# ---- design 1 ----
===== src/rtl/uart_tx_arbiter.sv =====
// Round-robin transmit arbiter: one byte FIFO per producer channel feeding a single UartTx,
// one byte per frame, paced by the tx_start / tx_busy handshake.
// state     | meaning
// IDLE      | waiting for tx_busy=0 and a non-empty FIFO
// START     | tx_start pulse on the wire, sdata held
// WAIT_BUSY | waiting for UartTx to raise tx_busy, 4-cycle time-out
// WAIT_DONE | frame in flight, waiting for tx_busy to fall
module uart_tx_arbiter #(
  parameter int NUM_CH     = 2,
  parameter int FIFO_DEPTH = 4,
  parameter int DATA_W     = 8
) (
  input  logic                     clock,
  input  logic                     resetn,
  input  logic [NUM_CH-1:0]        req_valid,
  input  logic [NUM_CH*DATA_W-1:0] req_data,
  output logic [NUM_CH-1:0]        req_ready,
  output logic [NUM_CH-1:0]        overflow,
  output logic                     tx_start,
  output logic [DATA_W-1:0]        sdata,
  input  logic                     tx_busy,
  output logic [NUM_CH-1:0]        grant
);
  localparam int CH_W  = (NUM_CH > 1) ? $clog2(NUM_CH) : 1;
  localparam int PTR_W = $clog2(FIFO_DEPTH);
  localparam int CNT_W = $clog2(FIFO_DEPTH + 1);
  localparam logic [CNT_W-1:0] CNT_FULL = CNT_W'(FIFO_DEPTH);
  localparam logic [1:0]       TMO_LOAD = 2'd3;

  typedef enum logic [1:0] {IDLE, START, WAIT_BUSY, WAIT_DONE} state_t;
  state_t state, state_nxt;

  logic [DATA_W-1:0] mem    [NUM_CH][FIFO_DEPTH];
  logic [PTR_W-1:0]  wr_ptr [NUM_CH];
  logic [PTR_W-1:0]  rd_ptr [NUM_CH];
  logic [CNT_W-1:0]  count  [NUM_CH];
  logic [NUM_CH-1:0] non_empty, push, pop, sel_onehot;
  logic [CH_W-1:0]   rr_ptr, sel, cand_c;
  logic              any_ne, launch;
  logic [1:0]        tmo;
  int                cand;

  always_comb begin
    for (int i = 0; i < NUM_CH; i++) begin
      req_ready[i] = (count[i] != CNT_FULL);
      non_empty[i] = (count[i] != '0);
      push[i]      = req_valid[i] && req_ready[i];
    end
  end

  // Walk from the nearest-after-rr_ptr channel last, so the closest non-empty one wins.
  always_comb begin
    sel    = rr_ptr;
    any_ne = 1'b0;
    cand   = 0;
    cand_c = '0;
    for (int k = NUM_CH; k >= 1; k--) begin
      cand = int'(rr_ptr) + k;
      if (cand >= NUM_CH) cand = cand - NUM_CH;
      cand_c = CH_W'(cand);
      if (non_empty[cand_c]) begin
        sel    = cand_c;
        any_ne = 1'b1;
      end
    end
  end

  assign launch = (state == IDLE) && !tx_busy && any_ne;

  always_comb begin
    for (int i = 0; i < NUM_CH; i++) begin
      sel_onehot[i] = (sel == CH_W'(i));
      pop[i]        = launch && sel_onehot[i];
    end
  end

  always_comb begin
    state_nxt = state;
    case (state)
      IDLE:      if (launch) state_nxt = START;
      START:     state_nxt = WAIT_BUSY;
      WAIT_BUSY: if (tx_busy || tmo == '0) state_nxt = WAIT_DONE;
      WAIT_DONE: if (!tx_busy) state_nxt = IDLE;
      default:   state_nxt = IDLE;
    endcase
  end

  always_ff @(posedge clock) begin
    if (!resetn) begin
      state    <= IDLE;
      rr_ptr   <= CH_W'(NUM_CH - 1);
      tx_start <= 1'b0;
      sdata    <= '0;
      grant    <= '0;
      tmo      <= TMO_LOAD;
    end else begin
      state    <= state_nxt;
      tx_start <= launch;
      if (launch) begin
        sdata  <= mem[sel][rd_ptr[sel]];
        grant  <= sel_onehot;
        rr_ptr <= sel;
      end
      if (state == START) tmo <= TMO_LOAD;
      else if (state == WAIT_BUSY && tmo != '0) tmo <= tmo - 2'd1;
      if (state == WAIT_DONE && !tx_busy) grant <= '0;
    end
  end

  always_ff @(posedge clock) begin
    if (!resetn) begin
      overflow <= '0;
      for (int i = 0; i < NUM_CH; i++) begin
        wr_ptr[i] <= '0;
        rd_ptr[i] <= '0;
        count[i]  <= '0;
      end
    end else begin
      for (int i = 0; i < NUM_CH; i++) begin
        if (push[i]) wr_ptr[i] <= wr_ptr[i] + PTR_W'(1);
        if (pop[i])  rd_ptr[i] <= rd_ptr[i] + PTR_W'(1);
        if (push[i] && !pop[i])      count[i] <= count[i] + CNT_W'(1);
        else if (!push[i] && pop[i]) count[i] <= count[i] - CNT_W'(1);
        if (req_valid[i] && !req_ready[i]) overflow[i] <= 1'b1;
      end
    end
  end

  // Storage needs no reset; pointers and counts define what is valid.
  always_ff @(posedge clock) begin
    for (int i = 0; i < NUM_CH; i++) begin
      if (push[i]) mem[i][wr_ptr[i]] <= req_data[DATA_W*i +: DATA_W];
    end
  end
endmodule


===== config.mk =====
export PLATFORM = sky130hd
export DESIGN_NAME = uart_tx_arbiter
export DESIGN_NICKNAME = d
export VERILOG_FILES = /design/src/rtl/uart_tx_arbiter.sv
export SDC_FILE = /design/constraint.sdc
export NUM_CORES = 1
export LEC_CHECK = 0
export CAP_MARGIN = 20
export CORE_MARGIN = 10
export CORE_UTILIZATION = 62
export CTS_CLUSTER_DIAMETER = 150
export DETAILED_ROUTE_END_ITERATION = 8
export GPL_TIMING_DRIVEN = 0
export PLACE_DENSITY = 0.85
export SLEW_MARGIN = 20
export SYNTH_ARGS = -nofsm -noshare
export SYNTH_HDL_FRONTEND = slang
export SYNTH_SLANG_ARGS = --single-unit
export TNS_END_PERCENT = 5

===== constraint.sdc =====
create_clock -name clock -period 7.7 [get_ports clock]
set_input_delay 1.155 -clock clock [delete_from_list [all_inputs] [get_ports clock]]
set_output_delay 1.155 -clock clock [all_outputs]
set_load 0.01 [all_outputs]

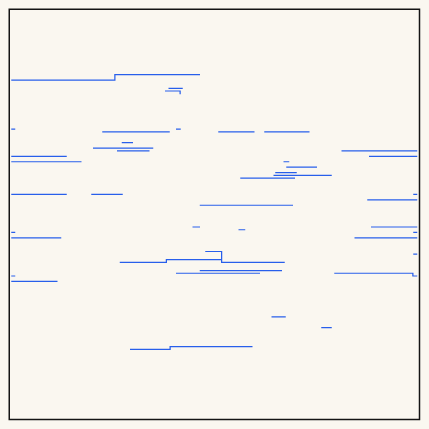
Figure 1: design 1, M3 wires.
(4 px per µm)
- wire length on this layer: 481 µm
- longest straight run: 25.8 µm
- main direction: horizontal
- share of all routed wire: 6.1%

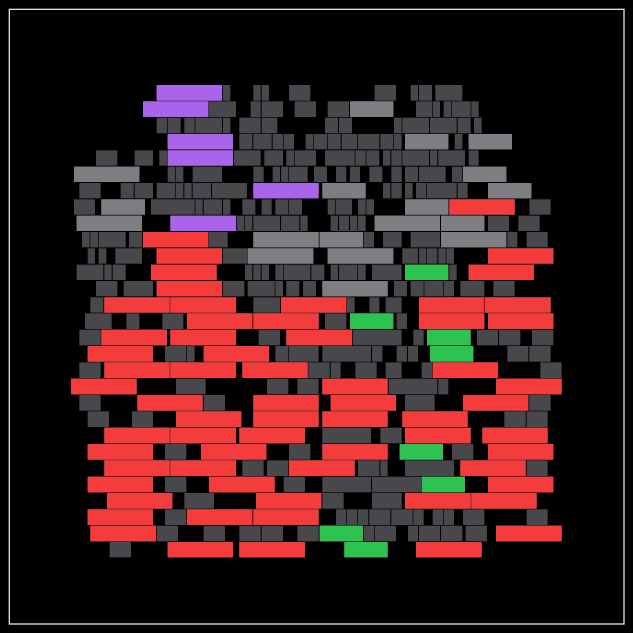
Figure 2: design 1, sequential cells coloured by netlist name.
(6 px per µm) Other sequential cells in the stronger grey, the rest of the logic in the fainter grey.
- red: mem (sequential cells 64)
- green: sdata (sequential cells 8)
- purple: count (sequential cells 6)
- not coloured: 18

==> impl_table.tex <==
% Synthesis and place-and-route results
\begin{tabular}{lr}
\hline
Metric & Value \\
\hline
\multicolumn{2}{l}{\textbf{Outcome}} \\
Result of the run & finished, final reports clean \\
\multicolumn{2}{l}{\textbf{Setup path}} \\
Kind of critical path & reg2out \\
Required time of the worst setup path & 6550 ps \\
\multicolumn{2}{l}{\textbf{CTS}} \\
H-Tree Level Count & 3 \\
Number of post-CTS setup repair buffers & 0 \\
Post-CTS Hold Buffers & 0 \\
Number of CTS-inserted buffers & 9 \\
Clock input transition at the sequential cells of the worst setup and hold paths & approximately 90 ps \\
\multicolumn{2}{l}{\textbf{Synth}} \\
Chip area estimate from yosys synthesis & 4190 µm² \\
Yosys warning total & 0 \\
Number of instances in the synthesized netlist & about 290 \\
\multicolumn{2}{l}{\textbf{Run}} \\
OpenROAD warnings & 38 \\
\multicolumn{2}{l}{\textbf{Finish}} \\
Area of all placed cells without fillers & 4800 µm² \\
\multicolumn{2}{l}{\textbf{Die}} \\
Die height & 102 µm \\
Initial standard-cell utilization of the core & 64.9\% \\
\multicolumn{2}{l}{\textbf{Power}} \\
Cell internal pwr & $\sim$0.0011 W \\
Power density relative to cell area & 340 nW/µm² \\
Maximum vdd drop & 0.184 mV \\
\multicolumn{2}{l}{\textbf{Place}} \\
Placed standard-cell area & 4630 µm² \\
\multicolumn{2}{l}{\textbf{GRT}} \\
GR met1 Demand/Resource & 21.4\% \\
\multicolumn{2}{l}{\textbf{Final timing}} \\
Final Setup Violations & 0 \\
Actual slew at the worst max-slew pin & 553 ps \\
\multicolumn{2}{l}{\textbf{Drt}} \\
Met2 wire length & 3.71 mm \\
\hline
\end{tabular}
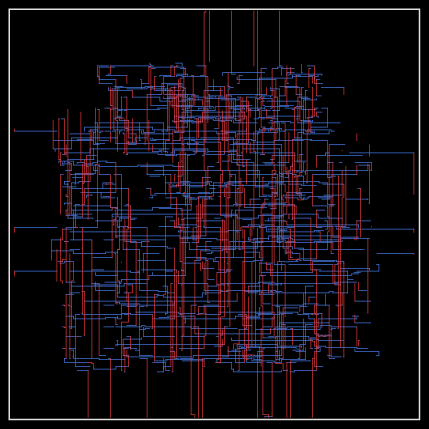
Figure 3: design 1, routed metal, one colour a layer.
(4 px per µm) Two of the layers only.
- blue: M1 (wire length 3590 µm)
- red: M2 (wire length 3710 µm)

## through the flow
| stage | utilization (%) | setup slack (ps) | hold WS (ps) |
|---|---|---|---|
| CTS | 74.3 | 4590 | 500 |
| global route | 74.3 | 4510 | 522 |
| global placement | 71.6 | 4350 | 466 |
| floorplan | - | 5010 | 453 |
| detailed placement | 71.6 | 4310 | 478 |
| finish | 74.3 | 4600 | 497 |
## cell type report
cell class	instances	area, µm²	area share, %
multi-input combinational	168	1370	28.5
timing repair buffer	34	340	7.10
clock buffer	10	128	2.66
sequential	96	2700	56.4
buffer	12	51.3	1.07
clock inverter	6	42.5	0.887
tap	77	96.3	2.01
inverter	18	67.6	1.41
## power groups by stage
stage / Sequential (W) / Clock, W / Combinational [W]
finish: 0.000744 / 0.000293 / 0.000595
global route: 0.000755 / 0.000315 / 0.000657
CTS: 0.000743 / 0.000297 / 0.000600
detailed placement: 0.000754 / 0 / 0.000597
global placement: 0.000750 / 0 / 0.000577
floorplan: 0.000755 / 0 / 0.000402
## kinds of logic after synthesis
kind of cell	synth area share, %
compound gates	5.41
buf+inv	2.84
xor+xnor	1.46
fa+ha+maj	5.56
flops	64.5
simple gates	8.09
mux	12.1

# ---- design 2 ----
Figure 4. Cell placement (design 2).
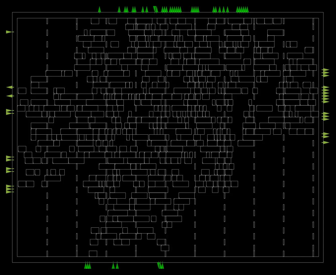
Figure 5. Cells coloured by class (design 2).
(2 px per µm)
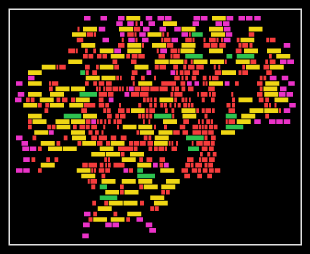
File: src/rtl/sseg_scan_decoder_if.sv
// Pin-level bundle shared by the seven-segment scan driver side and the
// receive-side decoder: multiplexed anode/cathode pins plus decoded results.
interface sseg_scan_decoder_if;
  logic [7:0]  anode;        // active-low digit select
  logic [7:0]  cathodes;     // active-low segments, [6:0]=gfedcba, [7]=dp
  logic [31:0] disp_word;    // decoded nibbles, digit i at [4i+3:4i]
  logic [7:0]  dp_word;      // captured decimal points, active-high
  logic [7:0]  digit_valid;  // digit i holds a legal hex glyph
  logic        frame_done;   // all 8 digits captured since last pulse/reset
  logic        pattern_err;  // captured segment pattern not a glyph nor blank
  logic        anode_err;    // captured with more than one anode low

  // Side that drives the pins and observes the decoded results.
  modport master (
    output anode, cathodes,
    input  disp_word, dp_word, digit_valid, frame_done, pattern_err, anode_err
  );

  // Decoder side: samples the pins, produces the decoded results.
  modport slave (
    input  anode, cathodes,
    output disp_word, dp_word, digit_valid, frame_done, pattern_err, anode_err
  );
endinterface

File: src/rtl/sseg_scan_decoder.sv
// sseg_scan_decoder: samples multiplexed 7-segment pins, waits for each pin
// pattern to settle, and decodes settled single-digit patterns back into the
// 32-bit display word, decimal points and per-digit validity.
module sseg_scan_decoder #(
  parameter int unsigned STABLE_CYCLES = 16,
  parameter int unsigned SYNC_STAGES   = 2
) (
  input  logic               clk_i,
  input  logic               reset_n_i,
  sseg_scan_decoder_if.slave pins_if
);

  localparam int unsigned   CW       = $clog2(STABLE_CYCLES);
  localparam logic [CW-1:0] CNT_LAST = CW'(STABLE_CYCLES - 1);

  typedef enum logic [0:0] {
    ST_WAIT = 1'b0,
    ST_HOLD = 1'b1
  } state_e;

  // Glyph lookup: bit 4 = legal hex glyph, bits [3:0] = nibble.
  function automatic logic [4:0] glyph_decode(input logic [6:0] seg);
    logic [4:0] res;
    res = 5'h00;
    case (seg)
      7'h3F:   res = 5'h10;
      7'h06:   res = 5'h11;
      7'h5B:   res = 5'h12;
      7'h4F:   res = 5'h13;
      7'h66:   res = 5'h14;
      7'h6D:   res = 5'h15;
      7'h7D:   res = 5'h16;
      7'h07:   res = 5'h17;
      7'h7F:   res = 5'h18;
      7'h6F:   res = 5'h19;
      7'h77:   res = 5'h1A;
      7'h7C:   res = 5'h1B;
      7'h39:   res = 5'h1C;
      7'h5E:   res = 5'h1D;
      7'h79:   res = 5'h1E;
      7'h71:   res = 5'h1F;
      default: res = 5'h00;
    endcase
    return res;
  endfunction

  // True when more than one select bit is active.
  function automatic logic multi_active(input logic [7:0] sel);
    return ((sel & (sel - 8'd1)) != 8'd0);
  endfunction

  // Position of the (single) active select bit; 0 when none is active.
  function automatic logic [2:0] onehot_index(input logic [7:0] sel);
    logic [2:0] idx;
    idx = 3'd0;
    for (int i = 0; i < 8; i++) begin
      if (sel[i]) begin
        idx = 3'(i);
      end else begin
        idx = idx;
      end
    end
    return idx;
  endfunction

  logic [SYNC_STAGES-1:0][7:0] an_sync_q;
  logic [SYNC_STAGES-1:0][7:0] ca_sync_q;
  logic [15:0]                 prev_q;
  state_e                      state_q, state_d;
  logic [CW-1:0]               cnt_q, cnt_d;
  logic [7:0]                  seen_q, seen_d;
  logic [31:0]                 disp_q, disp_d;
  logic [7:0]                  dp_q, dp_d;
  logic [7:0]                  valid_q, valid_d;
  logic                        frame_q, frame_d;
  logic                        perr_q, perr_d;
  logic                        aerr_q, aerr_d;

  logic [7:0]  sample_an_s;
  logic [7:0]  sample_ca_s;
  logic [15:0] sample_s;
  logic        changed_s;
  logic        capture_s;
  logic [7:0]  sel_s;
  logic [6:0]  seg_s;
  logic [4:0]  dec_s;
  logic [2:0]  idx_s;
  logic [7:0]  seen_next_s;

  assign sample_an_s = an_sync_q[SYNC_STAGES-1];
  assign sample_ca_s = ca_sync_q[SYNC_STAGES-1];
  assign sample_s    = {sample_an_s, sample_ca_s};
  assign changed_s   = (sample_s != prev_q);
  assign sel_s       = ~sample_an_s;
  assign seg_s       = ~sample_ca_s[6:0];
  assign dec_s       = glyph_decode(seg_s);
  assign idx_s       = onehot_index(sel_s);
  assign seen_next_s = seen_q | (8'd1 << idx_s);

  // Synchronizer chains; reset loads the inactive (all ones) pin level.
  always_ff @(posedge clk_i) begin
    if (!reset_n_i) begin
      an_sync_q <= '1;
      ca_sync_q <= '1;
      prev_q    <= 16'hFFFF;
    end else begin
      an_sync_q <= {an_sync_q[SYNC_STAGES-2:0], pins_if.anode};
      ca_sync_q <= {ca_sync_q[SYNC_STAGES-2:0], pins_if.cathodes};
      prev_q    <= sample_s;
    end
  end

  // Stability tracker next state: one capture per stable interval.
  always_comb begin
    state_d   = state_q;
    cnt_d     = cnt_q;
    capture_s = 1'b0;
    if (changed_s) begin
      state_d = ST_WAIT;
      cnt_d   = '0;
    end else begin
      case (state_q)
        ST_WAIT: begin
          if (cnt_q >= CNT_LAST) begin
            capture_s = 1'b1;
            state_d   = ST_HOLD;
          end else begin
            cnt_d = cnt_q + CW'(1);
          end
        end
        ST_HOLD: begin
          state_d = ST_HOLD;
        end
        default: begin
          state_d = ST_WAIT;
          cnt_d   = '0;
        end
      endcase
    end
  end

  // Capture decode: anode classification, glyph decode and frame tracking.
  always_comb begin
    disp_d  = disp_q;
    dp_d    = dp_q;
    valid_d = valid_q;
    seen_d  = seen_q;
    frame_d = 1'b0;
    perr_d  = 1'b0;
    aerr_d  = 1'b0;
    if (capture_s) begin
      if (sel_s == 8'h00) begin
        // Blanking interval between digits: nothing to record.
        seen_d = seen_q;
      end else if (multi_active(sel_s)) begin
        aerr_d = 1'b1;
      end else begin
        if (seg_s == 7'h00) begin
          valid_d[idx_s]                = 1'b0;
          disp_d[{idx_s, 2'b00} +: 4]   = 4'h0;
          dp_d[idx_s]                   = ~sample_ca_s[7];
        end else if (dec_s[4]) begin
          valid_d[idx_s]                = 1'b1;
          disp_d[{idx_s, 2'b00} +: 4]   = dec_s[3:0];
          dp_d[idx_s]                   = ~sample_ca_s[7];
        end else begin
          // Unknown pattern keeps the old nibble but is no longer trusted.
          perr_d         = 1'b1;
          valid_d[idx_s] = 1'b0;
        end
        if (seen_next_s == 8'hFF) begin
          frame_d = 1'b1;
          seen_d  = 8'h00;
        end else begin
          seen_d = seen_next_s;
        end
      end
    end else begin
      seen_d = seen_q;
    end
  end

  // State, counter, frame mask and registered outputs.
  always_ff @(posedge clk_i) begin
    if (!reset_n_i) begin
      state_q <= ST_WAIT;
      cnt_q   <= '0;
      seen_q  <= 8'h00;
      disp_q  <= 32'h0000_0000;
      dp_q    <= 8'h00;
      valid_q <= 8'h00;
      frame_q <= 1'b0;
      perr_q  <= 1'b0;
      aerr_q  <= 1'b0;
    end else begin
      state_q <= state_d;
      cnt_q   <= cnt_d;
      seen_q  <= seen_d;
      disp_q  <= disp_d;
      dp_q    <= dp_d;
      valid_q <= valid_d;
      frame_q <= frame_d;
      perr_q  <= perr_d;
      aerr_q  <= aerr_d;
    end
  end

  assign pins_if.disp_word   = disp_q;
  assign pins_if.dp_word     = dp_q;
  assign pins_if.digit_valid = valid_q;
  assign pins_if.frame_done  = frame_q;
  assign pins_if.pattern_err = perr_q;
  assign pins_if.anode_err   = aerr_q;

endmodule

File: src/flat_wrapper.sv
// flat-port wrapper written by rule: the top's interface ports become plain ports
module sseg_scan_decoder_flat 
#(
  parameter int unsigned STABLE_CYCLES = 16,
  parameter int unsigned SYNC_STAGES   = 2
)
  (clk_i, reset_n_i, pins_if_anode, pins_if_cathodes, pins_if_disp_word, pins_if_dp_word, pins_if_digit_valid, pins_if_frame_done, pins_if_pattern_err, pins_if_anode_err);
  sseg_scan_decoder_if pins_if_i ();
  input  logic clk_i;
  input  logic reset_n_i;
  input wire logic [$bits(pins_if_i.anode)-1:0] pins_if_anode;
  input wire logic [$bits(pins_if_i.cathodes)-1:0] pins_if_cathodes;
  output wire logic [$bits(pins_if_i.disp_word)-1:0] pins_if_disp_word;
  output wire logic [$bits(pins_if_i.dp_word)-1:0] pins_if_dp_word;
  output wire logic [$bits(pins_if_i.digit_valid)-1:0] pins_if_digit_valid;
  output wire logic [$bits(pins_if_i.frame_done)-1:0] pins_if_frame_done;
  output wire logic [$bits(pins_if_i.pattern_err)-1:0] pins_if_pattern_err;
  output wire logic [$bits(pins_if_i.anode_err)-1:0] pins_if_anode_err;
  assign pins_if_i.anode = pins_if_anode;
  assign pins_if_i.cathodes = pins_if_cathodes;
  assign pins_if_disp_word = pins_if_i.disp_word;
  assign pins_if_dp_word = pins_if_i.dp_word;
  assign pins_if_digit_valid = pins_if_i.digit_valid;
  assign pins_if_frame_done = pins_if_i.frame_done;
  assign pins_if_pattern_err = pins_if_i.pattern_err;
  assign pins_if_anode_err = pins_if_i.anode_err;
  sseg_scan_decoder #(.STABLE_CYCLES(STABLE_CYCLES), .SYNC_STAGES(SYNC_STAGES)) u_core (.clk_i(clk_i), .reset_n_i(reset_n_i), .pins_if(pins_if_i));
endmodule
File: config.mk
export PLATFORM = sky130hd
export DESIGN_NAME = sseg_scan_decoder_flat
export DESIGN_NICKNAME = d
export VERILOG_FILES = /design/src/rtl/sseg_scan_decoder_if.sv /design/src/rtl/sseg_scan_decoder.sv /design/src/flat_wrapper.sv
export SDC_FILE = /design/constraint.sdc
export NUM_CORES = 1
export LEC_CHECK = 0
export CORE_ASPECT_RATIO = 0.8
export CORE_MARGIN = 2
export CORE_UTILIZATION = 30
export DETAILED_ROUTE_END_ITERATION = 10
export GPL_ROUTABILITY_DRIVEN = 0
export PLACE_DENSITY = 0.6
export SYNTH_ARGS = -nofsm -noshare
export SYNTH_HDL_FRONTEND = slang
export SYNTH_SLANG_ARGS = --single-unit
File: constraint.sdc
create_clock -name clk_i -period 3.2 [get_ports clk_i]
set_clock_uncertainty 0.05 [all_clocks]
set_input_delay 0.64 -clock clk_i [delete_from_list [all_inputs] [get_ports clk_i]]
set_output_delay 0.64 -clock clk_i [all_outputs]
set_load 0.01 [all_outputs]
==> impl_table.tex <==
% Synthesis and place-and-route results
\begin{tabular}{lr}
\hline
Metric & Value \\
\hline
\multicolumn{2}{l}{\textbf{Setup path}} \\
Worst R2R Start & u\_core.sample\_an\_s[7]\$\_SDFF\_PN1\_ \\
Kind of critical path & reg2reg \\
\multicolumn{2}{l}{\textbf{Synth}} \\
Asr flop ratio synth & 0\% \\
Nets at Floorplan & between 500 and 600 \\
Chip area estimate from yosys synthesis & roughly 4800 µm² \\
Synth cell count leaders & sky130\_fd\_sc\_hd\_\_dfxtp\_1, sky130\_fd\_sc\_hd\_\_nand2b\_1, sky130\_fd\_sc\_hd\_\_nand2\_1, sky130\_fd\_sc\_hd\_\_mux2i\_1, sky130\_fd\_sc\_hd\_\_o21ai\_0 \\
Number of instances in the synthesized netlist & 500 \\
Total of flip-flops plus latches after synthesis & around 110 \\
\multicolumn{2}{l}{\textbf{Hold path}} \\
Worst hold-check path type & reg2reg \\
\multicolumn{2}{l}{\textbf{Place}} \\
Placed standard-cell area & 5640 µm² \\
\multicolumn{2}{l}{\textbf{Finish}} \\
Total of clock buffers placed in the layout & 9 \\
Non-clock buffer instance count of the final layout & 82 \\
\multicolumn{2}{l}{\textbf{Die}} \\
Core Rows & 41 \\
Top Ports & about 70 \\
Die height & approximately 120 µm \\
\multicolumn{2}{l}{\textbf{Outcome}} \\
Result of the run & finished, final reports clean \\
\multicolumn{2}{l}{\textbf{Final timing}} \\
Final cycle utilization of the critical path & 94.0\% \\
Worst Hold Margin & 360 ps \\
Max-slew headroom & 37.0\% \\
\multicolumn{2}{l}{\textbf{GRT}} \\
Met3 track utilization from global routing & 4.19\% \\
Largest net degree at the start of global routing & 67 \\
\multicolumn{2}{l}{\textbf{CTS}} \\
Post\_cts resized & 0 \\
Root Buffer Master & sky130\_fd\_sc\_hd\_\_clkbuf\_16 \\
\multicolumn{2}{l}{\textbf{Drt}} \\
Total number of vias & 3813 \\
Vias per cell & 4.91 \\
Length of routed wiring on met1 & $\sim$5.3 mm \\
\multicolumn{2}{l}{\textbf{Run}} \\
Count of max-cap constraint violations & 0 \\
\multicolumn{2}{l}{\textbf{Power}} \\
Maximum vdd drop & 0.242 mV \\
\hline
\end{tabular}
About Figure 4:
fill count: 1570
flip-flop and latch count: 112
core box area: 15700 µm²
final standard cell count with taps included and fillers excluded: 777

About Figure 5:
- red: remaining logic cells (cells 352; share of their area 41%)
- green: clock drivers and dummy loads (cells 16; share of their area 5.5%)
- magenta: remaining buffers and delay cells (cells 82; share of their area 14%)
- yellow: sequential cells (cells 112; share of their area 39%)

[flip-flops by register name (all words and copies together) (netlist names), named ones only]
name                        count
u_core.state_q                  1
u_core.sample_ca_s              8
u_core.sample_an_s              8
u_core.pins_if.pattern_err      1
u_core.ca_sync_q                8
u_core.cnt_q                    4
u_core.pins_if.frame_done       1
u_core.seen_q                   8
u_core.pins_if.disp_word       32
u_core.pins_if.dp_word          8
u_core.pins_if.anode_err        1
u_core.prev_q                  16
u_core.an_sync_q                8
[cells by family (layout without fill, tap and decap cells)]
group | after synthesis | count (layout) | share of synthesized area (%)
adders and majority gates | 7 | 7 | 1.83
buffers and inverters | 53 | 115 | 5.36
and+or+nand+nor | 195 | 195 | 24.0
xor gates and xnor gates | 19 | 19 | 3.79
muxes | 28 | 28 | 5.85
DFF | 112 | 112 | 46.8
AOI/OAI and AO/OA | 86 | 86 | 12.3
[power by group]
| group | internal [W] | total, W | leakage [nW] | switching (W) |
|---|---|---|---|---|
| clock | 0.000558 | 0.00112 | 0.146 | 0.000560 |
| sequential | 0.00142 | 0.00144 | 0.912 | 0.0000214 |
| combinational | 0.0000982 | 0.000244 | 1.08 | 0.000146 |

# ---- design 3 ----
Figure 6. M3 wires (design 3).
(1.5 px per µm)
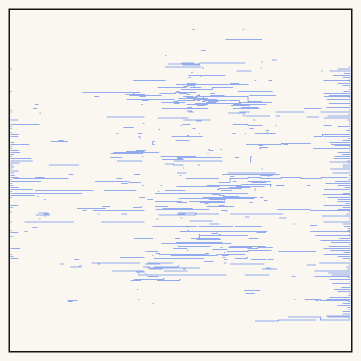
Figure 7. Cells coloured by class (design 3).
(1 px per µm)
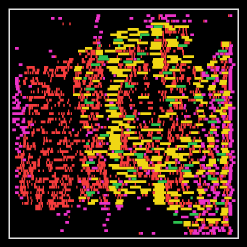
===== src/rtl/icache_fill_ctrl.sv =====
`default_nettype none
// ============================================================================
// Module  : icache_fill_ctrl
// Brief   : Instruction-cache prefetch window, miss-status table and fill port.
// Revision: 1.0 - initial release
// ============================================================================
module icache_fill_ctrl #(
   parameter int NUM_MSHR       = 4,
   parameter int PREFETCH_LINES = 4
) (
   input  logic        clock,
   input  logic        reset,
   input  logic [31:0] fetch_pc,
   input  logic        redirect,
   input  logic        prefetch_pc_is_in_cache,
   output logic [31:0] prefetch_pc_check,
   input  logic        icache_grant,
   output logic [1:0]  proc2mem_command,
   output logic [31:0] proc2mem_addr,
   input  logic [3:0]  mem2proc_response,
   input  logic [63:0] mem2proc_data,
   input  logic [3:0]  mem2proc_tag,
   output logic        write_enable,
   output logic [31:0] write_addr,
   output logic [63:0] write_data
);

   localparam logic [1:0]  c_BUS_NONE = 2'd0;
   localparam logic [1:0]  c_BUS_LOAD = 2'd1;
   localparam int          c_IDX_W    = (NUM_MSHR > 1) ? $clog2(NUM_MSHR) : 1;
   localparam logic [31:0] c_WINDOW   = 32'(8 * PREFETCH_LINES);

   logic [31:0]         r_pf_addr;
   logic [NUM_MSHR-1:0] r_valid;
   logic [31:0]         r_addr [NUM_MSHR];
   logic [3:0]          r_tag  [NUM_MSHR];

   logic [31:0]         w_fetch_block;
   logic [31:0]         w_offset;
   logic                w_in_window;
   logic                w_pf_in_mshr;
   logic                w_free_any;
   logic [c_IDX_W-1:0]  w_free_idx;
   logic                w_fill;
   logic [c_IDX_W-1:0]  w_fill_idx;
   logic                w_issue;
   logic                w_accept;

   always_comb begin
      w_fetch_block = {fetch_pc[31:3], 3'b000};
      w_offset      = r_pf_addr - w_fetch_block;
      w_in_window   = (w_offset < c_WINDOW);
      w_pf_in_mshr  = 1'b0;
      w_free_any    = 1'b0;
      w_free_idx    = '0;
      w_fill        = 1'b0;
      w_fill_idx    = '0;
      // Descending scan so the lowest-index free entry is the one that sticks.
      for (int i = NUM_MSHR - 1; i >= 0; i--) begin
         if (r_valid[i] && (r_addr[i] == r_pf_addr)) begin
            w_pf_in_mshr = 1'b1;
         end
         if (!r_valid[i]) begin
            w_free_any = 1'b1;
            w_free_idx = c_IDX_W'(i);
         end
         if (r_valid[i] && (mem2proc_tag != 4'd0) && (r_tag[i] == mem2proc_tag)) begin
            w_fill     = 1'b1;
            w_fill_idx = c_IDX_W'(i);
         end
      end
      w_issue = !reset && !redirect && w_in_window && !prefetch_pc_is_in_cache &&
                !w_pf_in_mshr && w_free_any && icache_grant;
      w_accept         = w_issue && (mem2proc_response != 4'd0);
      proc2mem_command = w_issue ? c_BUS_LOAD : c_BUS_NONE;
      proc2mem_addr    = w_issue ? r_pf_addr : 32'd0;
   end

   assign prefetch_pc_check = r_pf_addr;

   // Free and allocate read the registered valid vector, so an entry freed at
   // this edge cannot be reallocated until the following cycle.
   always_ff @(posedge clock) begin
      if (reset) begin
         r_pf_addr    <= 32'd0;
         r_valid      <= '0;
         write_enable <= 1'b0;
         write_addr   <= 32'd0;
         write_data   <= 64'd0;
      end else begin
         if (redirect || !w_in_window) begin
            r_pf_addr <= w_fetch_block;
         end else if (prefetch_pc_is_in_cache || w_pf_in_mshr || w_accept) begin
            r_pf_addr <= r_pf_addr + 32'd8;
         end
         write_enable <= w_fill;
         if (w_fill) begin
            write_addr          <= r_addr[w_fill_idx];
            write_data          <= mem2proc_data;
            r_valid[w_fill_idx] <= 1'b0;
         end
         if (w_accept) begin
            r_valid[w_free_idx] <= 1'b1;
            r_addr[w_free_idx]  <= r_pf_addr;
            r_tag[w_free_idx]   <= mem2proc_response;
         end
      end
   end

endmodule
`default_nettype wire


===== config.mk =====
export PLATFORM = sky130hd
export DESIGN_NAME = icache_fill_ctrl
export DESIGN_NICKNAME = d
export VERILOG_FILES = /design/src/rtl/icache_fill_ctrl.sv
export SDC_FILE = /design/constraint.sdc
export NUM_CORES = 1
export LEC_CHECK = 0
export ABC_AREA = 1
export CAP_MARGIN = 25
export CORE_MARGIN = 2
export CORE_UTILIZATION = 30
export CTS_CLUSTER_DIAMETER = 40
export DETAILED_ROUTE_END_ITERATION = 8
export GPL_TIMING_DRIVEN = 0
export SETUP_SLACK_MARGIN = 0.3
export SYNTH_ARGS = -nofsm -noshare
export SYNTH_HDL_FRONTEND = slang
export SYNTH_SLANG_ARGS = --single-unit

===== constraint.sdc =====
create_clock -name clock -period 8.5 [get_ports clock]
set_input_delay 1.7 -clock clock [delete_from_list [all_inputs] [get_ports clock]]
set_output_delay 1.7 -clock clock [all_outputs]
set_load 0.005 [all_outputs]

==> impl_table.tex <==
% Synthesis and place-and-route results
\begin{tabular}{lr}
\hline
Metric & Value \\
\hline
\multicolumn{2}{l}{\textbf{Outcome}} \\
Result of the run & finished, final reports clean \\
\multicolumn{2}{l}{\textbf{Die}} \\
Total Die Area & $\sim$52000 µm² \\
Die height & $\sim$230 µm \\
\multicolumn{2}{l}{\textbf{Setup path}} \\
Series of cell instances along the critical path & clkdlybuf4s50\_1 -> inv\_1 -> ha\_1 -> nand2\_1 -> nor2\_1 -> nand2\_1 -> nor2\_1 -> nand2\_1 -> nand3\_1 -> nand2\_1 -> nand2\_1 -> nand3\_1 -> nor2\_1 -> nand3\_1 -> nor2\_4 -> nand2\_1 -> buf\_2 -> nor2\_1 -> clkdlybuf4s50\_1 \\
Worst Path Arrival & 6040 ps \\
Reg2Reg Setup Slack & 2830 ps \\
Worst R2R Start & prefetch\_pc\_check[9]\$\_SDFFE\_PP0P\_ \\
Cell type of the slowest stage on the worst timing path & sky130\_fd\_sc\_hd\_\_clkdlybuf4s50\_1 \\
Required time of the worst setup path & a little under 7000 ps \\
Endpoint type of the worst setup path & primary output \\
\multicolumn{2}{l}{\textbf{Drt}} \\
Drt wl/cell & $\sim$21 µm \\
Number of nets with antenna violations after detailed routing & 0 \\
Detailed-router iteration count before antenna repair & 6 \\
\multicolumn{2}{l}{\textbf{Synth}} \\
Count of unique library cells instantiated by Yosys & 49 \\
Number of instances in the synthesized netlist & 2065 \\
Cell type with the largest total area after synthesis & sky130\_fd\_sc\_hd\_\_edfxtp\_1 \\
Register area share after synthesis & 43.5\% \\
Yosys cell count & 2065 \\
\multicolumn{2}{l}{\textbf{CTS}} \\
Root Buffer Master & sky130\_fd\_sc\_hd\_\_clkbuf\_16 \\
TritonCTS clock tree & built \\
Post\_cts resized & 0 \\
H-Tree Level Count & 2 \\
CTS sink cnt & approximately 260 \\
Number of CTS-inserted buffers & 39 \\
\multicolumn{2}{l}{\textbf{Finish}} \\
Fin nets & 2523 \\
Most common cell after layout, fill and taps aside & sky130\_fd\_sc\_hd\_\_nand2\_1 \\
Flop area & roughly 6500 µm² \\
Synthesis-to-layout area growth & 32.2\% \\
\multicolumn{2}{l}{\textbf{Final timing}} \\
Final Max-Slew Violation Tally & 0 \\
Time the final worst path needs with I/O delays and setup & 7740 ps \\
\multicolumn{2}{l}{\textbf{Power}} \\
Leak pwr & 8.33 nW \\
Reported sequential group power & 0.00136 W \\
Final Power & 0.00329 W \\
Cell internal pwr & between 0.002 and 0.0025 W \\
Maximum vdd drop & 0.120 mV \\
Clock network power consumption & 0.00154 W \\
\multicolumn{2}{l}{\textbf{GRT}} \\
Largest net degree at the start of global routing & 34 \\
Via count of the first global-routing pass & 14.8k \\
First-pass GRT wire length & just over 90 mm \\
\multicolumn{2}{l}{\textbf{Run}} \\
Count of max-cap constraint violations & 0 \\
\multicolumn{2}{l}{\textbf{Hold path}} \\
Startpoint of the worst hold path & write\_addr[23]\$\_SDFFE\_PP0N\_ \\
\multicolumn{2}{l}{\textbf{Place}} \\
Final HPWL DP & 52.1 mm \\
\hline
\end{tabular}
About Figure 6:
- share of all routed wire: 7.8%
- nets with wire on the layer: 360

About Figure 7:
- red: remaining logic cells (cells 1735; share of their area 43%)
- magenta: remaining buffers and delay cells (cells 351; share of their area 16%)
- yellow: sequential cells (cells 259; share of their area 34%)
- green: clock drivers and dummy loads (cells 72; share of their area 6.6%)

-- area by class of cell --
class | count | area share [%]
clock buffer | 45 | 5.20
sequential | 259 | 32.9
clock inverter | 27 | 1.12
inverter | 284 | 5.41
timing repair buffer | 271 | 13.6
multi-input combinational | 1451 | 35.6
tap | 664 | 4.20
antenna | 1 | 0.0126
buffer | 80 | 2.04
-- sequential cells by signal (all words and copies together) (netlist names) --
signal	count
prefetch_pc_check	29
r_addr	116
r_tag	16
r_valid	4
write_addr	29
write_data	64
write_enable	1
-- worst register-to-register path: cells and delay by family (launching register included) --
kind | cells | cell delay, ps
buffers and inverters | 5 | 1590
DFF | 1 | 950
AOI/OAI and AO/OA | 1 | 290
and+or+nand+nor | 10 | 2570
-- cell families (layout without fill, tap and decap cells) --
logic type      Yosys count  count (layout)  synth area share (%)
simple gates           1080            1080                  30.6
other cells               1              11                0.0250
fa+ha+maj                28              28                  2.34
flops                   259             259                  43.5
xor+xnor                 57              57                  3.33
compound gates          276             276                  10.4
buf+inv                 364             707                  9.85
-- layer usage --
layer,up-vias,part of all wire (%),global-route usage [%]
met5,-,0.018,0
met4,2,4.3,10.4
met3,138,7.8,3.29
met2,729,47,43.5
met1,7190,41,30.4
li1,7323,-,-

# ---- design 4 ----
Figure 8. Routed metal, one colour a layer (design 4).
(4 px per µm) Two of the layers only.
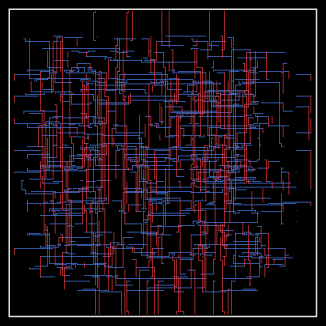
File: config.mk
export PLATFORM = sky130hd
export DESIGN_NAME = m8b_32
export DESIGN_NICKNAME = d
export VERILOG_FILES = /design/src/rtl/m8b_32_pkg.sv /design/src/rtl/m8b_32_win_cnt.sv /design/src/rtl/m8b_32.sv
export SDC_FILE = /design/constraint.sdc
export NUM_CORES = 1
export LEC_CHECK = 0
export CORE_MARGIN = 3
export CORE_UTILIZATION = 50
export CTS_CLUSTER_SIZE = 25
export DETAILED_ROUTE_END_ITERATION = 12
export PLACE_DENSITY_LB_ADDON = 0.12
export SLEW_MARGIN = 20
export SYNTH_ARGS = -nofsm -noshare
export SYNTH_HDL_FRONTEND = slang
export SYNTH_HIERARCHICAL = 1
export SYNTH_SLANG_ARGS = --single-unit
File: constraint.sdc
create_clock -name clk_4f -period 5.5 [get_ports clk_4f]
set_input_delay 1.65 -clock clk_4f [delete_from_list [all_inputs] [get_ports clk_4f]]
set_output_delay 1.65 -clock clk_4f [all_outputs]
set_load 0.05 [all_outputs]
File: src/rtl/m8b_32_pkg.sv
// Shared PHY definitions for the 8-to-32 byte packer and its 32-to-8 counterpart.
package m8b_32_pkg;

  localparam int unsigned BYTE_W         = 8;
  localparam int unsigned BYTES_PER_WORD = 4;
  localparam int unsigned HOLD_LEN       = 4;

  // Encoding is shared with the serializer FSM; keep values fixed.
  typedef enum logic [1:0] {
    ST_IDLE = 2'b00,
    ST_FILL = 2'b01
  } state_e;

endpackage

File: src/rtl/m8b_32_win_cnt.sv
// Reloadable down-counter: valid is high while the count is nonzero.
module m8b_32_win_cnt #(
  parameter int unsigned LEN   = 4,
  parameter int unsigned CNT_W = $clog2(LEN + 1)
) (
  input  logic clk,
  input  logic rst,
  input  logic load,
  output logic valid
);

  logic [CNT_W-1:0] cnt_q, cnt_d;

  // Reload wins over decrement so a new word always gets a full window.
  always_comb begin
    cnt_d = cnt_q;
    if (load) begin
      cnt_d = CNT_W'(LEN);
    end else if (cnt_q != '0) begin
      cnt_d = cnt_q - CNT_W'(1);
    end
  end

  always_ff @(posedge clk or posedge rst) begin
    if (rst) begin
      cnt_q <= '0;
    end else begin
      cnt_q <= cnt_d;
    end
  end

  assign valid = (cnt_q != '0);

endmodule

File: src/rtl/m8b_32.sv
// Receive-side byte-to-word packer: assembles MSB-first 32-bit words from a byte stream,
// drops and flags partial words interrupted by a valid drop.
module m8b_32
  import m8b_32_pkg::*;
#(
  parameter int unsigned BYTE_W         = m8b_32_pkg::BYTE_W,
  parameter int unsigned BYTES_PER_WORD = m8b_32_pkg::BYTES_PER_WORD
) (
  input  logic                             clk_4f,
  input  logic                             reset,
  input  logic [BYTE_W-1:0]                data_in_8,
  input  logic                             valid_in_8,
  output logic [BYTE_W*BYTES_PER_WORD-1:0] data_8_32,
  output logic                             valid_8_32,
  output logic                             err_8_32
);

  localparam int unsigned WORD_W  = BYTE_W * BYTES_PER_WORD;
  localparam int unsigned SHIFT_W = WORD_W - BYTE_W;
  localparam int unsigned CNT_W   = $clog2(BYTES_PER_WORD);

  state_e             state_q, state_d;
  logic [CNT_W-1:0]   cnt_q, cnt_d;
  logic [SHIFT_W-1:0] shift_q, shift_d;
  logic [WORD_W-1:0]  data_q, data_d;
  logic               err_q, err_d;
  logic               word_done;

  always_comb begin
    state_d   = state_q;
    cnt_d     = cnt_q;
    shift_d   = shift_q;
    data_d    = data_q;
    err_d     = 1'b0;
    word_done = 1'b0;
    unique case (state_q)
      ST_IDLE: begin
        if (valid_in_8) begin
          shift_d = {shift_q[SHIFT_W-BYTE_W-1:0], data_in_8};
          cnt_d   = CNT_W'(1);
          state_d = ST_FILL;
        end
      end
      ST_FILL: begin
        if (valid_in_8) begin
          if (cnt_q == CNT_W'(BYTES_PER_WORD - 1)) begin
            // Earliest byte sits at the top of the shift register, giving MSB-first order.
            data_d    = {shift_q, data_in_8};
            word_done = 1'b1;
            cnt_d     = '0;
            state_d   = ST_IDLE;
          end else begin
            shift_d = {shift_q[SHIFT_W-BYTE_W-1:0], data_in_8};
            cnt_d   = cnt_q + CNT_W'(1);
          end
        end else begin
          err_d   = 1'b1;
          cnt_d   = '0;
          shift_d = '0;
          state_d = ST_IDLE;
        end
      end
      default: begin
        cnt_d   = '0;
        state_d = ST_IDLE;
      end
    endcase
  end

  always_ff @(posedge clk_4f or posedge reset) begin
    if (reset) begin
      state_q <= ST_IDLE;
      cnt_q   <= '0;
      shift_q <= '0;
      data_q  <= '0;
      err_q   <= 1'b0;
    end else begin
      state_q <= state_d;
      cnt_q   <= cnt_d;
      shift_q <= shift_d;
      data_q  <= data_d;
      err_q   <= err_d;
    end
  end

  m8b_32_win_cnt #(
    .LEN (HOLD_LEN)
  ) u_win_cnt (
    .clk   (clk_4f),
    .rst   (reset),
    .load  (word_done),
    .valid (valid_8_32)
  );

  assign data_8_32 = data_q;
  assign err_8_32  = err_q;

endmodule

==> impl_table.tex <==
% Synthesis and place-and-route results
\begin{tabular}{lr}
\hline
Metric & Value \\
\hline
\multicolumn{2}{l}{\textbf{Outcome}} \\
Result of the run & finished, final reports clean \\
\multicolumn{2}{l}{\textbf{Synth}} \\
Register area share after synthesis & 63.6\% \\
Cells taking the most area after synthesis & sky130\_fd\_sc\_hd\_\_dfrtp\_1, sky130\_fd\_sc\_hd\_\_nand2\_1, sky130\_fd\_sc\_hd\_\_a32oi\_1 \\
Biggest combinational cell group after synthesis & simple AND/OR/NAND/NOR gates \\
Chip area estimate from yosys synthesis & 2480 µm² \\
Yosys warning total & 6 \\
\multicolumn{2}{l}{\textbf{Finish}} \\
Final standard cell count with taps included and fillers excluded & 364 \\
Multi-input combinational cell area & between 800 and 900 µm² \\
Fraction of layout instances using a drive strength above 1 & 7.69\% \\
Total of clock buffers placed in the layout & 13 \\
Most common cell after layout, fill and taps aside & sky130\_fd\_sc\_hd\_\_nand2\_1 \\
Ant diodes & 0 \\
\multicolumn{2}{l}{\textbf{Die}} \\
Total Die Area & 5840 µm² \\
Core Rows & 24 \\
Die height & 76.4 µm \\
Tap cells & approximately 65 \\
\multicolumn{2}{l}{\textbf{Drt}} \\
Sum of routed wire length over all layers & 5.26 mm \\
Total number of vias & 1890 \\
Met3 wire len & 187 µm \\
\multicolumn{2}{l}{\textbf{CTS}} \\
Root Buffer Master & sky130\_fd\_sc\_hd\_\_clkbuf\_8 \\
Number of post-CTS setup repair buffers & 0 \\
\multicolumn{2}{l}{\textbf{Setup path}} \\
End point of the critical path & valid\_8\_32 \\
Cell type of the slowest stage on the worst timing path & sky130\_fd\_sc\_hd\_\_clkdlybuf4s50\_1 \\
Endpoint of the lowest-slack register-to-register path & shift\_q[3]\$\_DFFE\_PP0P\_ \\
Endpoint type of the worst setup path & primary output \\
Kind of critical path & reg2out \\
Startpoint class of the critical path & flop \\
\multicolumn{2}{l}{\textbf{GRT}} \\
Via count of the first global-routing pass & 2020 \\
Tot GR Track Use & 20.3\% \\
Overflow left after global routing & 0 \\
\multicolumn{2}{l}{\textbf{Hold path}} \\
Worst hold-check path type & reg2reg \\
\multicolumn{2}{l}{\textbf{Power}} \\
Fraction of power consumed by the clock network & about a quarter \\
Total net switching power & 0.000724 W \\
Leak pwr & around 1.7 nW \\
\multicolumn{2}{l}{\textbf{Final timing}} \\
Final Max-Slew Violation Tally & 0 \\
Count of endpoints failing hold in the final timing report & 0 \\
Max-slew headroom & 47.3\% \\
Setup repair after global routing missed its margin & false \\
\hline
\end{tabular}
Notes on Figure 8 above:
- red: M2 (wire length 2620 µm)
- blue: M1 (wire length 2310 µm)

## cell usage after synthesis, types with 2 or more instances
master	count
sky130_fd_sc_hd__ha_1	3
sky130_fd_sc_hd__a32oi_1	24
sky130_fd_sc_hd__dfrtp_1	63
sky130_fd_sc_hd__clkbuf_1	3
sky130_fd_sc_hd__inv_1	5
sky130_fd_sc_hd__buf_2	10
sky130_fd_sc_hd__nand2_1	123
sky130_fd_sc_hd__nor2_1	3
sky130_fd_sc_hd__nor2b_1	2
## power groups by stage
stage	combinational, W	sequential, W	clock [W]
after floorplan	0.000175	0.000976	0
after detailed placement	0.000727	0.000672	0
final	0.000722	0.000664	0.000448
after global routing	0.000774	0.000683	0.000473
after global placement	0.000717	0.000669	0
after CTS	0.000731	0.000665	0.000454
## per-layer routing
layer	vias to the layer above	global-route usage, %
li1	916	-
met2	51	33.0
met1	910	25.8
met3	13	3.55
met4	0	11.2
met5	-	0
## stage by stage
step                utilization [%]  worst slack (ps)
floorplan                         -              2370
global placement               65.2              1920
detailed placement             65.2              1880
CTS                            70.1              1920
global route                   70.1              1860
finish                         70.1              1940

# ---- design 5 ----
Figure 9. M3 wires (design 5).
(1.5 px per µm)
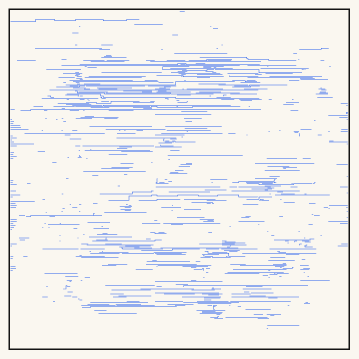
File: config.mk
export PLATFORM = sky130hd
export DESIGN_NAME = threshold_scan_ctrl
export DESIGN_NICKNAME = d
export VERILOG_FILES = /design/src/rtl/threshold_scan_ctrl.sv
export SDC_FILE = /design/constraint.sdc
export NUM_CORES = 1
export LEC_CHECK = 0
export CORE_UTILIZATION = 45
export CTS_CLUSTER_DIAMETER = 40
export DETAILED_ROUTE_END_ITERATION = 10
export PLACE_DENSITY_LB_ADDON = 0.3
export SLEW_MARGIN = 20
export SYNTH_ARGS = -nofsm -noshare
export SYNTH_HDL_FRONTEND = slang
export SYNTH_SLANG_ARGS = --single-unit
File: constraint.sdc
create_clock -name i_clk -period 64.7 [get_ports i_clk]
set_input_delay 6.47 -clock i_clk [delete_from_list [all_inputs] [get_ports i_clk]]
set_output_delay 6.47 -clock i_clk [all_outputs]
set_load 0.005 [all_outputs]
File: src/rtl/threshold_scan_ctrl.sv
// threshold_scan_ctrl
// Walks a 256-bin intensity histogram from the brightest bin downward in
// CHUNK-bin RAM words. It reports the first bin where the running pixel
// count reaches the programmed target.
// Optional feature macro: THRESHOLD_SCAN_CTRL_ABORT_EN adds an i_abort input.
module threshold_scan_ctrl #(
  parameter int NUM_BINS = 256,
  parameter int BIN_W    = 16,
  parameter int CHUNK    = 8,
  parameter int RD_LAT   = 1,
  parameter int ACC_W    = 24
) (
  input  logic                              i_clk,
  input  logic                              i_rst_n,
  input  logic                              i_start,
`ifdef THRESHOLD_SCAN_CTRL_ABORT_EN
  input  logic                              i_abort,
`endif
  input  logic [ACC_W-1:0]                  i_target_count,
  output logic                              o_rd_en,
  output logic [$clog2(NUM_BINS/CHUNK)-1:0] o_rd_addr,
  input  logic [CHUNK*BIN_W-1:0]            i_rd_data,
  output logic                              o_busy,
  output logic                              o_done,
  output logic                              o_found,
  output logic [7:0]                        o_threshold,
  output logic [ACC_W-1:0]                  o_cum_count
);

  localparam int NUM_CHUNKS = NUM_BINS / CHUNK;
  localparam int AW         = $clog2(NUM_CHUNKS);
  localparam int LW         = (CHUNK > 1) ? $clog2(CHUNK) : 1;
  localparam int WCW        = $clog2(RD_LAT + 1);
  localparam logic [AW-1:0] TOP_ADDR = AW'(NUM_CHUNKS - 1);

  typedef enum logic [2:0] {S_IDLE, S_REQ, S_WAIT, S_EVAL, S_DONE} state_t;

  state_t                   r_state;
  state_t                   w_state_next;
  logic [ACC_W-1:0]         r_target;
  logic [ACC_W-1:0]         r_acc;
  logic [AW-1:0]            r_addr;
  logic [WCW-1:0]           r_wait_cnt;
  logic [CHUNK*BIN_W-1:0]   r_data;
  logic                     r_found;
  logic [7:0]               r_threshold;
  logic [ACC_W-1:0]         r_cum;

  logic                     w_abort;
  logic                     w_scanning;
  logic                     w_wait_last;
  logic [BIN_W-1:0]         w_lane [CHUNK];
  logic [ACC_W:0]           w_ext;
  logic [ACC_W-1:0]         w_run;
  logic                     w_hit;
  logic [LW-1:0]            w_hit_lane;
  logic [ACC_W-1:0]         w_hit_sum;
  logic [ACC_W-1:0]         w_chunk_sum;

`ifdef THRESHOLD_SCAN_CTRL_ABORT_EN
  assign w_abort = i_abort;
`else
  assign w_abort = 1'b0;
`endif

  // Abort only has an effect while a scan is actually fetching/evaluating
  assign w_scanning  = (r_state == S_REQ) || (r_state == S_WAIT) || (r_state == S_EVAL);
  assign w_wait_last = (r_wait_cnt == WCW'(RD_LAT - 1));

  // Split the registered RAM word into per-bin lanes
  for (genvar gi = 0; gi < CHUNK; gi++) begin : g_lane
    assign w_lane[gi] = r_data[gi*BIN_W +: BIN_W];
  end

  // Saturating prefix sums from the top lane down; remember the first lane reaching target
  always_comb begin
    w_run       = r_acc;
    w_ext       = '0;
    w_hit       = 1'b0;
    w_hit_lane  = '0;
    w_hit_sum   = '0;
    for (int l = CHUNK - 1; l >= 0; l--) begin
      w_ext = {1'b0, w_run} + (ACC_W+1)'(w_lane[l]);
      w_run = w_ext[ACC_W] ? {ACC_W{1'b1}} : w_ext[ACC_W-1:0];
      if (!w_hit && (w_run >= r_target)) begin
        w_hit      = 1'b1;
        w_hit_lane = LW'(l);
        w_hit_sum  = w_run;
      end
    end
    w_chunk_sum = w_run;
  end

  // State register
  always_ff @(posedge i_clk) begin
    if (!i_rst_n) r_state <= S_IDLE;
    else          r_state <= w_state_next;
  end

  // Next-state logic
  always_comb begin
    w_state_next = r_state;
    case (r_state)
      S_IDLE: if (i_start) w_state_next = (i_target_count == '0) ? S_DONE : S_REQ;
      S_REQ:  w_state_next = w_abort ? S_DONE : S_WAIT;
      S_WAIT: begin
        if (w_abort)          w_state_next = S_DONE;
        else if (w_wait_last) w_state_next = S_EVAL;
      end
      S_EVAL: begin
        if (w_abort || w_hit || (r_addr == '0)) w_state_next = S_DONE;
        else                                    w_state_next = S_REQ;
      end
      S_DONE:  w_state_next = S_IDLE;
      default: w_state_next = S_IDLE;
    endcase
  end

  // FSM-decoded outputs; the address bus is quiet outside the read strobe
  always_comb begin
    o_rd_en   = (r_state == S_REQ);
    o_rd_addr = (r_state == S_REQ) ? r_addr : '0;
    o_busy    = (r_state != S_IDLE);
    o_done    = (r_state == S_DONE);
  end

  // Datapath: target capture, accumulation, read-data capture and result registers
  always_ff @(posedge i_clk) begin
    if (!i_rst_n) begin
      r_target    <= '0;
      r_acc       <= '0;
      r_addr      <= TOP_ADDR;
      r_wait_cnt  <= '0;
      r_data      <= '0;
      r_found     <= 1'b0;
      r_threshold <= '0;
      r_cum       <= '0;
    end else begin
      case (r_state)
        S_IDLE: begin
          if (i_start) begin
            r_target    <= i_target_count;
            r_acc       <= '0;
            r_addr      <= TOP_ADDR;
            r_wait_cnt  <= '0;
            r_cum       <= '0;
            // A zero target is met before any bin is counted
            r_found     <= (i_target_count == '0);
            r_threshold <= (i_target_count == '0) ? 8'(NUM_BINS - 1) : 8'd0;
          end
        end
        S_REQ: r_wait_cnt <= '0;
        S_WAIT: begin
          r_wait_cnt <= r_wait_cnt + WCW'(1);
          if (w_wait_last) r_data <= i_rd_data;
        end
        S_EVAL: begin
          if (w_hit) begin
            r_found     <= 1'b1;
            r_threshold <= 8'(r_addr) * 8'(CHUNK) + 8'(w_hit_lane);
            r_cum       <= w_hit_sum;
          end else if (r_addr != '0) begin
            r_acc  <= w_chunk_sum;
            r_addr <= r_addr - AW'(1);
          end else begin
            r_found     <= 1'b0;
            r_threshold <= '0;
            r_cum       <= w_chunk_sum;
          end
        end
        default: ;
      endcase
      // Abort overrides any EVAL outcome in the same cycle
      if (w_abort && w_scanning) begin
        r_found     <= 1'b0;
        r_threshold <= '0;
        r_cum       <= r_acc;
      end
    end
  end

  assign o_found     = r_found;
  assign o_threshold = r_threshold;
  assign o_cum_count = r_cum;

endmodule

==> impl_table.tex <==
% Synthesis and place-and-route results
\begin{tabular}{lr}
\hline
Metric & Value \\
\hline
\multicolumn{2}{l}{\textbf{Setup path}} \\
Critical Path Source & r\_acc[14]\$\_SDFFE\_PN0P\_ \\
Required time of the worst setup path & 65180 ps \\
Reg2Reg Setup Slack & 31670 ps \\
Cell type of the slowest stage on the worst timing path & sky130\_fd\_sc\_hd\_\_nor2\_1 \\
Cell depth of the worst setup path & 139 \\
Crit path top cell by count & sky130\_fd\_sc\_hd\_\_o21ai\_0 \\
\multicolumn{2}{l}{\textbf{Die}} \\
Initial standard-cell utilization of the core & 45.8\% \\
Core box area & 49200 µm² \\
Top Ports & roughly 200 \\
Die Span X & about 230 µm \\
\multicolumn{2}{l}{\textbf{Outcome}} \\
Result of the run & finished, final reports clean \\
\multicolumn{2}{l}{\textbf{Final timing}} \\
Largest clock skew in the final design & 27.4 ps \\
Final Max-Slew Violation Tally & 0 \\
Max Fclk & 30.3 MHz \\
Actual slew at the worst max-slew pin & 1200 ps \\
Worst Hold Margin & 453 ps \\
\multicolumn{2}{l}{\textbf{Place}} \\
Number of cells after detailed placement & roughly 3.8k \\
\multicolumn{2}{l}{\textbf{GRT}} \\
Tot GR Track Use & 36.0\% \\
Overflow left after global routing & 0 \\
First-pass GRT wire length & $\sim$140 mm \\
Antenna violations before repair & 6 \\
\multicolumn{2}{l}{\textbf{Drt}} \\
Drt wl/cell & 24.0 µm \\
DR top layer & met4 \\
\multicolumn{2}{l}{\textbf{CTS}} \\
Worst skew pair latency & roughly 580 ps \\
\multicolumn{2}{l}{\textbf{Synth}} \\
Synth Cell Area & 22500 µm² \\
Mean cell area of the mapped netlist & between 7 and 8 µm² \\
\multicolumn{2}{l}{\textbf{Power}} \\
Maximum vdd drop & 0.0381 mV \\
Max power group & combinational cells \\
Part of the total power dissipated in sequential elements & 12.3\% \\
\multicolumn{2}{l}{\textbf{Finish}} \\
Fin nets & 3684 \\
Synthesis-to-layout area growth & 18.0\% \\
\hline
\end{tabular}
Notes on Figure 9 above:
- longest straight run: 153 µm
- share of all routed wire: 8.6%
- nets with wire on the layer: 418
- main direction: horizontal

## kinds of logic (layout without fill, tap and decap cells)
| group | after synthesis | after routing | synth area share (%) |
|---|---|---|---|
| xor+xnor | 103 | 103 | 4.01 |
| other cells | 0 | 1 | 0 |
| buf+inv | 269 | 465 | 4.63 |
| compound gates | 1023 | 1023 | 30.5 |
| mux | 22 | 22 | 1.02 |
| simple gates | 1058 | 1058 | 21.5 |
| flops | 218 | 218 | 19.4 |
| fa+ha+maj | 336 | 336 | 18.9 |
## per-stage QoR
step	power [W]	cell area [µm²]	util [%]
floorplan	0.000816	22500	-
global placement	0.00114	25200	51.3
detailed placement	0.00116	25200	51.3
CTS	0.00138	26600	54.1
global route	0.00149	26600	54.1
finish	0.00141	26600	54.1
## layout make-up
| class | instances | area share (%) |
|---|---|---|
| Multi-Input combinational cell | 2542 | 64.5 |
| Sequential cell | 218 | 16.4 |
| Timing Repair Buffer | 238 | 8.56 |
| Clock buffer | 48 | 3.95 |
| Tap cell | 664 | 3.13 |
| Inverter | 153 | 2.17 |
| Clock inverter | 26 | 1.24 |
| Antenna cell | 1 | 0.00941 |

# ---- design 6 ----
--- src/rtl/audio_volume_meter_pkg.sv ---
// Shared types and helpers for the microphone volume meter: quantiser FSM
// encoding, level width and the per-level threshold function.
package audio_volume_meter_pkg;

  typedef enum logic [1:0] {
    StIdle   = 2'd0,
    StQuant  = 2'd1,
    StUpdate = 2'd2
  } quant_state_e;

  function automatic int unsigned level_w(input int unsigned max_level);
    return $clog2(max_level + 1);
  endfunction

  // Threshold for level k: floor(k * half / max_level)
  function automatic int unsigned th(input int unsigned k, input int unsigned half,
                                     input int unsigned max_level);
    return (k * half) / max_level;
  endfunction

endpackage

--- src/rtl/audio_volume_meter_level_quantiser.sv ---
// Sequential peak-to-level quantiser: one threshold compare per cycle, fixed
// latency, raw level presented with a one-cycle done in the update state.
module audio_volume_meter_level_quantiser
  import audio_volume_meter_pkg::*;
#(
  parameter int unsigned SAMPLE_W  = 12,
  parameter int unsigned MAX_LEVEL = 9
) (
  input  logic                          CLOCK,
  input  logic                          RESET,
  input  logic                          start,
  input  logic [SAMPLE_W-1:0]           snapshot,
  output logic [level_w(MAX_LEVEL)-1:0] raw,
  output logic                          done,
  output logic                          busy
);

  localparam int unsigned LevelW = level_w(MAX_LEVEL);
  localparam int unsigned KW     = (MAX_LEVEL > 1) ? $clog2(MAX_LEVEL) : 1;
  localparam int unsigned Half   = 2 ** (SAMPLE_W - 1);
  localparam logic [KW-1:0] LastK = KW'(MAX_LEVEL - 1);

  logic [SAMPLE_W-1:0] th_tab [MAX_LEVEL];

  for (genvar g = 0; g < MAX_LEVEL; g++) begin : g_th
    assign th_tab[g] = SAMPLE_W'(th(g, Half, MAX_LEVEL));
  end

  quant_state_e        state_q;
  logic [KW-1:0]       k_q;
  logic [LevelW-1:0]   raw_q;
  logic [SAMPLE_W-1:0] snap_q;
  logic                done_q;
  logic                busy_q;

  // The k = 0 compare is made on the start cycle against the live snapshot,
  // so the last compare lands MAX_LEVEL-1 cycles later.
  always_ff @(posedge CLOCK or posedge RESET) begin
    if (RESET) begin
      state_q <= StIdle;
      k_q     <= '0;
      raw_q   <= '0;
      snap_q  <= '0;
      done_q  <= 1'b0;
      busy_q  <= 1'b0;
    end else begin
      done_q <= 1'b0;
      unique case (state_q)
        StIdle: begin
          if (start) begin
            snap_q <= snapshot;
            raw_q  <= LevelW'(snapshot > th_tab[0]);
            k_q    <= KW'(1);
            busy_q <= 1'b1;
            if (MAX_LEVEL == 1) begin
              state_q <= StUpdate;
              done_q  <= 1'b1;
            end else begin
              state_q <= StQuant;
            end
          end
        end
        StQuant: begin
          raw_q <= raw_q + LevelW'(snap_q > th_tab[k_q]);
          if (k_q == LastK) begin
            state_q <= StUpdate;
            done_q  <= 1'b1;
          end else begin
            k_q <= k_q + 1'b1;
          end
        end
        StUpdate: begin
          state_q <= StIdle;
          busy_q  <= 1'b0;
        end
        default: state_q <= StIdle;
      endcase
    end
  end

  assign raw  = raw_q;
  assign done = done_q;
  assign busy = busy_q;

endmodule

--- src/rtl/audio_volume_meter.sv ---
// Microphone volume meter: windowed full-wave peak about mid-scale, quantised
// to a 0..MAX_LEVEL level with optional peak-hold decay and clip detection.
module audio_volume_meter
  import audio_volume_meter_pkg::*;
#(
  parameter int unsigned SAMPLE_W       = 12,
  parameter int unsigned WINDOW_SAMPLES = 4000,
  parameter int unsigned MAX_LEVEL      = 9,
  parameter int unsigned DECAY_WINDOWS  = 2,
  parameter int unsigned CLIP_RUN       = 4
) (
  input  logic                          CLOCK,
  input  logic                          RESET,
  input  logic                          sample_valid,
  input  logic [SAMPLE_W-1:0]           sample,
  input  logic                          hold_en,
  output logic [level_w(MAX_LEVEL)-1:0] level,
  output logic [MAX_LEVEL-1:0]          led,
  output logic                          level_valid,
  output logic                          clip,
  output logic                          busy
);

  localparam int unsigned LevelW = level_w(MAX_LEVEL);
  localparam int unsigned CntW   = $clog2(WINDOW_SAMPLES);
  localparam int unsigned RunW   = $clog2(CLIP_RUN + 1);
  localparam int unsigned DecW   = (DECAY_WINDOWS > 1) ? $clog2(DECAY_WINDOWS) : 1;

  localparam logic [SAMPLE_W-1:0] Half    = SAMPLE_W'(2 ** (SAMPLE_W - 1));
  localparam logic [CntW-1:0]     LastCnt = CntW'(WINDOW_SAMPLES - 1);
  localparam logic [RunW-1:0]     RunMax  = RunW'(CLIP_RUN);
  localparam logic [DecW-1:0]     DecLast = DecW'(DECAY_WINDOWS - 1);

  logic [CntW-1:0]     cnt_q;
  logic [SAMPLE_W-1:0] peak_q;
  logic [RunW-1:0]     run_q;
  logic                close_q;
  logic                clip_seen_q;
  logic                clip_snap_q;

  logic [SAMPLE_W-1:0] mag;
  logic                rail;
  logic                win_last;
  logic                close_d;
  logic [RunW-1:0]     run_d;
  logic                clip_hit;

  always_comb begin
    mag      = (sample >= Half) ? (sample - Half) : (Half - sample);
    rail     = (sample == '0) || (sample == '1);
    win_last = (cnt_q == LastCnt);
    // The counter parks on its last value during the close cycle.
    close_d  = sample_valid && win_last && !close_q;
    run_d    = run_q;
    if (sample_valid) begin
      if (!rail)                run_d = '0;
      else if (run_q != RunMax) run_d = run_q + 1'b1;
    end
    clip_hit = sample_valid && rail && (run_d == RunMax);
  end

  always_ff @(posedge CLOCK or posedge RESET) begin
    if (RESET) begin
      cnt_q       <= '0;
      peak_q      <= '0;
      run_q       <= '0;
      close_q     <= 1'b0;
      clip_seen_q <= 1'b0;
      clip_snap_q <= 1'b0;
    end else begin
      close_q <= close_d;
      run_q   <= run_d;
      if (close_q) begin
        cnt_q       <= sample_valid ? CntW'(1) : '0;
        peak_q      <= sample_valid ? mag : '0;
        clip_seen_q <= clip_hit;
        clip_snap_q <= clip_seen_q;
      end else if (sample_valid) begin
        if (!win_last)     cnt_q <= cnt_q + 1'b1;
        if (mag > peak_q)  peak_q <= mag;
        if (clip_hit)      clip_seen_q <= 1'b1;
      end
    end
  end

  logic [LevelW-1:0] raw;
  logic              done;

  audio_volume_meter_level_quantiser #(
    .SAMPLE_W (SAMPLE_W),
    .MAX_LEVEL(MAX_LEVEL)
  ) u_quant (
    .CLOCK   (CLOCK),
    .RESET   (RESET),
    .start   (close_q),
    .snapshot(peak_q),
    .raw     (raw),
    .done    (done),
    .busy    (busy)
  );

  logic [LevelW-1:0]    level_q, level_d;
  logic [DecW-1:0]      decay_q, decay_d;
  logic [MAX_LEVEL-1:0] led_q, led_d;
  logic                 clip_q;
  logic                 level_valid_q;

  always_comb begin
    level_d = level_q;
    decay_d = decay_q;
    if (!hold_en || (raw >= level_q)) begin
      level_d = raw;
      decay_d = '0;
    end else if (decay_q == DecLast) begin
      level_d = level_q - 1'b1;
      decay_d = '0;
    end else begin
      decay_d = decay_q + 1'b1;
    end
    led_d = '0;
    for (int i = 0; i < MAX_LEVEL; i++) begin
      led_d[i] = (level_d > LevelW'(i));
    end
  end

  always_ff @(posedge CLOCK or posedge RESET) begin
    if (RESET) begin
      level_q       <= '0;
      decay_q       <= '0;
      led_q         <= '0;
      clip_q        <= 1'b0;
      level_valid_q <= 1'b0;
    end else begin
      level_valid_q <= done;
      if (done) begin
        level_q <= level_d;
        decay_q <= decay_d;
        led_q   <= led_d;
        clip_q  <= clip_snap_q;
      end
    end
  end

  assign level       = level_q;
  assign led         = led_q;
  assign clip        = clip_q;
  assign level_valid = level_valid_q;

endmodule

--- config.mk ---
export PLATFORM = sky130hd
export DESIGN_NAME = audio_volume_meter
export DESIGN_NICKNAME = d
export VERILOG_FILES = /design/src/rtl/audio_volume_meter_pkg.sv /design/src/rtl/audio_volume_meter_level_quantiser.sv /design/src/rtl/audio_volume_meter.sv
export SDC_FILE = /design/constraint.sdc
export NUM_CORES = 1
export LEC_CHECK = 0
export CORE_MARGIN = 1.5
export CORE_UTILIZATION = 55
export DETAILED_ROUTE_END_ITERATION = 10
export PLACE_DENSITY = 0.75
export SLEW_MARGIN = 40
export SYNTH_ARGS = -nofsm -noshare
export SYNTH_HDL_FRONTEND = slang
export SYNTH_SLANG_ARGS = --single-unit
--- constraint.sdc ---
create_clock -name CLOCK -period 4.6 [get_ports CLOCK]
set_input_delay 1.15 -clock CLOCK [delete_from_list [all_inputs] [get_ports CLOCK]]
set_output_delay 1.15 -clock CLOCK [all_outputs]
set_load 0.02 [all_outputs]
==> impl_table.tex <==
% Synthesis and place-and-route results
\begin{tabular}{lr}
\hline
Metric & Value \\
\hline
\multicolumn{2}{l}{\textbf{Drt}} \\
Vias per cell & 5.66 \\
Drt wl/cell & about 14 µm \\
DRC violations left & 0 \\
DR top layer & met4 \\
\multicolumn{2}{l}{\textbf{Finish}} \\
Flop area & 1750 µm² \\
Multi-input combinational cell area & 2200 µm² \\
Fill count & $\sim$610 \\
Ant diodes & 0 \\
Synthesis-to-layout area growth & 14.5\% \\
\multicolumn{2}{l}{\textbf{Outcome}} \\
Result of the run & finished, final reports clean \\
\multicolumn{2}{l}{\textbf{Place}} \\
\# port buffers & 31 \\
Final estimated routing congestion in global placement & 0.851 \\
\multicolumn{2}{l}{\textbf{Synth}} \\
Mux share of post-synthesis cell area & $\sim$7.2\% \\
Register area share after synthesis & 42.5\% \\
Number of instances in the synthesized netlist & about 420 \\
Count of unique library cells instantiated by Yosys & $\sim$45 \\
\multicolumn{2}{l}{\textbf{GRT}} \\
Largest net degree at the start of global routing & 46 \\
\multicolumn{2}{l}{\textbf{CTS}} \\
TritonCTS clock tree & built \\
Post\_cts resized & 0 \\
Number of post-CTS setup repair buffers & 0 \\
Max clock buf depth & 2 \\
\multicolumn{2}{l}{\textbf{Power}} \\
Max power group & sequential cells \\
Maximum vdd drop & 0.241 mV \\
Clock network power consumption & 0.000485 W \\
\multicolumn{2}{l}{\textbf{Hold path}} \\
End point of the worst hold path & u\_quant.snap\_q[9]\$\_DFFE\_PP0P\_ \\
\multicolumn{2}{l}{\textbf{Setup path}} \\
Max Fanout on Critical Path & 12 \\
\multicolumn{2}{l}{\textbf{Die}} \\
Top Ports & 32 \\
Die height & 89.6 µm \\
\hline
\end{tabular}
-- synthesized netlist by cell type, drive strengths merged (2+ instances only) --
library cell | instances | share of area [%]
dfrtp | 70 | 43
nor2 | 42 | 3.8
ha | 38 | 12
inv | 32 | 2.9
a21oi | 26 | 3.2
nand2 | 26 | 2.4
mux2 | 20 | 5.5
xor2 | 20 | 4.3
o21ai | 17 | 2.1
nand2b | 14 | 2.1
nand3 | 13 | 1.6
nand4 | 13 | 2.0
a32o | 12 | 2.9
clkbuf | 11 | 1.0
nor2b | 8 | 1.2
mux2i | 7 | 1.7
nor4 | 7 | 1.4
nor3 | 6 | 0.97
xnor2 | 5 | 1.1
a211oi | 3 | 0.55
a21o | 3 | 0.55
a31oi | 3 | 0.46
and3 | 3 | 0.46
buf | 3 | 0.30
and2 | 2 | 0.30
o211ai | 2 | 0.36
o22ai | 2 | 0.30
or3 | 2 | 0.30
-- per-stage QoR --
stage	std cells	setup WS (ps)	util [%]	power, W
detailed placement	541	169	62.5	0.00115
global placement	541	158	62.4	0.00113
global route	557	276	65.1	0.00172
CTS	557	523	65.1	0.00164
floorplan	422	1030	-	0.00104
finish	557	510	65.1	0.00163
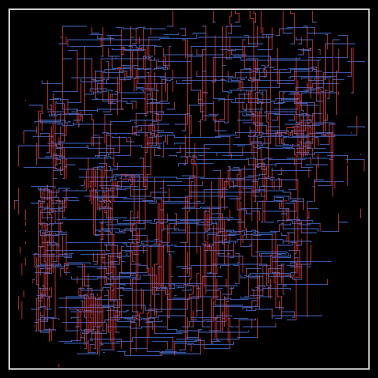
Figure 10: design 6, routed metal, one colour a layer.
(4 px per µm) Two of the layers only.
- red: M2 (wire length 3790 µm)
- blue: M1 (wire length 3640 µm)

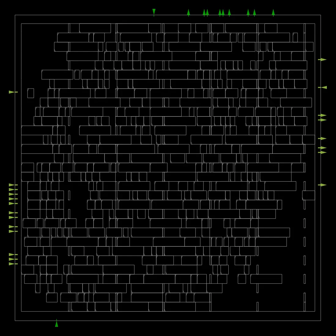
Figure 11: design 6, cell placement.
Core Rows: 31
fraction of area in registers: 37.1%
core box area: 7250 µm²


# ---- design 7 ----
Figure 12. Cells coloured by class (design 7).
(2 px per µm)
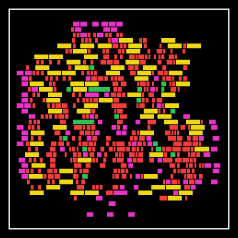
Figure 13. Routed metal, one colour a layer (design 7).
(3 px per µm) Two of the layers only.
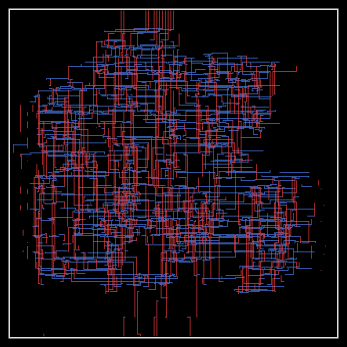
Figure 14. Cell placement (design 7).
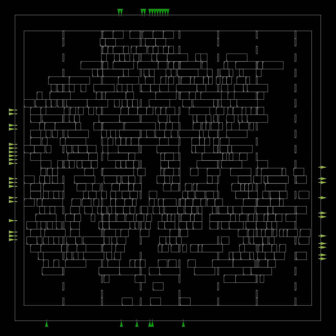
**config.mk**
```make
export PLATFORM = sky130hd
export DESIGN_NAME = fade_ramp_flat
export DESIGN_NICKNAME = d
export VERILOG_FILES = /design/src/rtl/fade_ramp_if.sv /design/src/rtl/fade_ramp.sv /design/src/flat_wrapper.sv
export SDC_FILE = /design/constraint.sdc
export NUM_CORES = 1
export LEC_CHECK = 0
export CORE_MARGIN = 3
export CORE_UTILIZATION = 34
export CTS_BUF_LIST = sky130_fd_sc_hd__clkbuf_4
export CTS_CLUSTER_SIZE = 24
export DETAILED_ROUTE_END_ITERATION = 10
export SLEW_MARGIN = 20
export SYNTH_ARGS = -nofsm -noshare
export SYNTH_HDL_FRONTEND = slang
export SYNTH_SLANG_ARGS = --single-unit
```
**constraint.sdc**
```tcl
create_clock -name clk -period 2.6 [get_ports clk]
set_clock_uncertainty 0.15 [all_clocks]
set_input_delay 0.78 -clock clk [delete_from_list [all_inputs] [get_ports clk]]
set_output_delay 0.78 -clock clk [all_outputs]
set_load 0.02 [all_outputs]
```
**src/rtl/fade_ramp_if.sv**
```systemverilog
// Control and status bundle between a channel controller and its fade_ramp
// phase generator.
interface fade_ramp_if #(
    parameter int unsigned RATE_W = 16,
    parameter int unsigned HOLD_W = 8
);
    logic              enable;
    logic              abort;
    logic              one_shot;
    logic [RATE_W-1:0] rate;
    logic [HOLD_W-1:0] hold_hi;
    logic [HOLD_W-1:0] hold_lo;
    logic [7:0]        phase;
    logic              phase_stb;
    logic              busy;
    logic              cycle_done;

    modport master (
        output enable, abort, one_shot, rate, hold_hi, hold_lo,
        input  phase, phase_stb, busy, cycle_done
    );

    modport slave (
        input  enable, abort, one_shot, rate, hold_hi, hold_lo,
        output phase, phase_stb, busy, cycle_done
    );
endinterface

```
**src/rtl/fade_ramp.sv**
```systemverilog
// Triangle phase generator (0->255->0) with prescaled stepping and dwell at
// peak and trough; feeds the sinusoid lookup of one LED channel.
module fade_ramp #(
    parameter int unsigned RATE_W = 16,
    parameter int unsigned HOLD_W = 8
) (
    input  logic       clk,
    input  logic       rst,
    fade_ramp_if.slave bus
);
    typedef enum logic [2:0] {IDLE, RISE, HOLD_HI, FALL, HOLD_LO} state_t;

    state_t            state_q, state_d;
    logic [7:0]        phase_q, phase_d;
    logic              phase_stb_q, phase_stb_d;
    logic              busy_q, busy_d;
    logic              cycle_done_q, cycle_done_d;
    logic [RATE_W-1:0] presc_q, presc_d;
    logic [RATE_W-1:0] rate_s_q, rate_s_d;
    logic [HOLD_W-1:0] hold_cnt_q, hold_cnt_d;
    logic [HOLD_W-1:0] hold_hi_s_q, hold_hi_s_d;
    logic [HOLD_W-1:0] hold_lo_s_q, hold_lo_s_d;
    logic              tick;

    assign tick = (presc_q == rate_s_q);

    always_comb begin
        state_d      = state_q;
        phase_d      = phase_q;
        phase_stb_d  = 1'b0;
        cycle_done_d = 1'b0;
        hold_cnt_d   = hold_cnt_q;
        rate_s_d     = rate_s_q;
        hold_hi_s_d  = hold_hi_s_q;
        hold_lo_s_d  = hold_lo_s_q;
        presc_d      = (state_q == IDLE || tick) ? '0 : presc_q + 1'b1;

        if (state_q != IDLE && bus.abort) begin
            // Abort beats any tick this cycle; a strobe only if phase moves.
            state_d     = IDLE;
            phase_d     = '0;
            presc_d     = '0;
            phase_stb_d = (phase_q != 8'd0);
        end else begin
            case (state_q)
                IDLE: begin
                    if (bus.enable && !bus.abort) begin
                        state_d     = RISE;
                        rate_s_d    = bus.rate;
                        hold_hi_s_d = bus.hold_hi;
                        hold_lo_s_d = bus.hold_lo;
                    end
                end
                RISE: begin
                    if (tick) begin
                        phase_d     = phase_q + 8'd1;
                        phase_stb_d = 1'b1;
                        if (phase_q == 8'd254) begin
                            state_d    = HOLD_HI;
                            hold_cnt_d = '0;
                        end
                    end
                end
                HOLD_HI: begin
                    if (tick) begin
                        if (hold_cnt_q == hold_hi_s_q) begin
                            state_d = FALL;
                        end else begin
                            hold_cnt_d = hold_cnt_q + 1'b1;
                        end
                    end
                end
                FALL: begin
                    if (tick) begin
                        phase_d     = phase_q - 8'd1;
                        phase_stb_d = 1'b1;
                        if (phase_q == 8'd1) begin
                            state_d    = HOLD_LO;
                            hold_cnt_d = '0;
                        end
                    end
                end
                HOLD_LO: begin
                    if (tick) begin
                        if (hold_cnt_q == hold_lo_s_q) begin
                            cycle_done_d = 1'b1;
                            // Wrap keeps the prescaler running; only shadows reload.
                            if (bus.enable && !bus.one_shot) begin
                                state_d     = RISE;
                                rate_s_d    = bus.rate;
                                hold_hi_s_d = bus.hold_hi;
                                hold_lo_s_d = bus.hold_lo;
                            end else begin
                                state_d = IDLE;
                            end
                        end else begin
                            hold_cnt_d = hold_cnt_q + 1'b1;
                        end
                    end
                end
                default: begin
                    state_d = IDLE;
                end
            endcase
        end

        busy_d = (state_d != IDLE);
    end

    always_ff @(posedge clk) begin
        if (rst) begin
            state_q      <= IDLE;
            phase_q      <= '0;
            phase_stb_q  <= 1'b0;
            busy_q       <= 1'b0;
            cycle_done_q <= 1'b0;
            presc_q      <= '0;
            hold_cnt_q   <= '0;
            rate_s_q     <= '0;
            hold_hi_s_q  <= '0;
            hold_lo_s_q  <= '0;
        end else begin
            state_q      <= state_d;
            phase_q      <= phase_d;
            phase_stb_q  <= phase_stb_d;
            busy_q       <= busy_d;
            cycle_done_q <= cycle_done_d;
            presc_q      <= presc_d;
            hold_cnt_q   <= hold_cnt_d;
            rate_s_q     <= rate_s_d;
            hold_hi_s_q  <= hold_hi_s_d;
            hold_lo_s_q  <= hold_lo_s_d;
        end
    end

    assign bus.phase      = phase_q;
    assign bus.phase_stb  = phase_stb_q;
    assign bus.busy       = busy_q;
    assign bus.cycle_done = cycle_done_q;
endmodule

```
**src/flat_wrapper.sv**
```systemverilog
// flat-port wrapper written by rule: the top's interface ports become plain ports
module fade_ramp_flat 
#(
    parameter int unsigned RATE_W = 16,
    parameter int unsigned HOLD_W = 8
)
  (clk, rst, bus_enable, bus_abort, bus_one_shot, bus_rate, bus_hold_hi, bus_hold_lo, bus_phase, bus_phase_stb, bus_busy, bus_cycle_done);
  fade_ramp_if #(.RATE_W(RATE_W), .HOLD_W(HOLD_W)) bus_i ();
  input  logic clk;
  input  logic rst;
  input wire logic [$bits(bus_i.enable)-1:0] bus_enable;
  input wire logic [$bits(bus_i.abort)-1:0] bus_abort;
  input wire logic [$bits(bus_i.one_shot)-1:0] bus_one_shot;
  input wire logic [$bits(bus_i.rate)-1:0] bus_rate;
  input wire logic [$bits(bus_i.hold_hi)-1:0] bus_hold_hi;
  input wire logic [$bits(bus_i.hold_lo)-1:0] bus_hold_lo;
  output wire logic [$bits(bus_i.phase)-1:0] bus_phase;
  output wire logic [$bits(bus_i.phase_stb)-1:0] bus_phase_stb;
  output wire logic [$bits(bus_i.busy)-1:0] bus_busy;
  output wire logic [$bits(bus_i.cycle_done)-1:0] bus_cycle_done;
  assign bus_i.enable = bus_enable;
  assign bus_i.abort = bus_abort;
  assign bus_i.one_shot = bus_one_shot;
  assign bus_i.rate = bus_rate;
  assign bus_i.hold_hi = bus_hold_hi;
  assign bus_i.hold_lo = bus_hold_lo;
  assign bus_phase = bus_i.phase;
  assign bus_phase_stb = bus_i.phase_stb;
  assign bus_busy = bus_i.busy;
  assign bus_cycle_done = bus_i.cycle_done;
  fade_ramp #(.RATE_W(RATE_W), .HOLD_W(HOLD_W)) u_core (.clk(clk), .rst(rst), .bus(bus_i));
endmodule
```
==> impl_table.tex <==
% Synthesis and place-and-route results
\begin{tabular}{lr}
\hline
Metric & Value \\
\hline
\multicolumn{2}{l}{\textbf{Final timing}} \\
Max Fclk & 390 MHz \\
Max-slew headroom & 66.2\% \\
\multicolumn{2}{l}{\textbf{Die}} \\
Die height & between 100 and 150 µm \\
Die Span X & 109 µm \\
\multicolumn{2}{l}{\textbf{Setup path}} \\
Largest stage delay on the critical path & about 580 ps \\
\multicolumn{2}{l}{\textbf{Synth}} \\
Synth Cell Area & roughly 3600 µm² \\
Asr flop ratio synth & 0\% \\
Number of instances in the synthesized netlist & 446 \\
Yosys cell count & 446 \\
Mean cell area of the mapped netlist & 8.09 µm² \\
\multicolumn{2}{l}{\textbf{Drt}} \\
Met3 wire len & around 440 µm \\
Length of routed wiring on met1 & $\sim$4.6 mm \\
\multicolumn{2}{l}{\textbf{CTS}} \\
Root Buffer Master & sky130\_fd\_sc\_hd\_\_clkbuf\_4 \\
CTS sink cnt & roughly 70 \\
Max clock buf depth & 2 \\
H-Tree Level Count & 3 \\
Post-CTS Hold Buffers & 0 \\
\multicolumn{2}{l}{\textbf{Outcome}} \\
Result of the run & finished, final reports clean \\
\multicolumn{2}{l}{\textbf{Place}} \\
Final estimated routing congestion in global placement & 0.836 \\
\multicolumn{2}{l}{\textbf{Power}} \\
Maximum vdd drop & 0.267 mV \\
\multicolumn{2}{l}{\textbf{GRT}} \\
GRT busiest layer & met2 \\
\multicolumn{2}{l}{\textbf{Finish}} \\
Fin nets & $\sim$550 \\
Total of clock buffers placed in the layout & 9 \\
Ant diodes & 1 \\
\multicolumn{2}{l}{\textbf{Hold path}} \\
Worst hold-check path type & reg2reg \\
\hline
\end{tabular}
## Picture notes: Figure 12
- red: remaining logic cells (cells 347; share of their area 48%)
- green: clock drivers and dummy loads (cells 16; share of their area 3.7%)
- magenta: remaining buffers and delay cells (cells 82; share of their area 17%)
- yellow: sequential cells (cells 70; share of their area 31%)

## Picture notes: Figure 13
- blue: M1 (wire length 4550 µm)
- red: M2 (wire length 4350 µm)

## Picture notes: Figure 14
core box area: 10000 µm²
flip-flop and latch count: 70

[where the power goes]
part           leakage, nW  internal, W  switching [W]
logic                 1.03     0.000138       0.000135
registers            0.569      0.00110      0.0000200
clock network       0.0825     0.000392       0.000422
total                 1.68      0.00163       0.000578
[final timing paths]
| path | from | to | slack [ps] | depth (start not counted) |
|---|---|---|---|---|
| setup / recovery | u_core.bus.phase[3]$_SDFFE_PP0P_ | u_core.hold_cnt_q[5]$_SDFFE_PP0P_ | 40 | 7 |
| hold / removal | u_core.rate_s_q[5]$_SDFFE_PP0P_ | u_core.rate_s_q[5]$_SDFFE_PP0P_ | 350 | 2 |
| setup reg to reg | u_core.bus.phase[3]$_SDFFE_PP0P_ | u_core.hold_cnt_q[5]$_SDFFE_PP0P_ | 40 | 7 |
| hold reg to reg | u_core.rate_s_q[5]$_SDFFE_PP0P_ | u_core.rate_s_q[5]$_SDFFE_PP0P_ | 350 | 2 |
[stage by stage]
step           util [%]  std cells  area [µm²]  TNS (ps)
3_3_place_gp       43.9        629        4410         0
2_1_floorplan         -        446        3610         0
4_1_cts            45.5        645        4570         0
5_1_grt            46.1        649        4630     -85.0
3_5_place_dp       43.9        629        4410     -4.40
6_report           46.1        649        4630         0

# ---- design 8 ----
**config.mk**
```make
export PLATFORM = sky130hd
export DESIGN_NAME = duty_ramp_ctrl
export DESIGN_NICKNAME = d
export VERILOG_FILES = /design/src/rtl/duty_ramp_ctrl.sv
export SDC_FILE = /design/constraint.sdc
export NUM_CORES = 1
export LEC_CHECK = 0
export ABC_AREA = 1
export ABC_CLOCK_PERIOD_IN_PS = 5830
export CAP_MARGIN = 25
export CORE_ASPECT_RATIO = 1.75
export CORE_MARGIN = 3
export CORE_UTILIZATION = 55
export DETAILED_ROUTE_END_ITERATION = 12
export PLACE_DENSITY = 0.87
export SKIP_CTS_REPAIR_TIMING = 1
export SLEW_MARGIN = 20
export SYNTH_ARGS = -nofsm -noshare
export SYNTH_HDL_FRONTEND = slang
export SYNTH_SLANG_ARGS = --single-unit
```
**constraint.sdc**
```tcl
create_clock -name clk -period 5.83 [get_ports clk]
set_input_delay 0.8745 -clock clk [delete_from_list [all_inputs] [get_ports clk]]
set_output_delay 0.8745 -clock clk [all_outputs]
set_load 0.02 [all_outputs]
```
**src/rtl/duty_ramp_ctrl.sv**
```systemverilog
// Duty-cycle slew controller feeding the PWM stage: soft-start/stop ramp with IR obstacle stop and recovery.
// Optional IR_DEBOUNCE_EN adds a stable-time filter of DEBOUNCE_CYCLES clocks on the synchronised IR level.
module duty_ramp_ctrl #(
  parameter int STEP_DIV        = 1000,
  parameter int STEP_SIZE       = 1,
  parameter int CLEAR_TICKS     = 4,
  parameter int DEBOUNCE_CYCLES = 16
) (
  input  logic       clk,
  input  logic       rst,
  input  logic       enable,
  input  logic [7:0] target,
  input  logic       ir,
  output logic [7:0] duty_cycle,
  output logic       at_target,
  output logic       blocked
);

  localparam int CW = (STEP_DIV > 2) ? $clog2(STEP_DIV) : 1;
  localparam logic [CW-1:0] TICK_LAST = CW'(STEP_DIV - 1);
  localparam logic [8:0] STEP9  = 9'(STEP_SIZE);
  localparam logic [8:0] CLEAR9 = 9'(CLEAR_TICKS);

  typedef enum logic [1:0] {ST_IDLE, ST_RUN, ST_BLOCKED, ST_RECOVER} state_t;

  state_t     state_q, state_d;
  logic [7:0] duty_q, duty_d;
  logic [7:0] clr_q, clr_d;
  logic [CW-1:0] tick_cnt_q, tick_cnt_d;
  logic       tick_s;
  logic       sync1_q, sync2_q;
  logic       ir_s;
  logic [8:0] duty9_s, tgt9_s, up9_s, clr_inc9_s;
  logic [7:0] ramp_s;

  // Free-running ramp tick divider
  always_comb begin
    tick_s = (tick_cnt_q == TICK_LAST);
    if (tick_s) begin
      tick_cnt_d = '0;
    end else begin
      tick_cnt_d = tick_cnt_q + CW'(1);
    end
  end

  // Tick counter and IR synchroniser flops
  always_ff @(posedge clk or posedge rst) begin
    if (rst) begin
      tick_cnt_q <= '0;
      sync1_q    <= 1'b0;
      sync2_q    <= 1'b0;
    end else begin
      tick_cnt_q <= tick_cnt_d;
      sync1_q    <= ir;
      sync2_q    <= sync1_q;
    end
  end

`ifdef IR_DEBOUNCE_EN
  localparam int DW = $clog2(DEBOUNCE_CYCLES + 1);
  logic [DW-1:0] db_cnt_q, db_cnt_d;
  logic          db_q, db_d;

  // Filtered level flips only after the synchronised level differs for DEBOUNCE_CYCLES clocks in a row
  always_comb begin
    db_d     = db_q;
    db_cnt_d = '0;
    if (sync2_q != db_q) begin
      if (db_cnt_q == DW'(DEBOUNCE_CYCLES - 1)) begin
        db_d = sync2_q;
      end else begin
        db_cnt_d = db_cnt_q + DW'(1);
      end
    end else begin
      db_cnt_d = '0;
    end
  end

  // Debounce state registers
  always_ff @(posedge clk or posedge rst) begin
    if (rst) begin
      db_q     <= 1'b0;
      db_cnt_q <= '0;
    end else begin
      db_q     <= db_d;
      db_cnt_q <= db_cnt_d;
    end
  end

  assign ir_s = db_q;
`else
  assign ir_s = sync2_q;
`endif

  // Saturating ramp toward target using 9-bit headroom so duty never wraps
  always_comb begin
    duty9_s = {1'b0, duty_q};
    tgt9_s  = {1'b0, target};
    up9_s   = duty9_s + STEP9;
    if (duty9_s < tgt9_s) begin
      ramp_s = (up9_s > tgt9_s) ? target : up9_s[7:0];
    end else if (duty9_s > tgt9_s) begin
      ramp_s = (duty9_s < (tgt9_s + STEP9)) ? target : (duty_q - STEP9[7:0]);
    end else begin
      ramp_s = duty_q;
    end
  end

  // Next-state and duty decode, priority: enable drop, idle start, obstacle, per-state behaviour
  always_comb begin
    state_d    = state_q;
    duty_d     = duty_q;
    clr_d      = clr_q;
    clr_inc9_s = {1'b0, clr_q} + 9'd1;
    if (!enable) begin
      state_d = ST_IDLE;
      duty_d  = 8'd0;
      clr_d   = 8'd0;
    end else if (state_q == ST_IDLE) begin
      state_d = ST_RUN;
      duty_d  = 8'd0;
    end else if (ir_s) begin
      state_d = ST_BLOCKED;
      duty_d  = 8'd0;
      clr_d   = 8'd0;
    end else begin
      case (state_q)
        ST_RUN: begin
          if (tick_s) begin
            duty_d = ramp_s;
          end else begin
            duty_d = duty_q;
          end
        end
        ST_BLOCKED: begin
          state_d = ST_RECOVER;
          duty_d  = 8'd0;
          clr_d   = 8'd0;
        end
        ST_RECOVER: begin
          duty_d = 8'd0;
          if (tick_s) begin
            if (clr_inc9_s >= CLEAR9) begin
              state_d = ST_RUN;
              clr_d   = 8'd0;
            end else begin
              clr_d = clr_inc9_s[7:0];
            end
          end else begin
            clr_d = clr_q;
          end
        end
        default: begin
          state_d = ST_IDLE;
          duty_d  = 8'd0;
          clr_d   = 8'd0;
        end
      endcase
    end
  end

  // Control state registers
  always_ff @(posedge clk or posedge rst) begin
    if (rst) begin
      state_q <= ST_IDLE;
      duty_q  <= 8'd0;
      clr_q   <= 8'd0;
    end else begin
      state_q <= state_d;
      duty_q  <= duty_d;
      clr_q   <= clr_d;
    end
  end

  assign duty_cycle = duty_q;
  assign at_target  = (state_q == ST_RUN) && (duty_q == target);
  assign blocked    = (state_q == ST_BLOCKED) || (state_q == ST_RECOVER);

endmodule

```
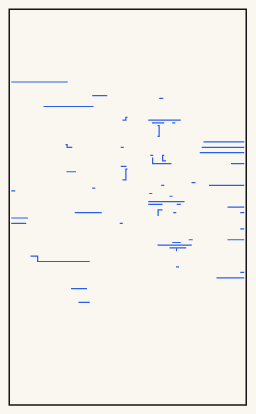
Figure 15: design 8, M3 wires.
(4 px per µm)
- wire length on this layer: 192 µm
- longest straight run: 13.8 µm
- nets with wire on the layer: 37

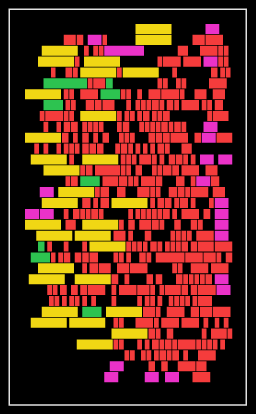
Figure 16: design 8, cells coloured by class.
(4 px per µm)
- green: clock drivers and dummy loads (cells 8; share of their area 3.6%)
- yellow: sequential cells (cells 30; share of their area 25%)
- red: remaining logic cells (cells 347; share of their area 63%)
- magenta: remaining buffers and delay cells (cells 22; share of their area 7.9%)

==> impl_table.tex <==
% Synthesis and place-and-route results
\begin{tabular}{lr}
\hline
Metric & Value \\
\hline
\multicolumn{2}{l}{\textbf{Power}} \\
Cell internal pwr & approximately 0.00038 W \\
Maximum vdd drop & 0.251 mV \\
Combinational share of power & roughly a fifth \\
Reported sequential group power & 0.000228 W \\
Sw Share & roughly 28\% \\
Power density relative to cell area & 175 nW/µm² \\
\multicolumn{2}{l}{\textbf{Synth}} \\
Yosys warning total & 0 \\
Number of instances in the synthesized netlist & 383 \\
Synth Cell Area & between 2000 and 3000 µm² \\
Number of synthesized flops with an enable pin & 0 \\
\multicolumn{2}{l}{\textbf{Die}} \\
Top Ports & 22 \\
Die Span X & between 50 and 60 µm \\
Total Die Area & about 5800 µm² \\
Core box area & 4710 µm² \\
\multicolumn{2}{l}{\textbf{Setup path}} \\
Kind of critical path & in2out \\
Series of cell instances along the critical path & clkdlybuf4s50\_1 -> inv\_1 -> ha\_1 -> nand2\_1 -> inv\_1 -> nand3\_1 -> nor4\_1 -> clkdlybuf4s50\_1 \\
Cell depth of the worst setup path & 8 \\
Endpoint of the lowest-slack register-to-register path & duty\_cycle[6]\$\_DFFE\_PP0P\_ \\
Cell type of the slowest stage on the worst timing path & sky130\_fd\_sc\_hd\_\_clkdlybuf4s50\_1 \\
Critical Path Source & target[2] \\
\multicolumn{2}{l}{\textbf{CTS}} \\
Root Buffer Master & sky130\_fd\_sc\_hd\_\_clkbuf\_8 \\
TritonCTS clock tree & built \\
Max clock buf depth & 2 \\
\multicolumn{2}{l}{\textbf{Place}} \\
\# port buffers & 21 \\
Placed standard-cell area & 2950 µm² \\
\multicolumn{2}{l}{\textbf{Finish}} \\
Fin nets & 447 \\
Most flop-heavy register & tick\_cnt\_q \\
Largest register FFs & 10 \\
Top logic cells by instance count in the layout & sky130\_fd\_sc\_hd\_\_nand2\_1, sky130\_fd\_sc\_hd\_\_inv\_1, sky130\_fd\_sc\_hd\_\_nor2\_1, sky130\_fd\_sc\_hd\_\_nand3\_1, sky130\_fd\_sc\_hd\_\_dfrtp\_1 \\
\multicolumn{2}{l}{\textbf{Final timing}} \\
Time the final worst path needs with I/O delays and setup & 3810 ps \\
Max-slew headroom & 65.2\% \\
Setup TNS & 0 ps \\
\multicolumn{2}{l}{\textbf{Run}} \\
OpenROAD warnings & 29 \\
\multicolumn{2}{l}{\textbf{Hold path}} \\
Worst hold-check path type & reg2reg \\
Hold Path Depth & 0 \\
\multicolumn{2}{l}{\textbf{Drt}} \\
Number of nets with antenna violations after detailed routing & 0 \\
\multicolumn{2}{l}{\textbf{GRT}} \\
Antenna violations before repair & 0 \\
\multicolumn{2}{l}{\textbf{Outcome}} \\
Result of the run & finished, final reports clean \\
\hline
\end{tabular}
## area by class of cell
| cell class | instances | area, µm² |
|---|---|---|
| clock buffers | 5 | 68.8 |
| flip-flops and latches | 30 | 751 |
| fillers | 427 | 1650 |
| multi-input cells | 291 | 1690 |
| clock inverters | 3 | 40.0 |
| repair buffers | 22 | 238 |
| well taps | 52 | 65.1 |
| inverters | 56 | 211 |
## layer usage
layer  vias to the layer above  GRT usage (%)  wire [µm]
met2                        66           43.0       3340
met5                         -              0          0
li1                       1266              -          -
met3                        23           3.41        191
met1                      1127           22.3       2270
met4                         0           12.2        202
## through the flow
stage	hold slack (ps)	setup WS [ps]	cells	util, %
finish	356	2020	459	65.0
CTS	360	2020	459	65.0
floorplan	331	2920	383	-
detailed placement	346	2030	451	62.7
global route	366	1910	459	65.0
global placement	338	2070	450	62.1
## kinds of logic (layout without fill, tap and decap cells)
logic type               after synthesis  in the layout  synth area share, %
XOR/XNOR                              18             18                 5.85
AND/OR/NAND/NOR                      211            211                 36.3
adder cells (fa/ha/maj)               29             29                 13.5
buffers and inverters                 62             86                 9.57
AND-OR/OR-AND                         33             33                 6.97
flip-flops                            30             30                 27.9

# ---- design 9 ----
Figure 17. Cells coloured by class (design 9).
(2 px per µm)
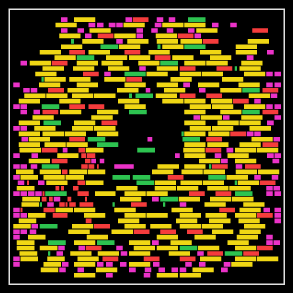
==> src/rtl/net_bus_pkg.sv <==
// -----------------------------------------------------------------------------
// net_bus_pkg
//   Shared NetBus definitions used by the port FIFO and its storage.
//   - net_bus_word_w(): bus word width for a given lane width
//                       (9 bits per lane plus a 14-bit header/route field).
//   - DROP_CNT_W      : width of the saturating overwrite counter.
//   - DROP_CNT_MAX    : saturation value of that counter.
// -----------------------------------------------------------------------------
package net_bus_pkg;

  localparam int DROP_CNT_W = 16;
  localparam logic [DROP_CNT_W-1:0] DROP_CNT_MAX = {DROP_CNT_W{1'b1}};

  // Width of one NetBus word for a lane width of dw.
  function automatic int net_bus_word_w(input int dw);
    return dw * 9 + 14;
  endfunction

endpackage : net_bus_pkg

==> src/rtl/net_bus_fifo_ram.sv <==
// -----------------------------------------------------------------------------
// net_bus_fifo_ram
//   Storage array for the NetBus port FIFO: W bits x DEPTH entries, a single
//   synchronous write port and an asynchronous (combinational) read port.
//   The array has no reset; the control logic guarantees that no entry is
//   observed before it has been written.
//
// Ports
//   i_clk    : write clock
//   i_we     : write enable, entry i_waddr takes i_wdata at the rising edge
//   i_waddr  : write address
//   i_wdata  : write data
//   i_raddr  : read address
//   o_rdata  : contents of entry i_raddr (combinational)
// -----------------------------------------------------------------------------
module net_bus_fifo_ram #(
  parameter int W     = 50,
  parameter int DEPTH = 4
) (
  input  logic                     i_clk,
  input  logic                     i_we,
  input  logic [$clog2(DEPTH)-1:0] i_waddr,
  input  logic [W-1:0]             i_wdata,
  input  logic [$clog2(DEPTH)-1:0] i_raddr,
  output logic [W-1:0]             o_rdata
);

  logic [W-1:0] r_mem [DEPTH];

  always_ff @(posedge i_clk) begin
    if (i_we) begin
      r_mem[i_waddr] <= i_wdata;
    end
  end

  assign o_rdata = r_mem[i_raddr];

endmodule : net_bus_fifo_ram

==> src/rtl/net_bus_port_fifo.sv <==
// -----------------------------------------------------------------------------
// net_bus_port_fifo
//   Per-port elastic buffer between an upstream NetBus source and the MUX
//   port. Words are stored unmodified and delivered in order.
//   REAL_TIME = 0 : lossless; WREADY drops while the buffer is full.
//   REAL_TIME = 1 : never stalls; a write into a full buffer with no read
//                   overwrites the oldest entry and bumps DROP_CNT.
//
// Ports
//   CLK      : sole clock, rising edge
//   RESET    : asynchronous, active-high reset
//   WDATA    : upstream bus word (W = DATA_WIDTH*9+14 bits)
//   WVALID   : WDATA valid
//   WREADY   : buffer accepts WDATA this cycle (state-driven only)
//   RDATA    : oldest stored word
//   RVALID   : RDATA valid (LEVEL != 0)
//   RREADY   : MUX port consumes RDATA
//   LEVEL    : occupancy, 0..FIFO_DEPTH
//   DROP_CNT : number of overwritten words, saturating
// -----------------------------------------------------------------------------
module net_bus_port_fifo
  import net_bus_pkg::*;
#(
  parameter int DATA_WIDTH = 4,
  parameter int FIFO_DEPTH = 4,
  parameter int REAL_TIME  = 0
) (
  input  logic                                 CLK,
  input  logic                                 RESET,
  input  logic [net_bus_word_w(DATA_WIDTH)-1:0] WDATA,
  input  logic                                 WVALID,
  output logic                                 WREADY,
  output logic [net_bus_word_w(DATA_WIDTH)-1:0] RDATA,
  output logic                                 RVALID,
  input  logic                                 RREADY,
  output logic [$clog2(FIFO_DEPTH):0]          LEVEL,
  output logic [DROP_CNT_W-1:0]                DROP_CNT
);

  localparam int W  = net_bus_word_w(DATA_WIDTH);
  localparam int AW = $clog2(FIFO_DEPTH);
  localparam int LW = AW + 1;
  localparam logic [LW-1:0] FULL_LVL = LW'(FIFO_DEPTH);

  logic [AW-1:0]         r_wptr;
  logic [AW-1:0]         r_rptr;
  logic [LW-1:0]         r_level;
  logic [DROP_CNT_W-1:0] r_drop_cnt;
  // Set at the first edge after reset release; holds WREADY low in reset.
  logic                  r_wr_en;

  logic w_full;
  logic w_empty;
  logic w_wready;
  logic w_wr;
  logic w_rd;
  logic w_ovw;

  // Full/empty come from the occupancy count, never from pointer equality,
  // so WREADY is a pure function of registered state.
  assign w_full   = (r_level == FULL_LVL);
  assign w_empty  = (r_level == '0);
  assign w_wready = r_wr_en && ((REAL_TIME != 0) || !w_full);

  assign w_wr = WVALID && w_wready;
  assign w_rd = !w_empty && RREADY;
  // Only possible in real-time mode; a concurrent read frees the slot instead.
  assign w_ovw = w_wr && w_full && !w_rd;

  always_ff @(posedge CLK or posedge RESET) begin
    if (RESET) begin
      r_wr_en <= 1'b0;
    end else begin
      r_wr_en <= 1'b1;
    end
  end

  always_ff @(posedge CLK or posedge RESET) begin
    if (RESET) begin
      r_wptr <= '0;
    end else if (w_wr) begin
      r_wptr <= r_wptr + AW'(1);
    end
  end

  // An overwrite discards the oldest entry, so the read side moves as well.
  always_ff @(posedge CLK or posedge RESET) begin
    if (RESET) begin
      r_rptr <= '0;
    end else if (w_rd || w_ovw) begin
      r_rptr <= r_rptr + AW'(1);
    end
  end

  always_ff @(posedge CLK or posedge RESET) begin
    if (RESET) begin
      r_level <= '0;
    end else if (w_wr && !w_rd && !w_full) begin
      r_level <= r_level + LW'(1);
    end else if (w_rd && !w_wr) begin
      r_level <= r_level - LW'(1);
    end
  end

  always_ff @(posedge CLK or posedge RESET) begin
    if (RESET) begin
      r_drop_cnt <= '0;
    end else if (w_ovw && (r_drop_cnt != DROP_CNT_MAX)) begin
      r_drop_cnt <= r_drop_cnt + DROP_CNT_W'(1);
    end
  end

  net_bus_fifo_ram #(
    .W     (W),
    .DEPTH (FIFO_DEPTH)
  ) u_ram (
    .i_clk   (CLK),
    .i_we    (w_wr),
    .i_waddr (r_wptr),
    .i_wdata (WDATA),
    .i_raddr (r_rptr),
    .o_rdata (RDATA)
  );

  assign WREADY   = w_wready;
  assign RVALID   = !w_empty;
  assign LEVEL    = r_level;
  assign DROP_CNT = r_drop_cnt;

endmodule : net_bus_port_fifo
==> config.mk <==
export PLATFORM = sky130hd
export DESIGN_NAME = net_bus_port_fifo
export DESIGN_NICKNAME = d
export VERILOG_FILES = /design/src/rtl/net_bus_pkg.sv /design/src/rtl/net_bus_fifo_ram.sv /design/src/rtl/net_bus_port_fifo.sv
export SDC_FILE = /design/constraint.sdc
export NUM_CORES = 1
export LEC_CHECK = 0
export CAP_MARGIN = 20
export CORE_UTILIZATION = 45
export CTS_CLUSTER_DIAMETER = 150
export DETAILED_ROUTE_END_ITERATION = 12
export PLACE_DENSITY = 0.65
export SYNTH_ARGS = -nofsm -noshare
export SYNTH_HDL_FRONTEND = slang
export SYNTH_HIERARCHICAL = 1
export SYNTH_SLANG_ARGS = --single-unit
==> constraint.sdc <==
create_clock -name CLK -period 7.3 [get_ports CLK]
set_input_delay 1.46 -clock CLK [delete_from_list [all_inputs] [get_ports CLK]]
set_output_delay 1.46 -clock CLK [all_outputs]
set_load 0.02 [all_outputs]
==> impl_table.tex <==
% Synthesis and place-and-route results
\begin{tabular}{lr}
\hline
Metric & Value \\
\hline
\multicolumn{2}{l}{\textbf{Drt}} \\
Sum of routed wire length over all layers & 13.8 mm \\
\multicolumn{2}{l}{\textbf{Synth}} \\
Count of unique library cells instantiated by Yosys & 28 \\
Most frequent cell after synthesis & sky130\_fd\_sc\_hd\_\_edfxtp\_1 \\
Number of instances in the synthesized netlist & 329 \\
Fa+ha+maj area frac & 0.245\% \\
\multicolumn{2}{l}{\textbf{Setup path}} \\
Kind of critical path & reg2out \\
Worst R2R Start & LEVEL[0]\$\_DFFE\_PP0P\_ \\
Endpoint type of the worst setup path & primary output \\
\multicolumn{2}{l}{\textbf{Finish}} \\
Area of all placed cells without fillers & 10400 µm² \\
Fin nets & between 500 and 600 \\
Number of combinational gates with multiple inputs & 76 \\
Non-clock inverter instance count of the final layout & 1 \\
\multicolumn{2}{l}{\textbf{Place}} \\
\# port buffers & 124 \\
\multicolumn{2}{l}{\textbf{Outcome}} \\
Result of the run & finished, final reports clean \\
\multicolumn{2}{l}{\textbf{CTS}} \\
CTS sink cnt & 224 \\
\multicolumn{2}{l}{\textbf{Final timing}} \\
Time the final worst path needs with I/O delays and setup & 4130 ps \\
\hline
\end{tabular}
Notes on Figure 17 above:
- green: clock drivers and dummy loads (cells 41; share of their area 7.9%)
- yellow: sequential cells (cells 224; share of their area 66%)
- magenta: remaining buffers and delay cells (cells 131; share of their area 13%)
- red: remaining logic cells (cells 77; share of their area 14%)

## flip-flops by register name, summed over array words and instances (netlist names)
name and count:
DROP_CNT 16, LEVEL 3, r_rptr 2, r_wptr 2, r_wr_en 1, u_ram/r_mem 200
## worst max path at each step
| stage | depth (start not counted) | slack, ps | endpoint | from |
|---|---|---|---|---|
| after floorplan | 3 | 1280 | u_ram/r_mem[0][0]$_DFFE_PP_ | WVALID |
| after global placement | 2 | 3400 | RDATA[5] | r_rptr[0]$_DFFE_PP0P_ |
| after detailed placement | 2 | 3400 | RDATA[24] | r_rptr[0]$_DFFE_PP0P_ |
| after CTS | 2 | 2850 | RDATA[24] | r_rptr[0]$_DFFE_PP0P_ |
| after global routing | 3 | 3010 | RDATA[31] | r_rptr[0]$_DFFE_PP0P_ |
| final | 3 | 3170 | RDATA[14] | r_rptr[0]$_DFFE_PP0P_ |
## power breakdown
part	total (W)	switching (W)	internal, W
Sequential	0.00165	0.0000978	0.00155
Clock	0.00121	0.000446	0.000759
Combinational	0.00121	0.000580	0.000631
Total	0.00406	0.00112	0.00294
## critical path: cells and delay by family, from the launching register on
family,cells,cell delay (ps)
muxes,1,570
DFF,1,730
buffers and inverters,2,870

# ---- design 10 ----
Figure 18. Cell placement (design 10).
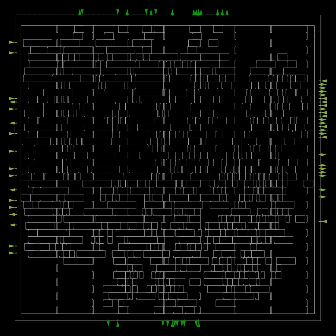
Figure 19. Routed metal, one colour a layer (design 10).
(3 px per µm) Two of the layers only.
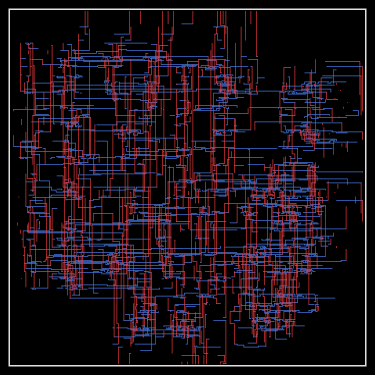
[src/rtl/i2c_cmd_sequencer.sv]
// i2c_cmd_sequencer
//
// Command queue and issue sequencer placed in front of the I2C EEPROM
// controller. System logic pushes read/write commands through a valid/ready
// port into a small FIFO. The sequencer issues one command at a time on the
// controller's newd/wr/addr/wdata inputs and waits for its done. Each
// command produces a one-cycle response pulse. The pulse is either a normal
// completion carrying read data, or a timeout if done never arrives.
//
// Ports
//   clk, rst              system clock, synchronous active-high reset
//   cmd_valid/cmd_ready   command handshake (cmd_ready == !full)
//   cmd_wr/addr/wdata     command payload (wdata ignored for reads)
//   rsp_valid             one-cycle completion pulse
//   rsp_wr/addr/data      completed command; data is 0 for writes/timeouts
//   rsp_timeout           qualifies rsp_valid: command abandoned
//   level                 FIFO occupancy
//   busy                  sequencer active or commands queued
//   ctl_newd/wr/addr/wdata  to controller
//   ctl_rdata, ctl_done     from controller
module i2c_cmd_sequencer #(
  parameter int DEPTH          = 4,
  parameter int TIMEOUT_CYCLES = 2_000_000
) (
  input  logic                     clk,
  input  logic                     rst,
  input  logic                     cmd_valid,
  output logic                     cmd_ready,
  input  logic                     cmd_wr,
  input  logic [6:0]               cmd_addr,
  input  logic [7:0]               cmd_wdata,
  output logic                     rsp_valid,
  output logic                     rsp_wr,
  output logic [6:0]               rsp_addr,
  output logic [7:0]               rsp_data,
  output logic                     rsp_timeout,
  output logic [$clog2(DEPTH):0]   level,
  output logic                     busy,
  output logic                     ctl_newd,
  output logic                     ctl_wr,
  output logic [6:0]               ctl_addr,
  output logic [7:0]               ctl_wdata,
  input  logic [7:0]               ctl_rdata,
  input  logic                     ctl_done
);

  localparam int AW = $clog2(DEPTH);
  localparam int TW = $clog2(TIMEOUT_CYCLES);

  localparam logic [AW:0]   LVL_FULL = (AW+1)'(DEPTH);
  localparam logic [AW:0]   LVL_ONE  = (AW+1)'(1);
  localparam logic [AW-1:0] PTR_ONE  = AW'(1);
  localparam logic [TW-1:0] TMR_ONE  = TW'(1);
  localparam logic [TW-1:0] TMR_LAST = TW'(TIMEOUT_CYCLES - 1);

  typedef enum logic [1:0] {
    IDLE  = 2'd0,
    ISSUE = 2'd1,
    DRAIN = 2'd2
  } state_t;

  typedef struct packed {
    logic       wr;
    logic [6:0] addr;
    logic [7:0] wdata;
  } cmd_t;

  state_t        state, state_nx;
  cmd_t          mem [DEPTH];
  logic [AW-1:0] wptr, rptr;
  logic [TW-1:0] timer;
  logic          done_q;
  logic          push, pop, done_rise, expire, fin_ok, fin_to;

  assign cmd_ready = (level != LVL_FULL);
  assign push      = cmd_valid && cmd_ready;
  assign done_rise = ctl_done && !done_q;
  assign expire    = (timer == TMR_LAST);
  assign busy      = (state != IDLE) || (level != '0);

  // ---------------------------------------------------------------------------
  // FSM
  // ---------------------------------------------------------------------------
  always_ff @(posedge clk) begin
    if (rst) state <= IDLE;
    else     state <= state_nx;
  end

  always_comb begin
    state_nx = state;
    pop      = 1'b0;
    fin_ok   = 1'b0;
    fin_to   = 1'b0;
    unique case (state)
      IDLE: begin
        if (level != '0) begin
          pop      = 1'b1;
          state_nx = ISSUE;
        end
      end
      ISSUE: begin
        // A done rise on the expiry cycle wins: the transfer did complete.
        if (done_rise) begin
          fin_ok   = 1'b1;
          state_nx = DRAIN;
        end else if (expire) begin
          fin_to   = 1'b1;
          state_nx = DRAIN;
        end
      end
      DRAIN: begin
        // Hold off the next newd until the controller has left its done phase.
        if (!ctl_done) state_nx = IDLE;
      end
      default: state_nx = IDLE;
    endcase
  end

  // ---------------------------------------------------------------------------
  // Command FIFO. Storage is not reset; only pointers and level are.
  // A pop reads the registered level, so a fresh push is not visible to the
  // pop logic until the following cycle (no bypass).
  // ---------------------------------------------------------------------------
  always_ff @(posedge clk) begin
    if (push) mem[wptr] <= cmd_t'{cmd_wr, cmd_addr, cmd_wdata};
  end

  always_ff @(posedge clk) begin
    if (rst) begin
      wptr  <= '0;
      rptr  <= '0;
      level <= '0;
    end else begin
      if (push) wptr <= wptr + PTR_ONE;
      if (pop)  rptr <= rptr + PTR_ONE;
      unique case ({push, pop})
        2'b10:   level <= level + LVL_ONE;
        2'b01:   level <= level - LVL_ONE;
        default: level <= level;
      endcase
    end
  end

  // ---------------------------------------------------------------------------
  // Issue / response datapath
  // ---------------------------------------------------------------------------
  always_ff @(posedge clk) begin
    if (rst) begin
      done_q      <= 1'b0;
      timer       <= '0;
      ctl_newd    <= 1'b0;
      ctl_wr      <= 1'b0;
      ctl_addr    <= '0;
      ctl_wdata   <= '0;
      rsp_valid   <= 1'b0;
      rsp_wr      <= 1'b0;
      rsp_addr    <= '0;
      rsp_data    <= '0;
      rsp_timeout <= 1'b0;
    end else begin
      done_q    <= ctl_done;
      rsp_valid <= 1'b0;

      if (pop) begin
        ctl_newd                      <= 1'b1;
        {ctl_wr, ctl_addr, ctl_wdata} <= mem[rptr];
        timer                         <= '0;
      end else if (state == ISSUE) begin
        timer <= timer + TMR_ONE;
      end

      // newd must drop on completion: the controller re-samples it once back
      // in its own IDLE, and a held newd would replay the same transfer.
      if (fin_ok) begin
        ctl_newd    <= 1'b0;
        rsp_valid   <= 1'b1;
        rsp_wr      <= ctl_wr;
        rsp_addr    <= ctl_addr;
        rsp_data    <= ctl_wr ? 8'h00 : ctl_rdata;
        rsp_timeout <= 1'b0;
      end

      if (fin_to) begin
        ctl_newd    <= 1'b0;
        rsp_valid   <= 1'b1;
        rsp_wr      <= ctl_wr;
        rsp_addr    <= ctl_addr;
        rsp_data    <= 8'h00;
        rsp_timeout <= 1'b1;
      end
    end
  end

endmodule

[config.mk]
export PLATFORM = sky130hd
export DESIGN_NAME = i2c_cmd_sequencer
export DESIGN_NICKNAME = d
export VERILOG_FILES = /design/src/rtl/i2c_cmd_sequencer.sv
export SDC_FILE = /design/constraint.sdc
export NUM_CORES = 1
export LEC_CHECK = 0
export ABC_AREA = 1
export CAP_MARGIN = 20
export CORE_MARGIN = 2
export CORE_UTILIZATION = 41
export CTS_BUF_LIST = sky130_fd_sc_hd__clkbuf_4 sky130_fd_sc_hd__clkbuf_8
export CTS_CLUSTER_DIAMETER = 40
export DETAILED_ROUTE_END_ITERATION = 6
export PLACE_DENSITY_LB_ADDON = 0.2
export SLEW_MARGIN = 20
export SYNTH_ARGS = -nofsm -noshare
export SYNTH_HDL_FRONTEND = slang
export SYNTH_SLANG_ARGS = --single-unit
[constraint.sdc]
create_clock -name clk -period 2.8 [get_ports clk]
set_input_delay 0.28 -clock clk [delete_from_list [all_inputs] [get_ports clk]]
set_output_delay 0.28 -clock clk [all_outputs]
set_load 0.005 [all_outputs]
==> impl_table.tex <==
% Synthesis and place-and-route results
\begin{tabular}{lr}
\hline
Metric & Value \\
\hline
\multicolumn{2}{l}{\textbf{Synth}} \\
Biggest combinational cell group after synthesis & simple AND/OR/NAND/NOR gates \\
And-or/or-and share of the synthesized area & 12.6\% \\
Synth Cell Area & 5360 µm² \\
Number of instances in the synthesized netlist & 568 \\
Register area share after synthesis & 60.5\% \\
Yosys warning total & 0 \\
Simple share & 18.3\% \\
\multicolumn{2}{l}{\textbf{Die}} \\
Total Die Area & 14000 µm² \\
Top Ports & 68 \\
Die height & roughly 120 µm \\
Initial standard-cell utilization of the core & 42.3\% \\
Core Rows & 41 \\
\multicolumn{2}{l}{\textbf{Setup path}} \\
Kind of critical path & reg2reg \\
Critical Path Source & level[0]\$\_SDFFE\_PP0P\_ \\
Endpoint of the lowest-slack register-to-register path & level[2]\$\_SDFFE\_PP0P\_ \\
Startpoint class of the critical path & flop \\
\multicolumn{2}{l}{\textbf{Final timing}} \\
Final cycle utilization of the critical path & 74.2\% \\
Largest clock skew in the final design & 14.4 ps \\
Worst Hold Margin & 447 ps \\
\multicolumn{2}{l}{\textbf{Power}} \\
Combinational share of power & 27.6\% \\
Part of the total power dissipated in sequential elements & 43.9\% \\
Maximum vdd drop & slightly below 0.5 mV \\
Leak pwr & 2.41 nW \\
Clock network power consumption & 0.00157 W \\
\multicolumn{2}{l}{\textbf{CTS}} \\
Worst skew pair latency & 450 ps \\
Root Buffer Master & sky130\_fd\_sc\_hd\_\_clkbuf\_8 \\
TritonCTS clock tree & built \\
Clock input transition at the sequential cells of the worst setup and hold paths & roughly 80 ps \\
Number of post-CTS setup repair buffers & 0 \\
\multicolumn{2}{l}{\textbf{Drt}} \\
DR top layer & met4 \\
Total number of vias & 4018 \\
Number of nets with antenna violations after detailed routing & 0 \\
\multicolumn{2}{l}{\textbf{GRT}} \\
GRT met2 Usage & 27.6\% \\
GR met1 Demand/Resource & about 20\% \\
GRT busiest layer & met2 \\
\multicolumn{2}{l}{\textbf{Finish}} \\
Leading registers by flop count & mem (64), timer (21) \\
Area of all placed cells without fillers & 6580 µm² \\
Top class by area & flip-flops and latches \\
Top logic cells by instance count in the layout & sky130\_fd\_sc\_hd\_\_nor2\_1, sky130\_fd\_sc\_hd\_\_o21ai\_0, sky130\_fd\_sc\_hd\_\_clkdlybuf4s50\_1, sky130\_fd\_sc\_hd\_\_dfxtp\_1, sky130\_fd\_sc\_hd\_\_edfxtp\_1 \\
\multicolumn{2}{l}{\textbf{Outcome}} \\
Result of the run & finished, final reports clean \\
\multicolumn{2}{l}{\textbf{Hold path}} \\
Worst hold-check path type & in2reg \\
\multicolumn{2}{l}{\textbf{Place}} \\
Final HPWL DP & between 7 and 8 mm \\
Placed standard-cell area & 6190 µm² \\
\hline
\end{tabular}
## Picture notes: Figure 18
Final Core Density: 52.0%
core box area: 12700 µm²
fill count: 1201
tap cells: 172

## Picture notes: Figure 19
- red: M2 (wire length 5480 µm)
- blue: M1 (wire length 5090 µm)

-- worst register-to-register path: cells and delay by family, from the launching register on --
| family | cells | cell delay [ps] |
|---|---|---|
| fa+ha+maj | 2 | 580 |
| compound gates | 4 | 510 |
| simple gates | 2 | 340 |
| buf+inv | 2 | 180 |
| flops | 1 | 340 |
-- synthesized netlist by cell type, drive strengths merged --
| master | n | area share [%] |
|---|---|---|
| a21oi | 34 | 3.2 |
| a31oi | 18 | 2.1 |
| buf | 15 | 1.9 |
| clkbuf | 8 | 0.56 |
| clkinv | 2 | 0.16 |
| dfxtp | 66 | 25 |
| edfxtp | 64 | 36 |
| fa | 1 | 0.37 |
| ha | 6 | 1.4 |
| inv | 56 | 3.9 |
| nand2 | 61 | 4.4 |
| nand3 | 24 | 3.1 |
| nand3b | 2 | 0.35 |
| nand4 | 9 | 1.1 |
| nor2 | 110 | 8.1 |
| nor3 | 6 | 0.56 |
| nor3b | 1 | 0.14 |
| nor4 | 1 | 0.12 |
| o21ai | 78 | 7.3 |
| or2 | 4 | 0.47 |
| xor2 | 2 | 0.33 |

# ---- design 11 ----
Figure 20. M3 wires (design 11).
(2 px per µm)
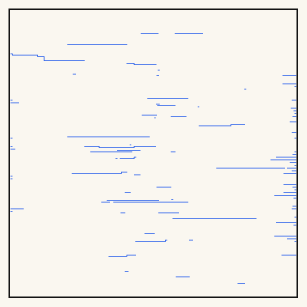
Figure 21. Cell placement (design 11).
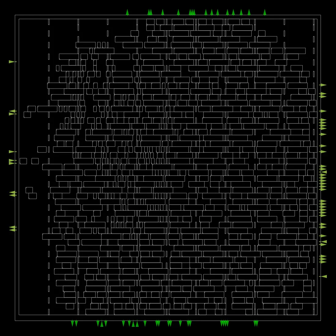
**src/rtl/dds_param_loader.sv**
```systemverilog
// dds_param_loader: framed byte-command parser that stages DDS parameters in shadow registers and applies them together on COMMIT
// Ports: clk, rst_n (async active-low) | rx_data[7:0], rx_valid: received byte + 1-cycle strobe
//        mode[2:0], fc[23:0], fs[23:0], ma[3:0], fd[15:0]: DDS control outputs | ack, err: 1-cycle frame status pulses
module dds_param_loader #(
  parameter int          TIMEOUT_CYC = 100_000,
  parameter logic [23:0] FC_RST      = 24'd1_000_000,
  parameter logic [23:0] FS_RST      = 24'd1_000,
  parameter logic [3:0]  MA_RST      = 4'd5,
  parameter logic [15:0] FD_RST      = 16'd1_000
) (
  input  logic        clk,
  input  logic        rst_n,
  input  logic [7:0]  rx_data,
  input  logic        rx_valid,
  output logic [2:0]  mode,
  output logic [23:0] fc,
  output logic [23:0] fs,
  output logic [3:0]  ma,
  output logic [15:0] fd,
  output logic        ack,
  output logic        err
);
  localparam int GW = $clog2(TIMEOUT_CYC + 1);
  localparam logic [GW-1:0] GAP_MAX = GW'(TIMEOUT_CYC - 1);
  typedef enum logic [2:0] {S_IDLE, S_ADDR, S_D2, S_D1, S_D0, S_CHK} state_t;
  state_t r_state, w_next;
  logic [7:0] r_addr, r_d2, r_d1, r_d0, r_xor;
  logic [GW-1:0] r_gap;
  logic [2:0] r_sh_mode;
  logic [23:0] r_sh_fc, r_sh_fs;
  logic [3:0] r_sh_ma;
  logic [15:0] r_sh_fd;
  logic w_legal, w_ok, w_bad, w_tmo;
  // mode only accepts the five defined DDS modes; high D0 bits are ignored
  assign w_legal = (r_addr == 8'h00) ? (r_d0[2:0] <= 3'd4)
                 : ((r_addr >= 8'h01 && r_addr <= 8'h04) || r_addr == 8'h0F);
  always_comb begin
    w_next = r_state;
    w_ok   = 1'b0;
    w_bad  = 1'b0;
    w_tmo  = 1'b0;
    if (rx_valid) begin
      case (r_state)
        S_IDLE:  w_next = (rx_data == 8'hA5) ? S_ADDR : S_IDLE;
        S_ADDR:  w_next = S_D2;
        S_D2:    w_next = S_D1;
        S_D1:    w_next = S_D0;
        S_D0:    w_next = S_CHK;
        S_CHK: begin
          w_next = S_IDLE;
          w_ok   = (rx_data == r_xor) && w_legal;
          w_bad  = !((rx_data == r_xor) && w_legal);
        end
        default: w_next = S_IDLE;
      endcase
    end else if (r_state != S_IDLE && r_gap == GAP_MAX) begin
      // a byte in the timeout cycle wins, so only a silent gap aborts the frame
      w_next = S_IDLE;
      w_tmo  = 1'b1;
    end
  end
  always_ff @(posedge clk or negedge rst_n) begin
    if (!rst_n) r_state <= S_IDLE;
    else        r_state <= w_next;
  end
  always_ff @(posedge clk or negedge rst_n) begin
    if (!rst_n) begin
      r_gap     <= '0;
      r_addr    <= '0;
      r_d2      <= '0;
      r_d1      <= '0;
      r_d0      <= '0;
      r_xor     <= '0;
      ack       <= 1'b0;
      err       <= 1'b0;
      r_sh_mode <= 3'd0;
      r_sh_fc   <= FC_RST;
      r_sh_fs   <= FS_RST;
      r_sh_ma   <= MA_RST;
      r_sh_fd   <= FD_RST;
      mode      <= 3'd0;
      fc        <= FC_RST;
      fs        <= FS_RST;
      ma        <= MA_RST;
      fd        <= FD_RST;
    end else begin
      r_gap <= (rx_valid || r_state == S_IDLE || w_tmo) ? '0 : r_gap + 1'b1;
      ack   <= w_ok;
      err   <= w_bad || w_tmo;
      if (rx_valid) begin
        case (r_state)
          S_ADDR: begin
            r_addr <= rx_data;
            r_xor  <= rx_data;
          end
          S_D2: begin
            r_d2  <= rx_data;
            r_xor <= r_xor ^ rx_data;
          end
          S_D1: begin
            r_d1  <= rx_data;
            r_xor <= r_xor ^ rx_data;
          end
          S_D0: begin
            r_d0  <= rx_data;
            r_xor <= r_xor ^ rx_data;
          end
          default: ;
        endcase
      end
      if (w_ok) begin
        case (r_addr)
          8'h00: r_sh_mode <= r_d0[2:0];
          8'h01: r_sh_fc   <= {r_d2, r_d1, r_d0};
          8'h02: r_sh_fs   <= {r_d2, r_d1, r_d0};
          8'h03: r_sh_ma   <= r_d0[3:0];
          8'h04: r_sh_fd   <= {r_d1, r_d0};
          8'h0F: begin
            mode <= r_sh_mode;
            fc   <= r_sh_fc;
            fs   <= r_sh_fs;
            ma   <= r_sh_ma;
            fd   <= r_sh_fd;
          end
          default: ;
        endcase
      end
    end
  end
endmodule

```
**config.mk**
```make
export PLATFORM = sky130hd
export DESIGN_NAME = dds_param_loader
export DESIGN_NICKNAME = d
export VERILOG_FILES = /design/src/rtl/dds_param_loader.sv
export SDC_FILE = /design/constraint.sdc
export NUM_CORES = 1
export LEC_CHECK = 0
export ABC_CLOCK_PERIOD_IN_PS = 2200
export CAP_MARGIN = 20
export CELL_PAD_IN_SITES_DETAIL_PLACEMENT = 1
export CELL_PAD_IN_SITES_GLOBAL_PLACEMENT = 1
export CORE_MARGIN = 1.5
export CORE_UTILIZATION = 43
export CTS_CLUSTER_DIAMETER = 200
export DETAILED_ROUTE_END_ITERATION = 12
export GPL_TIMING_DRIVEN = 0
export HOLD_SLACK_MARGIN = 0.08
export PLACE_DENSITY = 0.78
export SLEW_MARGIN = 20
export SYNTH_ARGS = -nofsm -noshare
export SYNTH_HDL_FRONTEND = slang
export SYNTH_SLANG_ARGS = --single-unit
```
**constraint.sdc**
```tcl
create_clock -name clk -period 2.2 [get_ports clk]
set_input_delay 0.44 -clock clk [delete_from_list [all_inputs] [get_ports clk]]
set_output_delay 0.44 -clock clk [all_outputs]
set_load 0.05 [all_outputs]
```
==> impl_table.tex <==
% Synthesis and place-and-route results
\begin{tabular}{lr}
\hline
Metric & Value \\
\hline
\multicolumn{2}{l}{\textbf{Place}} \\
Placed standard-cell area & 9700 µm² \\
\multicolumn{2}{l}{\textbf{Final timing}} \\
Final Setup Violations & 129 \\
Worst Setup Slack, final & -217 ps \\
\multicolumn{2}{l}{\textbf{Synth}} \\
Top cell type's share of synthesized area & between 40\% and 50\% \\
XOR-XNOR Cells, Area Fraction & roughly 3.2\% \\
Asr flop ratio synth & 100\% \\
Most frequent cell after synthesis & sky130\_fd\_sc\_hd\_\_dfrtp\_1 \\
\multicolumn{2}{l}{\textbf{Power}} \\
Maximum vdd drop & 0.494 mV \\
Leak pwr & 5.48 nW \\
Part of the total power dissipated in sequential elements & 46.3\% \\
Power density relative to cell area & 893 nW/µm² \\
\multicolumn{2}{l}{\textbf{CTS}} \\
TritonCTS clock tree & built \\
H-Tree Level Count & 1 \\
Number of CTS-inserted buffers & 22 \\
Number of post-CTS setup repair buffers & 13 \\
\multicolumn{2}{l}{\textbf{Die}} \\
Core box area & 19400 µm² \\
Die height & about 140 µm \\
\multicolumn{2}{l}{\textbf{Setup path}} \\
Worst Path Arrival & 2800 ps \\
Kind of critical path & reg2reg \\
Endpoint type of the worst setup path & flop \\
Reg2Reg Setup Slack & -220 ps \\
Largest stage delay on the critical path & 400 ps \\
Startpoint class of the critical path & flop \\
Cell type of the slowest stage on the worst timing path & sky130\_fd\_sc\_hd\_\_dfrtp\_1 \\
\multicolumn{2}{l}{\textbf{Outcome}} \\
Violations in the final reports & negative setup slack \\
Result of the run & finished with violations \\
\multicolumn{2}{l}{\textbf{Drt}} \\
Number of DRC markers in iteration 0 & 199 \\
Detailed-router iteration count before antenna repair & 4 \\
Sum of routed wire length over all layers & about 22 mm \\
\multicolumn{2}{l}{\textbf{GRT}} \\
Overflow left after global routing & 0 \\
\hline
\end{tabular}
Notes on Figure 20 above:
- main direction: horizontal
- nets with wire on the layer: 63

Notes on Figure 21 above:
tap cells: 265
fill count: 1860
final standard cell count with taps included and fillers excluded: 972
flip-flop and latch count: 204

-- sequential cells by signal (all words and copies together) (netlist names) --
register / count
mode: 3
ack: 1
err: 1
r_d0: 8
r_sh_fc: 24
r_sh_fd: 16
ma: 4
r_addr: 8
r_xor: 8
r_d1: 8
r_d2: 8
r_state: 3
fs: 24
r_sh_ma: 4
fc: 24
r_sh_mode: 3
fd: 16
r_gap: 17
r_sh_fs: 24
-- routing by layer --
| metal | track usage, % | part of all wire [%] |
|---|---|---|
| met1 | 25.8 | 42 |
| met2 | 37.5 | 53 |
| met3 | 3.00 | 3.1 |
| met4 | 5.42 | 1.9 |
| met5 | 0 | 0 |
-- final cells by class --
class	count	area, µm²
Inverter	3	11.3
Timing Repair Buffer	112	1270
Tap cell	265	332
Multi-Input combinational cell	329	3290
Clock inverter	4	75.1
Clock buffer	36	726
Buffer	19	270
Fill cell	1860	8270
Sequential cell	204	5160
-- worst max-delay path: cells and delay by family, from the launching register on --
kind	cells	cell delay (ps)
XOR/XNOR	1	170
buffers and inverters	3	470
flip-flops	1	400
multiplexers	1	340
AND/OR/NAND/NOR	3	920


==> layout pictures side by side <==
Routed metal, one colour a layer.
shot_01.png
(4 px per µm) Two of the layers only.
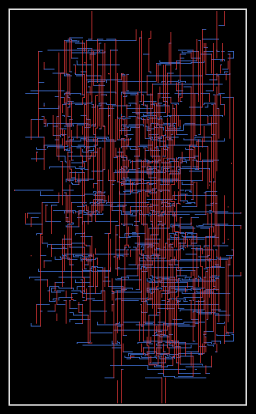
shot_02.png
(2 px per µm) Two of the layers only.
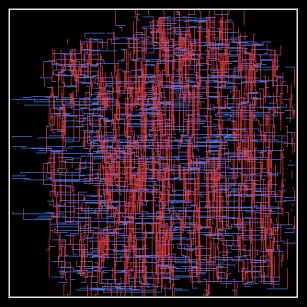
shot_03.png
(2 px per µm) Two of the layers only.
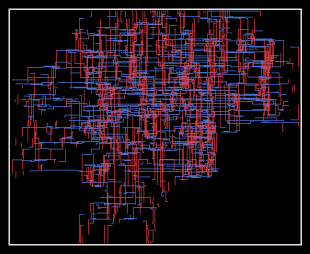
shot_04.png
(1.5 px per µm) Two of the layers only.
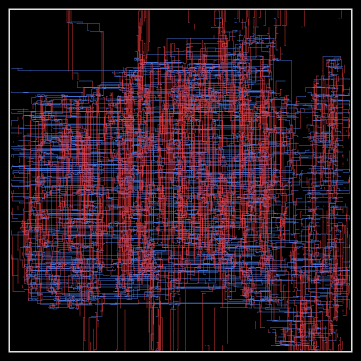
shot_05.png
(1.5 px per µm) Two of the layers only.
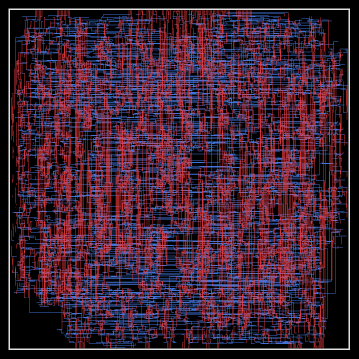
shot_06.png
(3 px per µm) Two of the layers only.
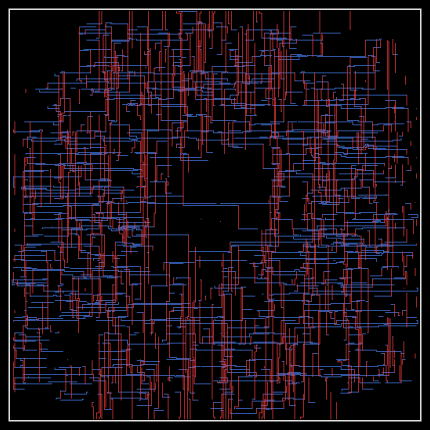
shot_03.png -> design 2
shot_01.png -> design 8
shot_05.png -> design 5
shot_02.png -> design 11
shot_04.png -> design 3
shot_06.png -> design 9
Of these, least wire: shot_01.png
Of these, most wire: shot_05.png

Key to shot_05.png:
- red: M2 (wire length 40.7 mm)
- blue: M1 (wire length 39.3 mm)


==> screenshots <==
M3 wires.
panel A
(4 px per µm)
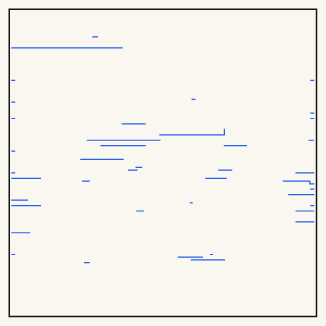
panel B
(3 px per µm)
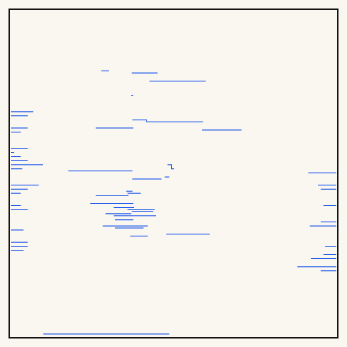
panel C
(4 px per µm)
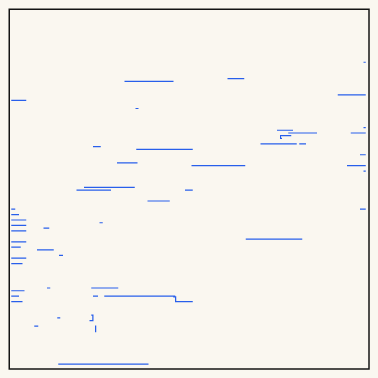
panel D
(3 px per µm)
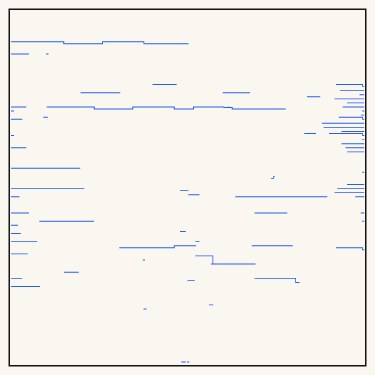
panel E
(2 px per µm)
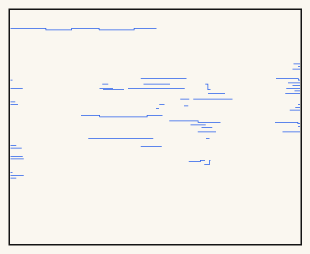
panel F
(3 px per µm)
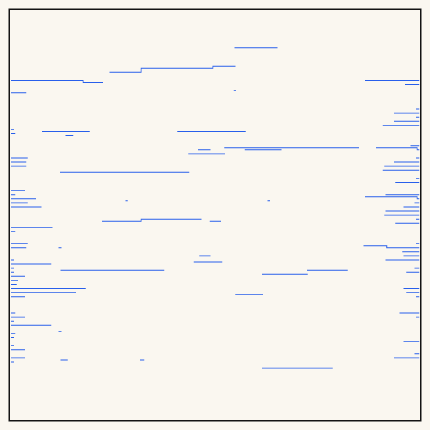
panel E: design 2
panel A: design 4
panel D: design 10
panel C: design 6
panel F: design 9
panel B: design 7
- smallest die: panel A

No activity file was given, so power comes from the tool's default toggle rates.
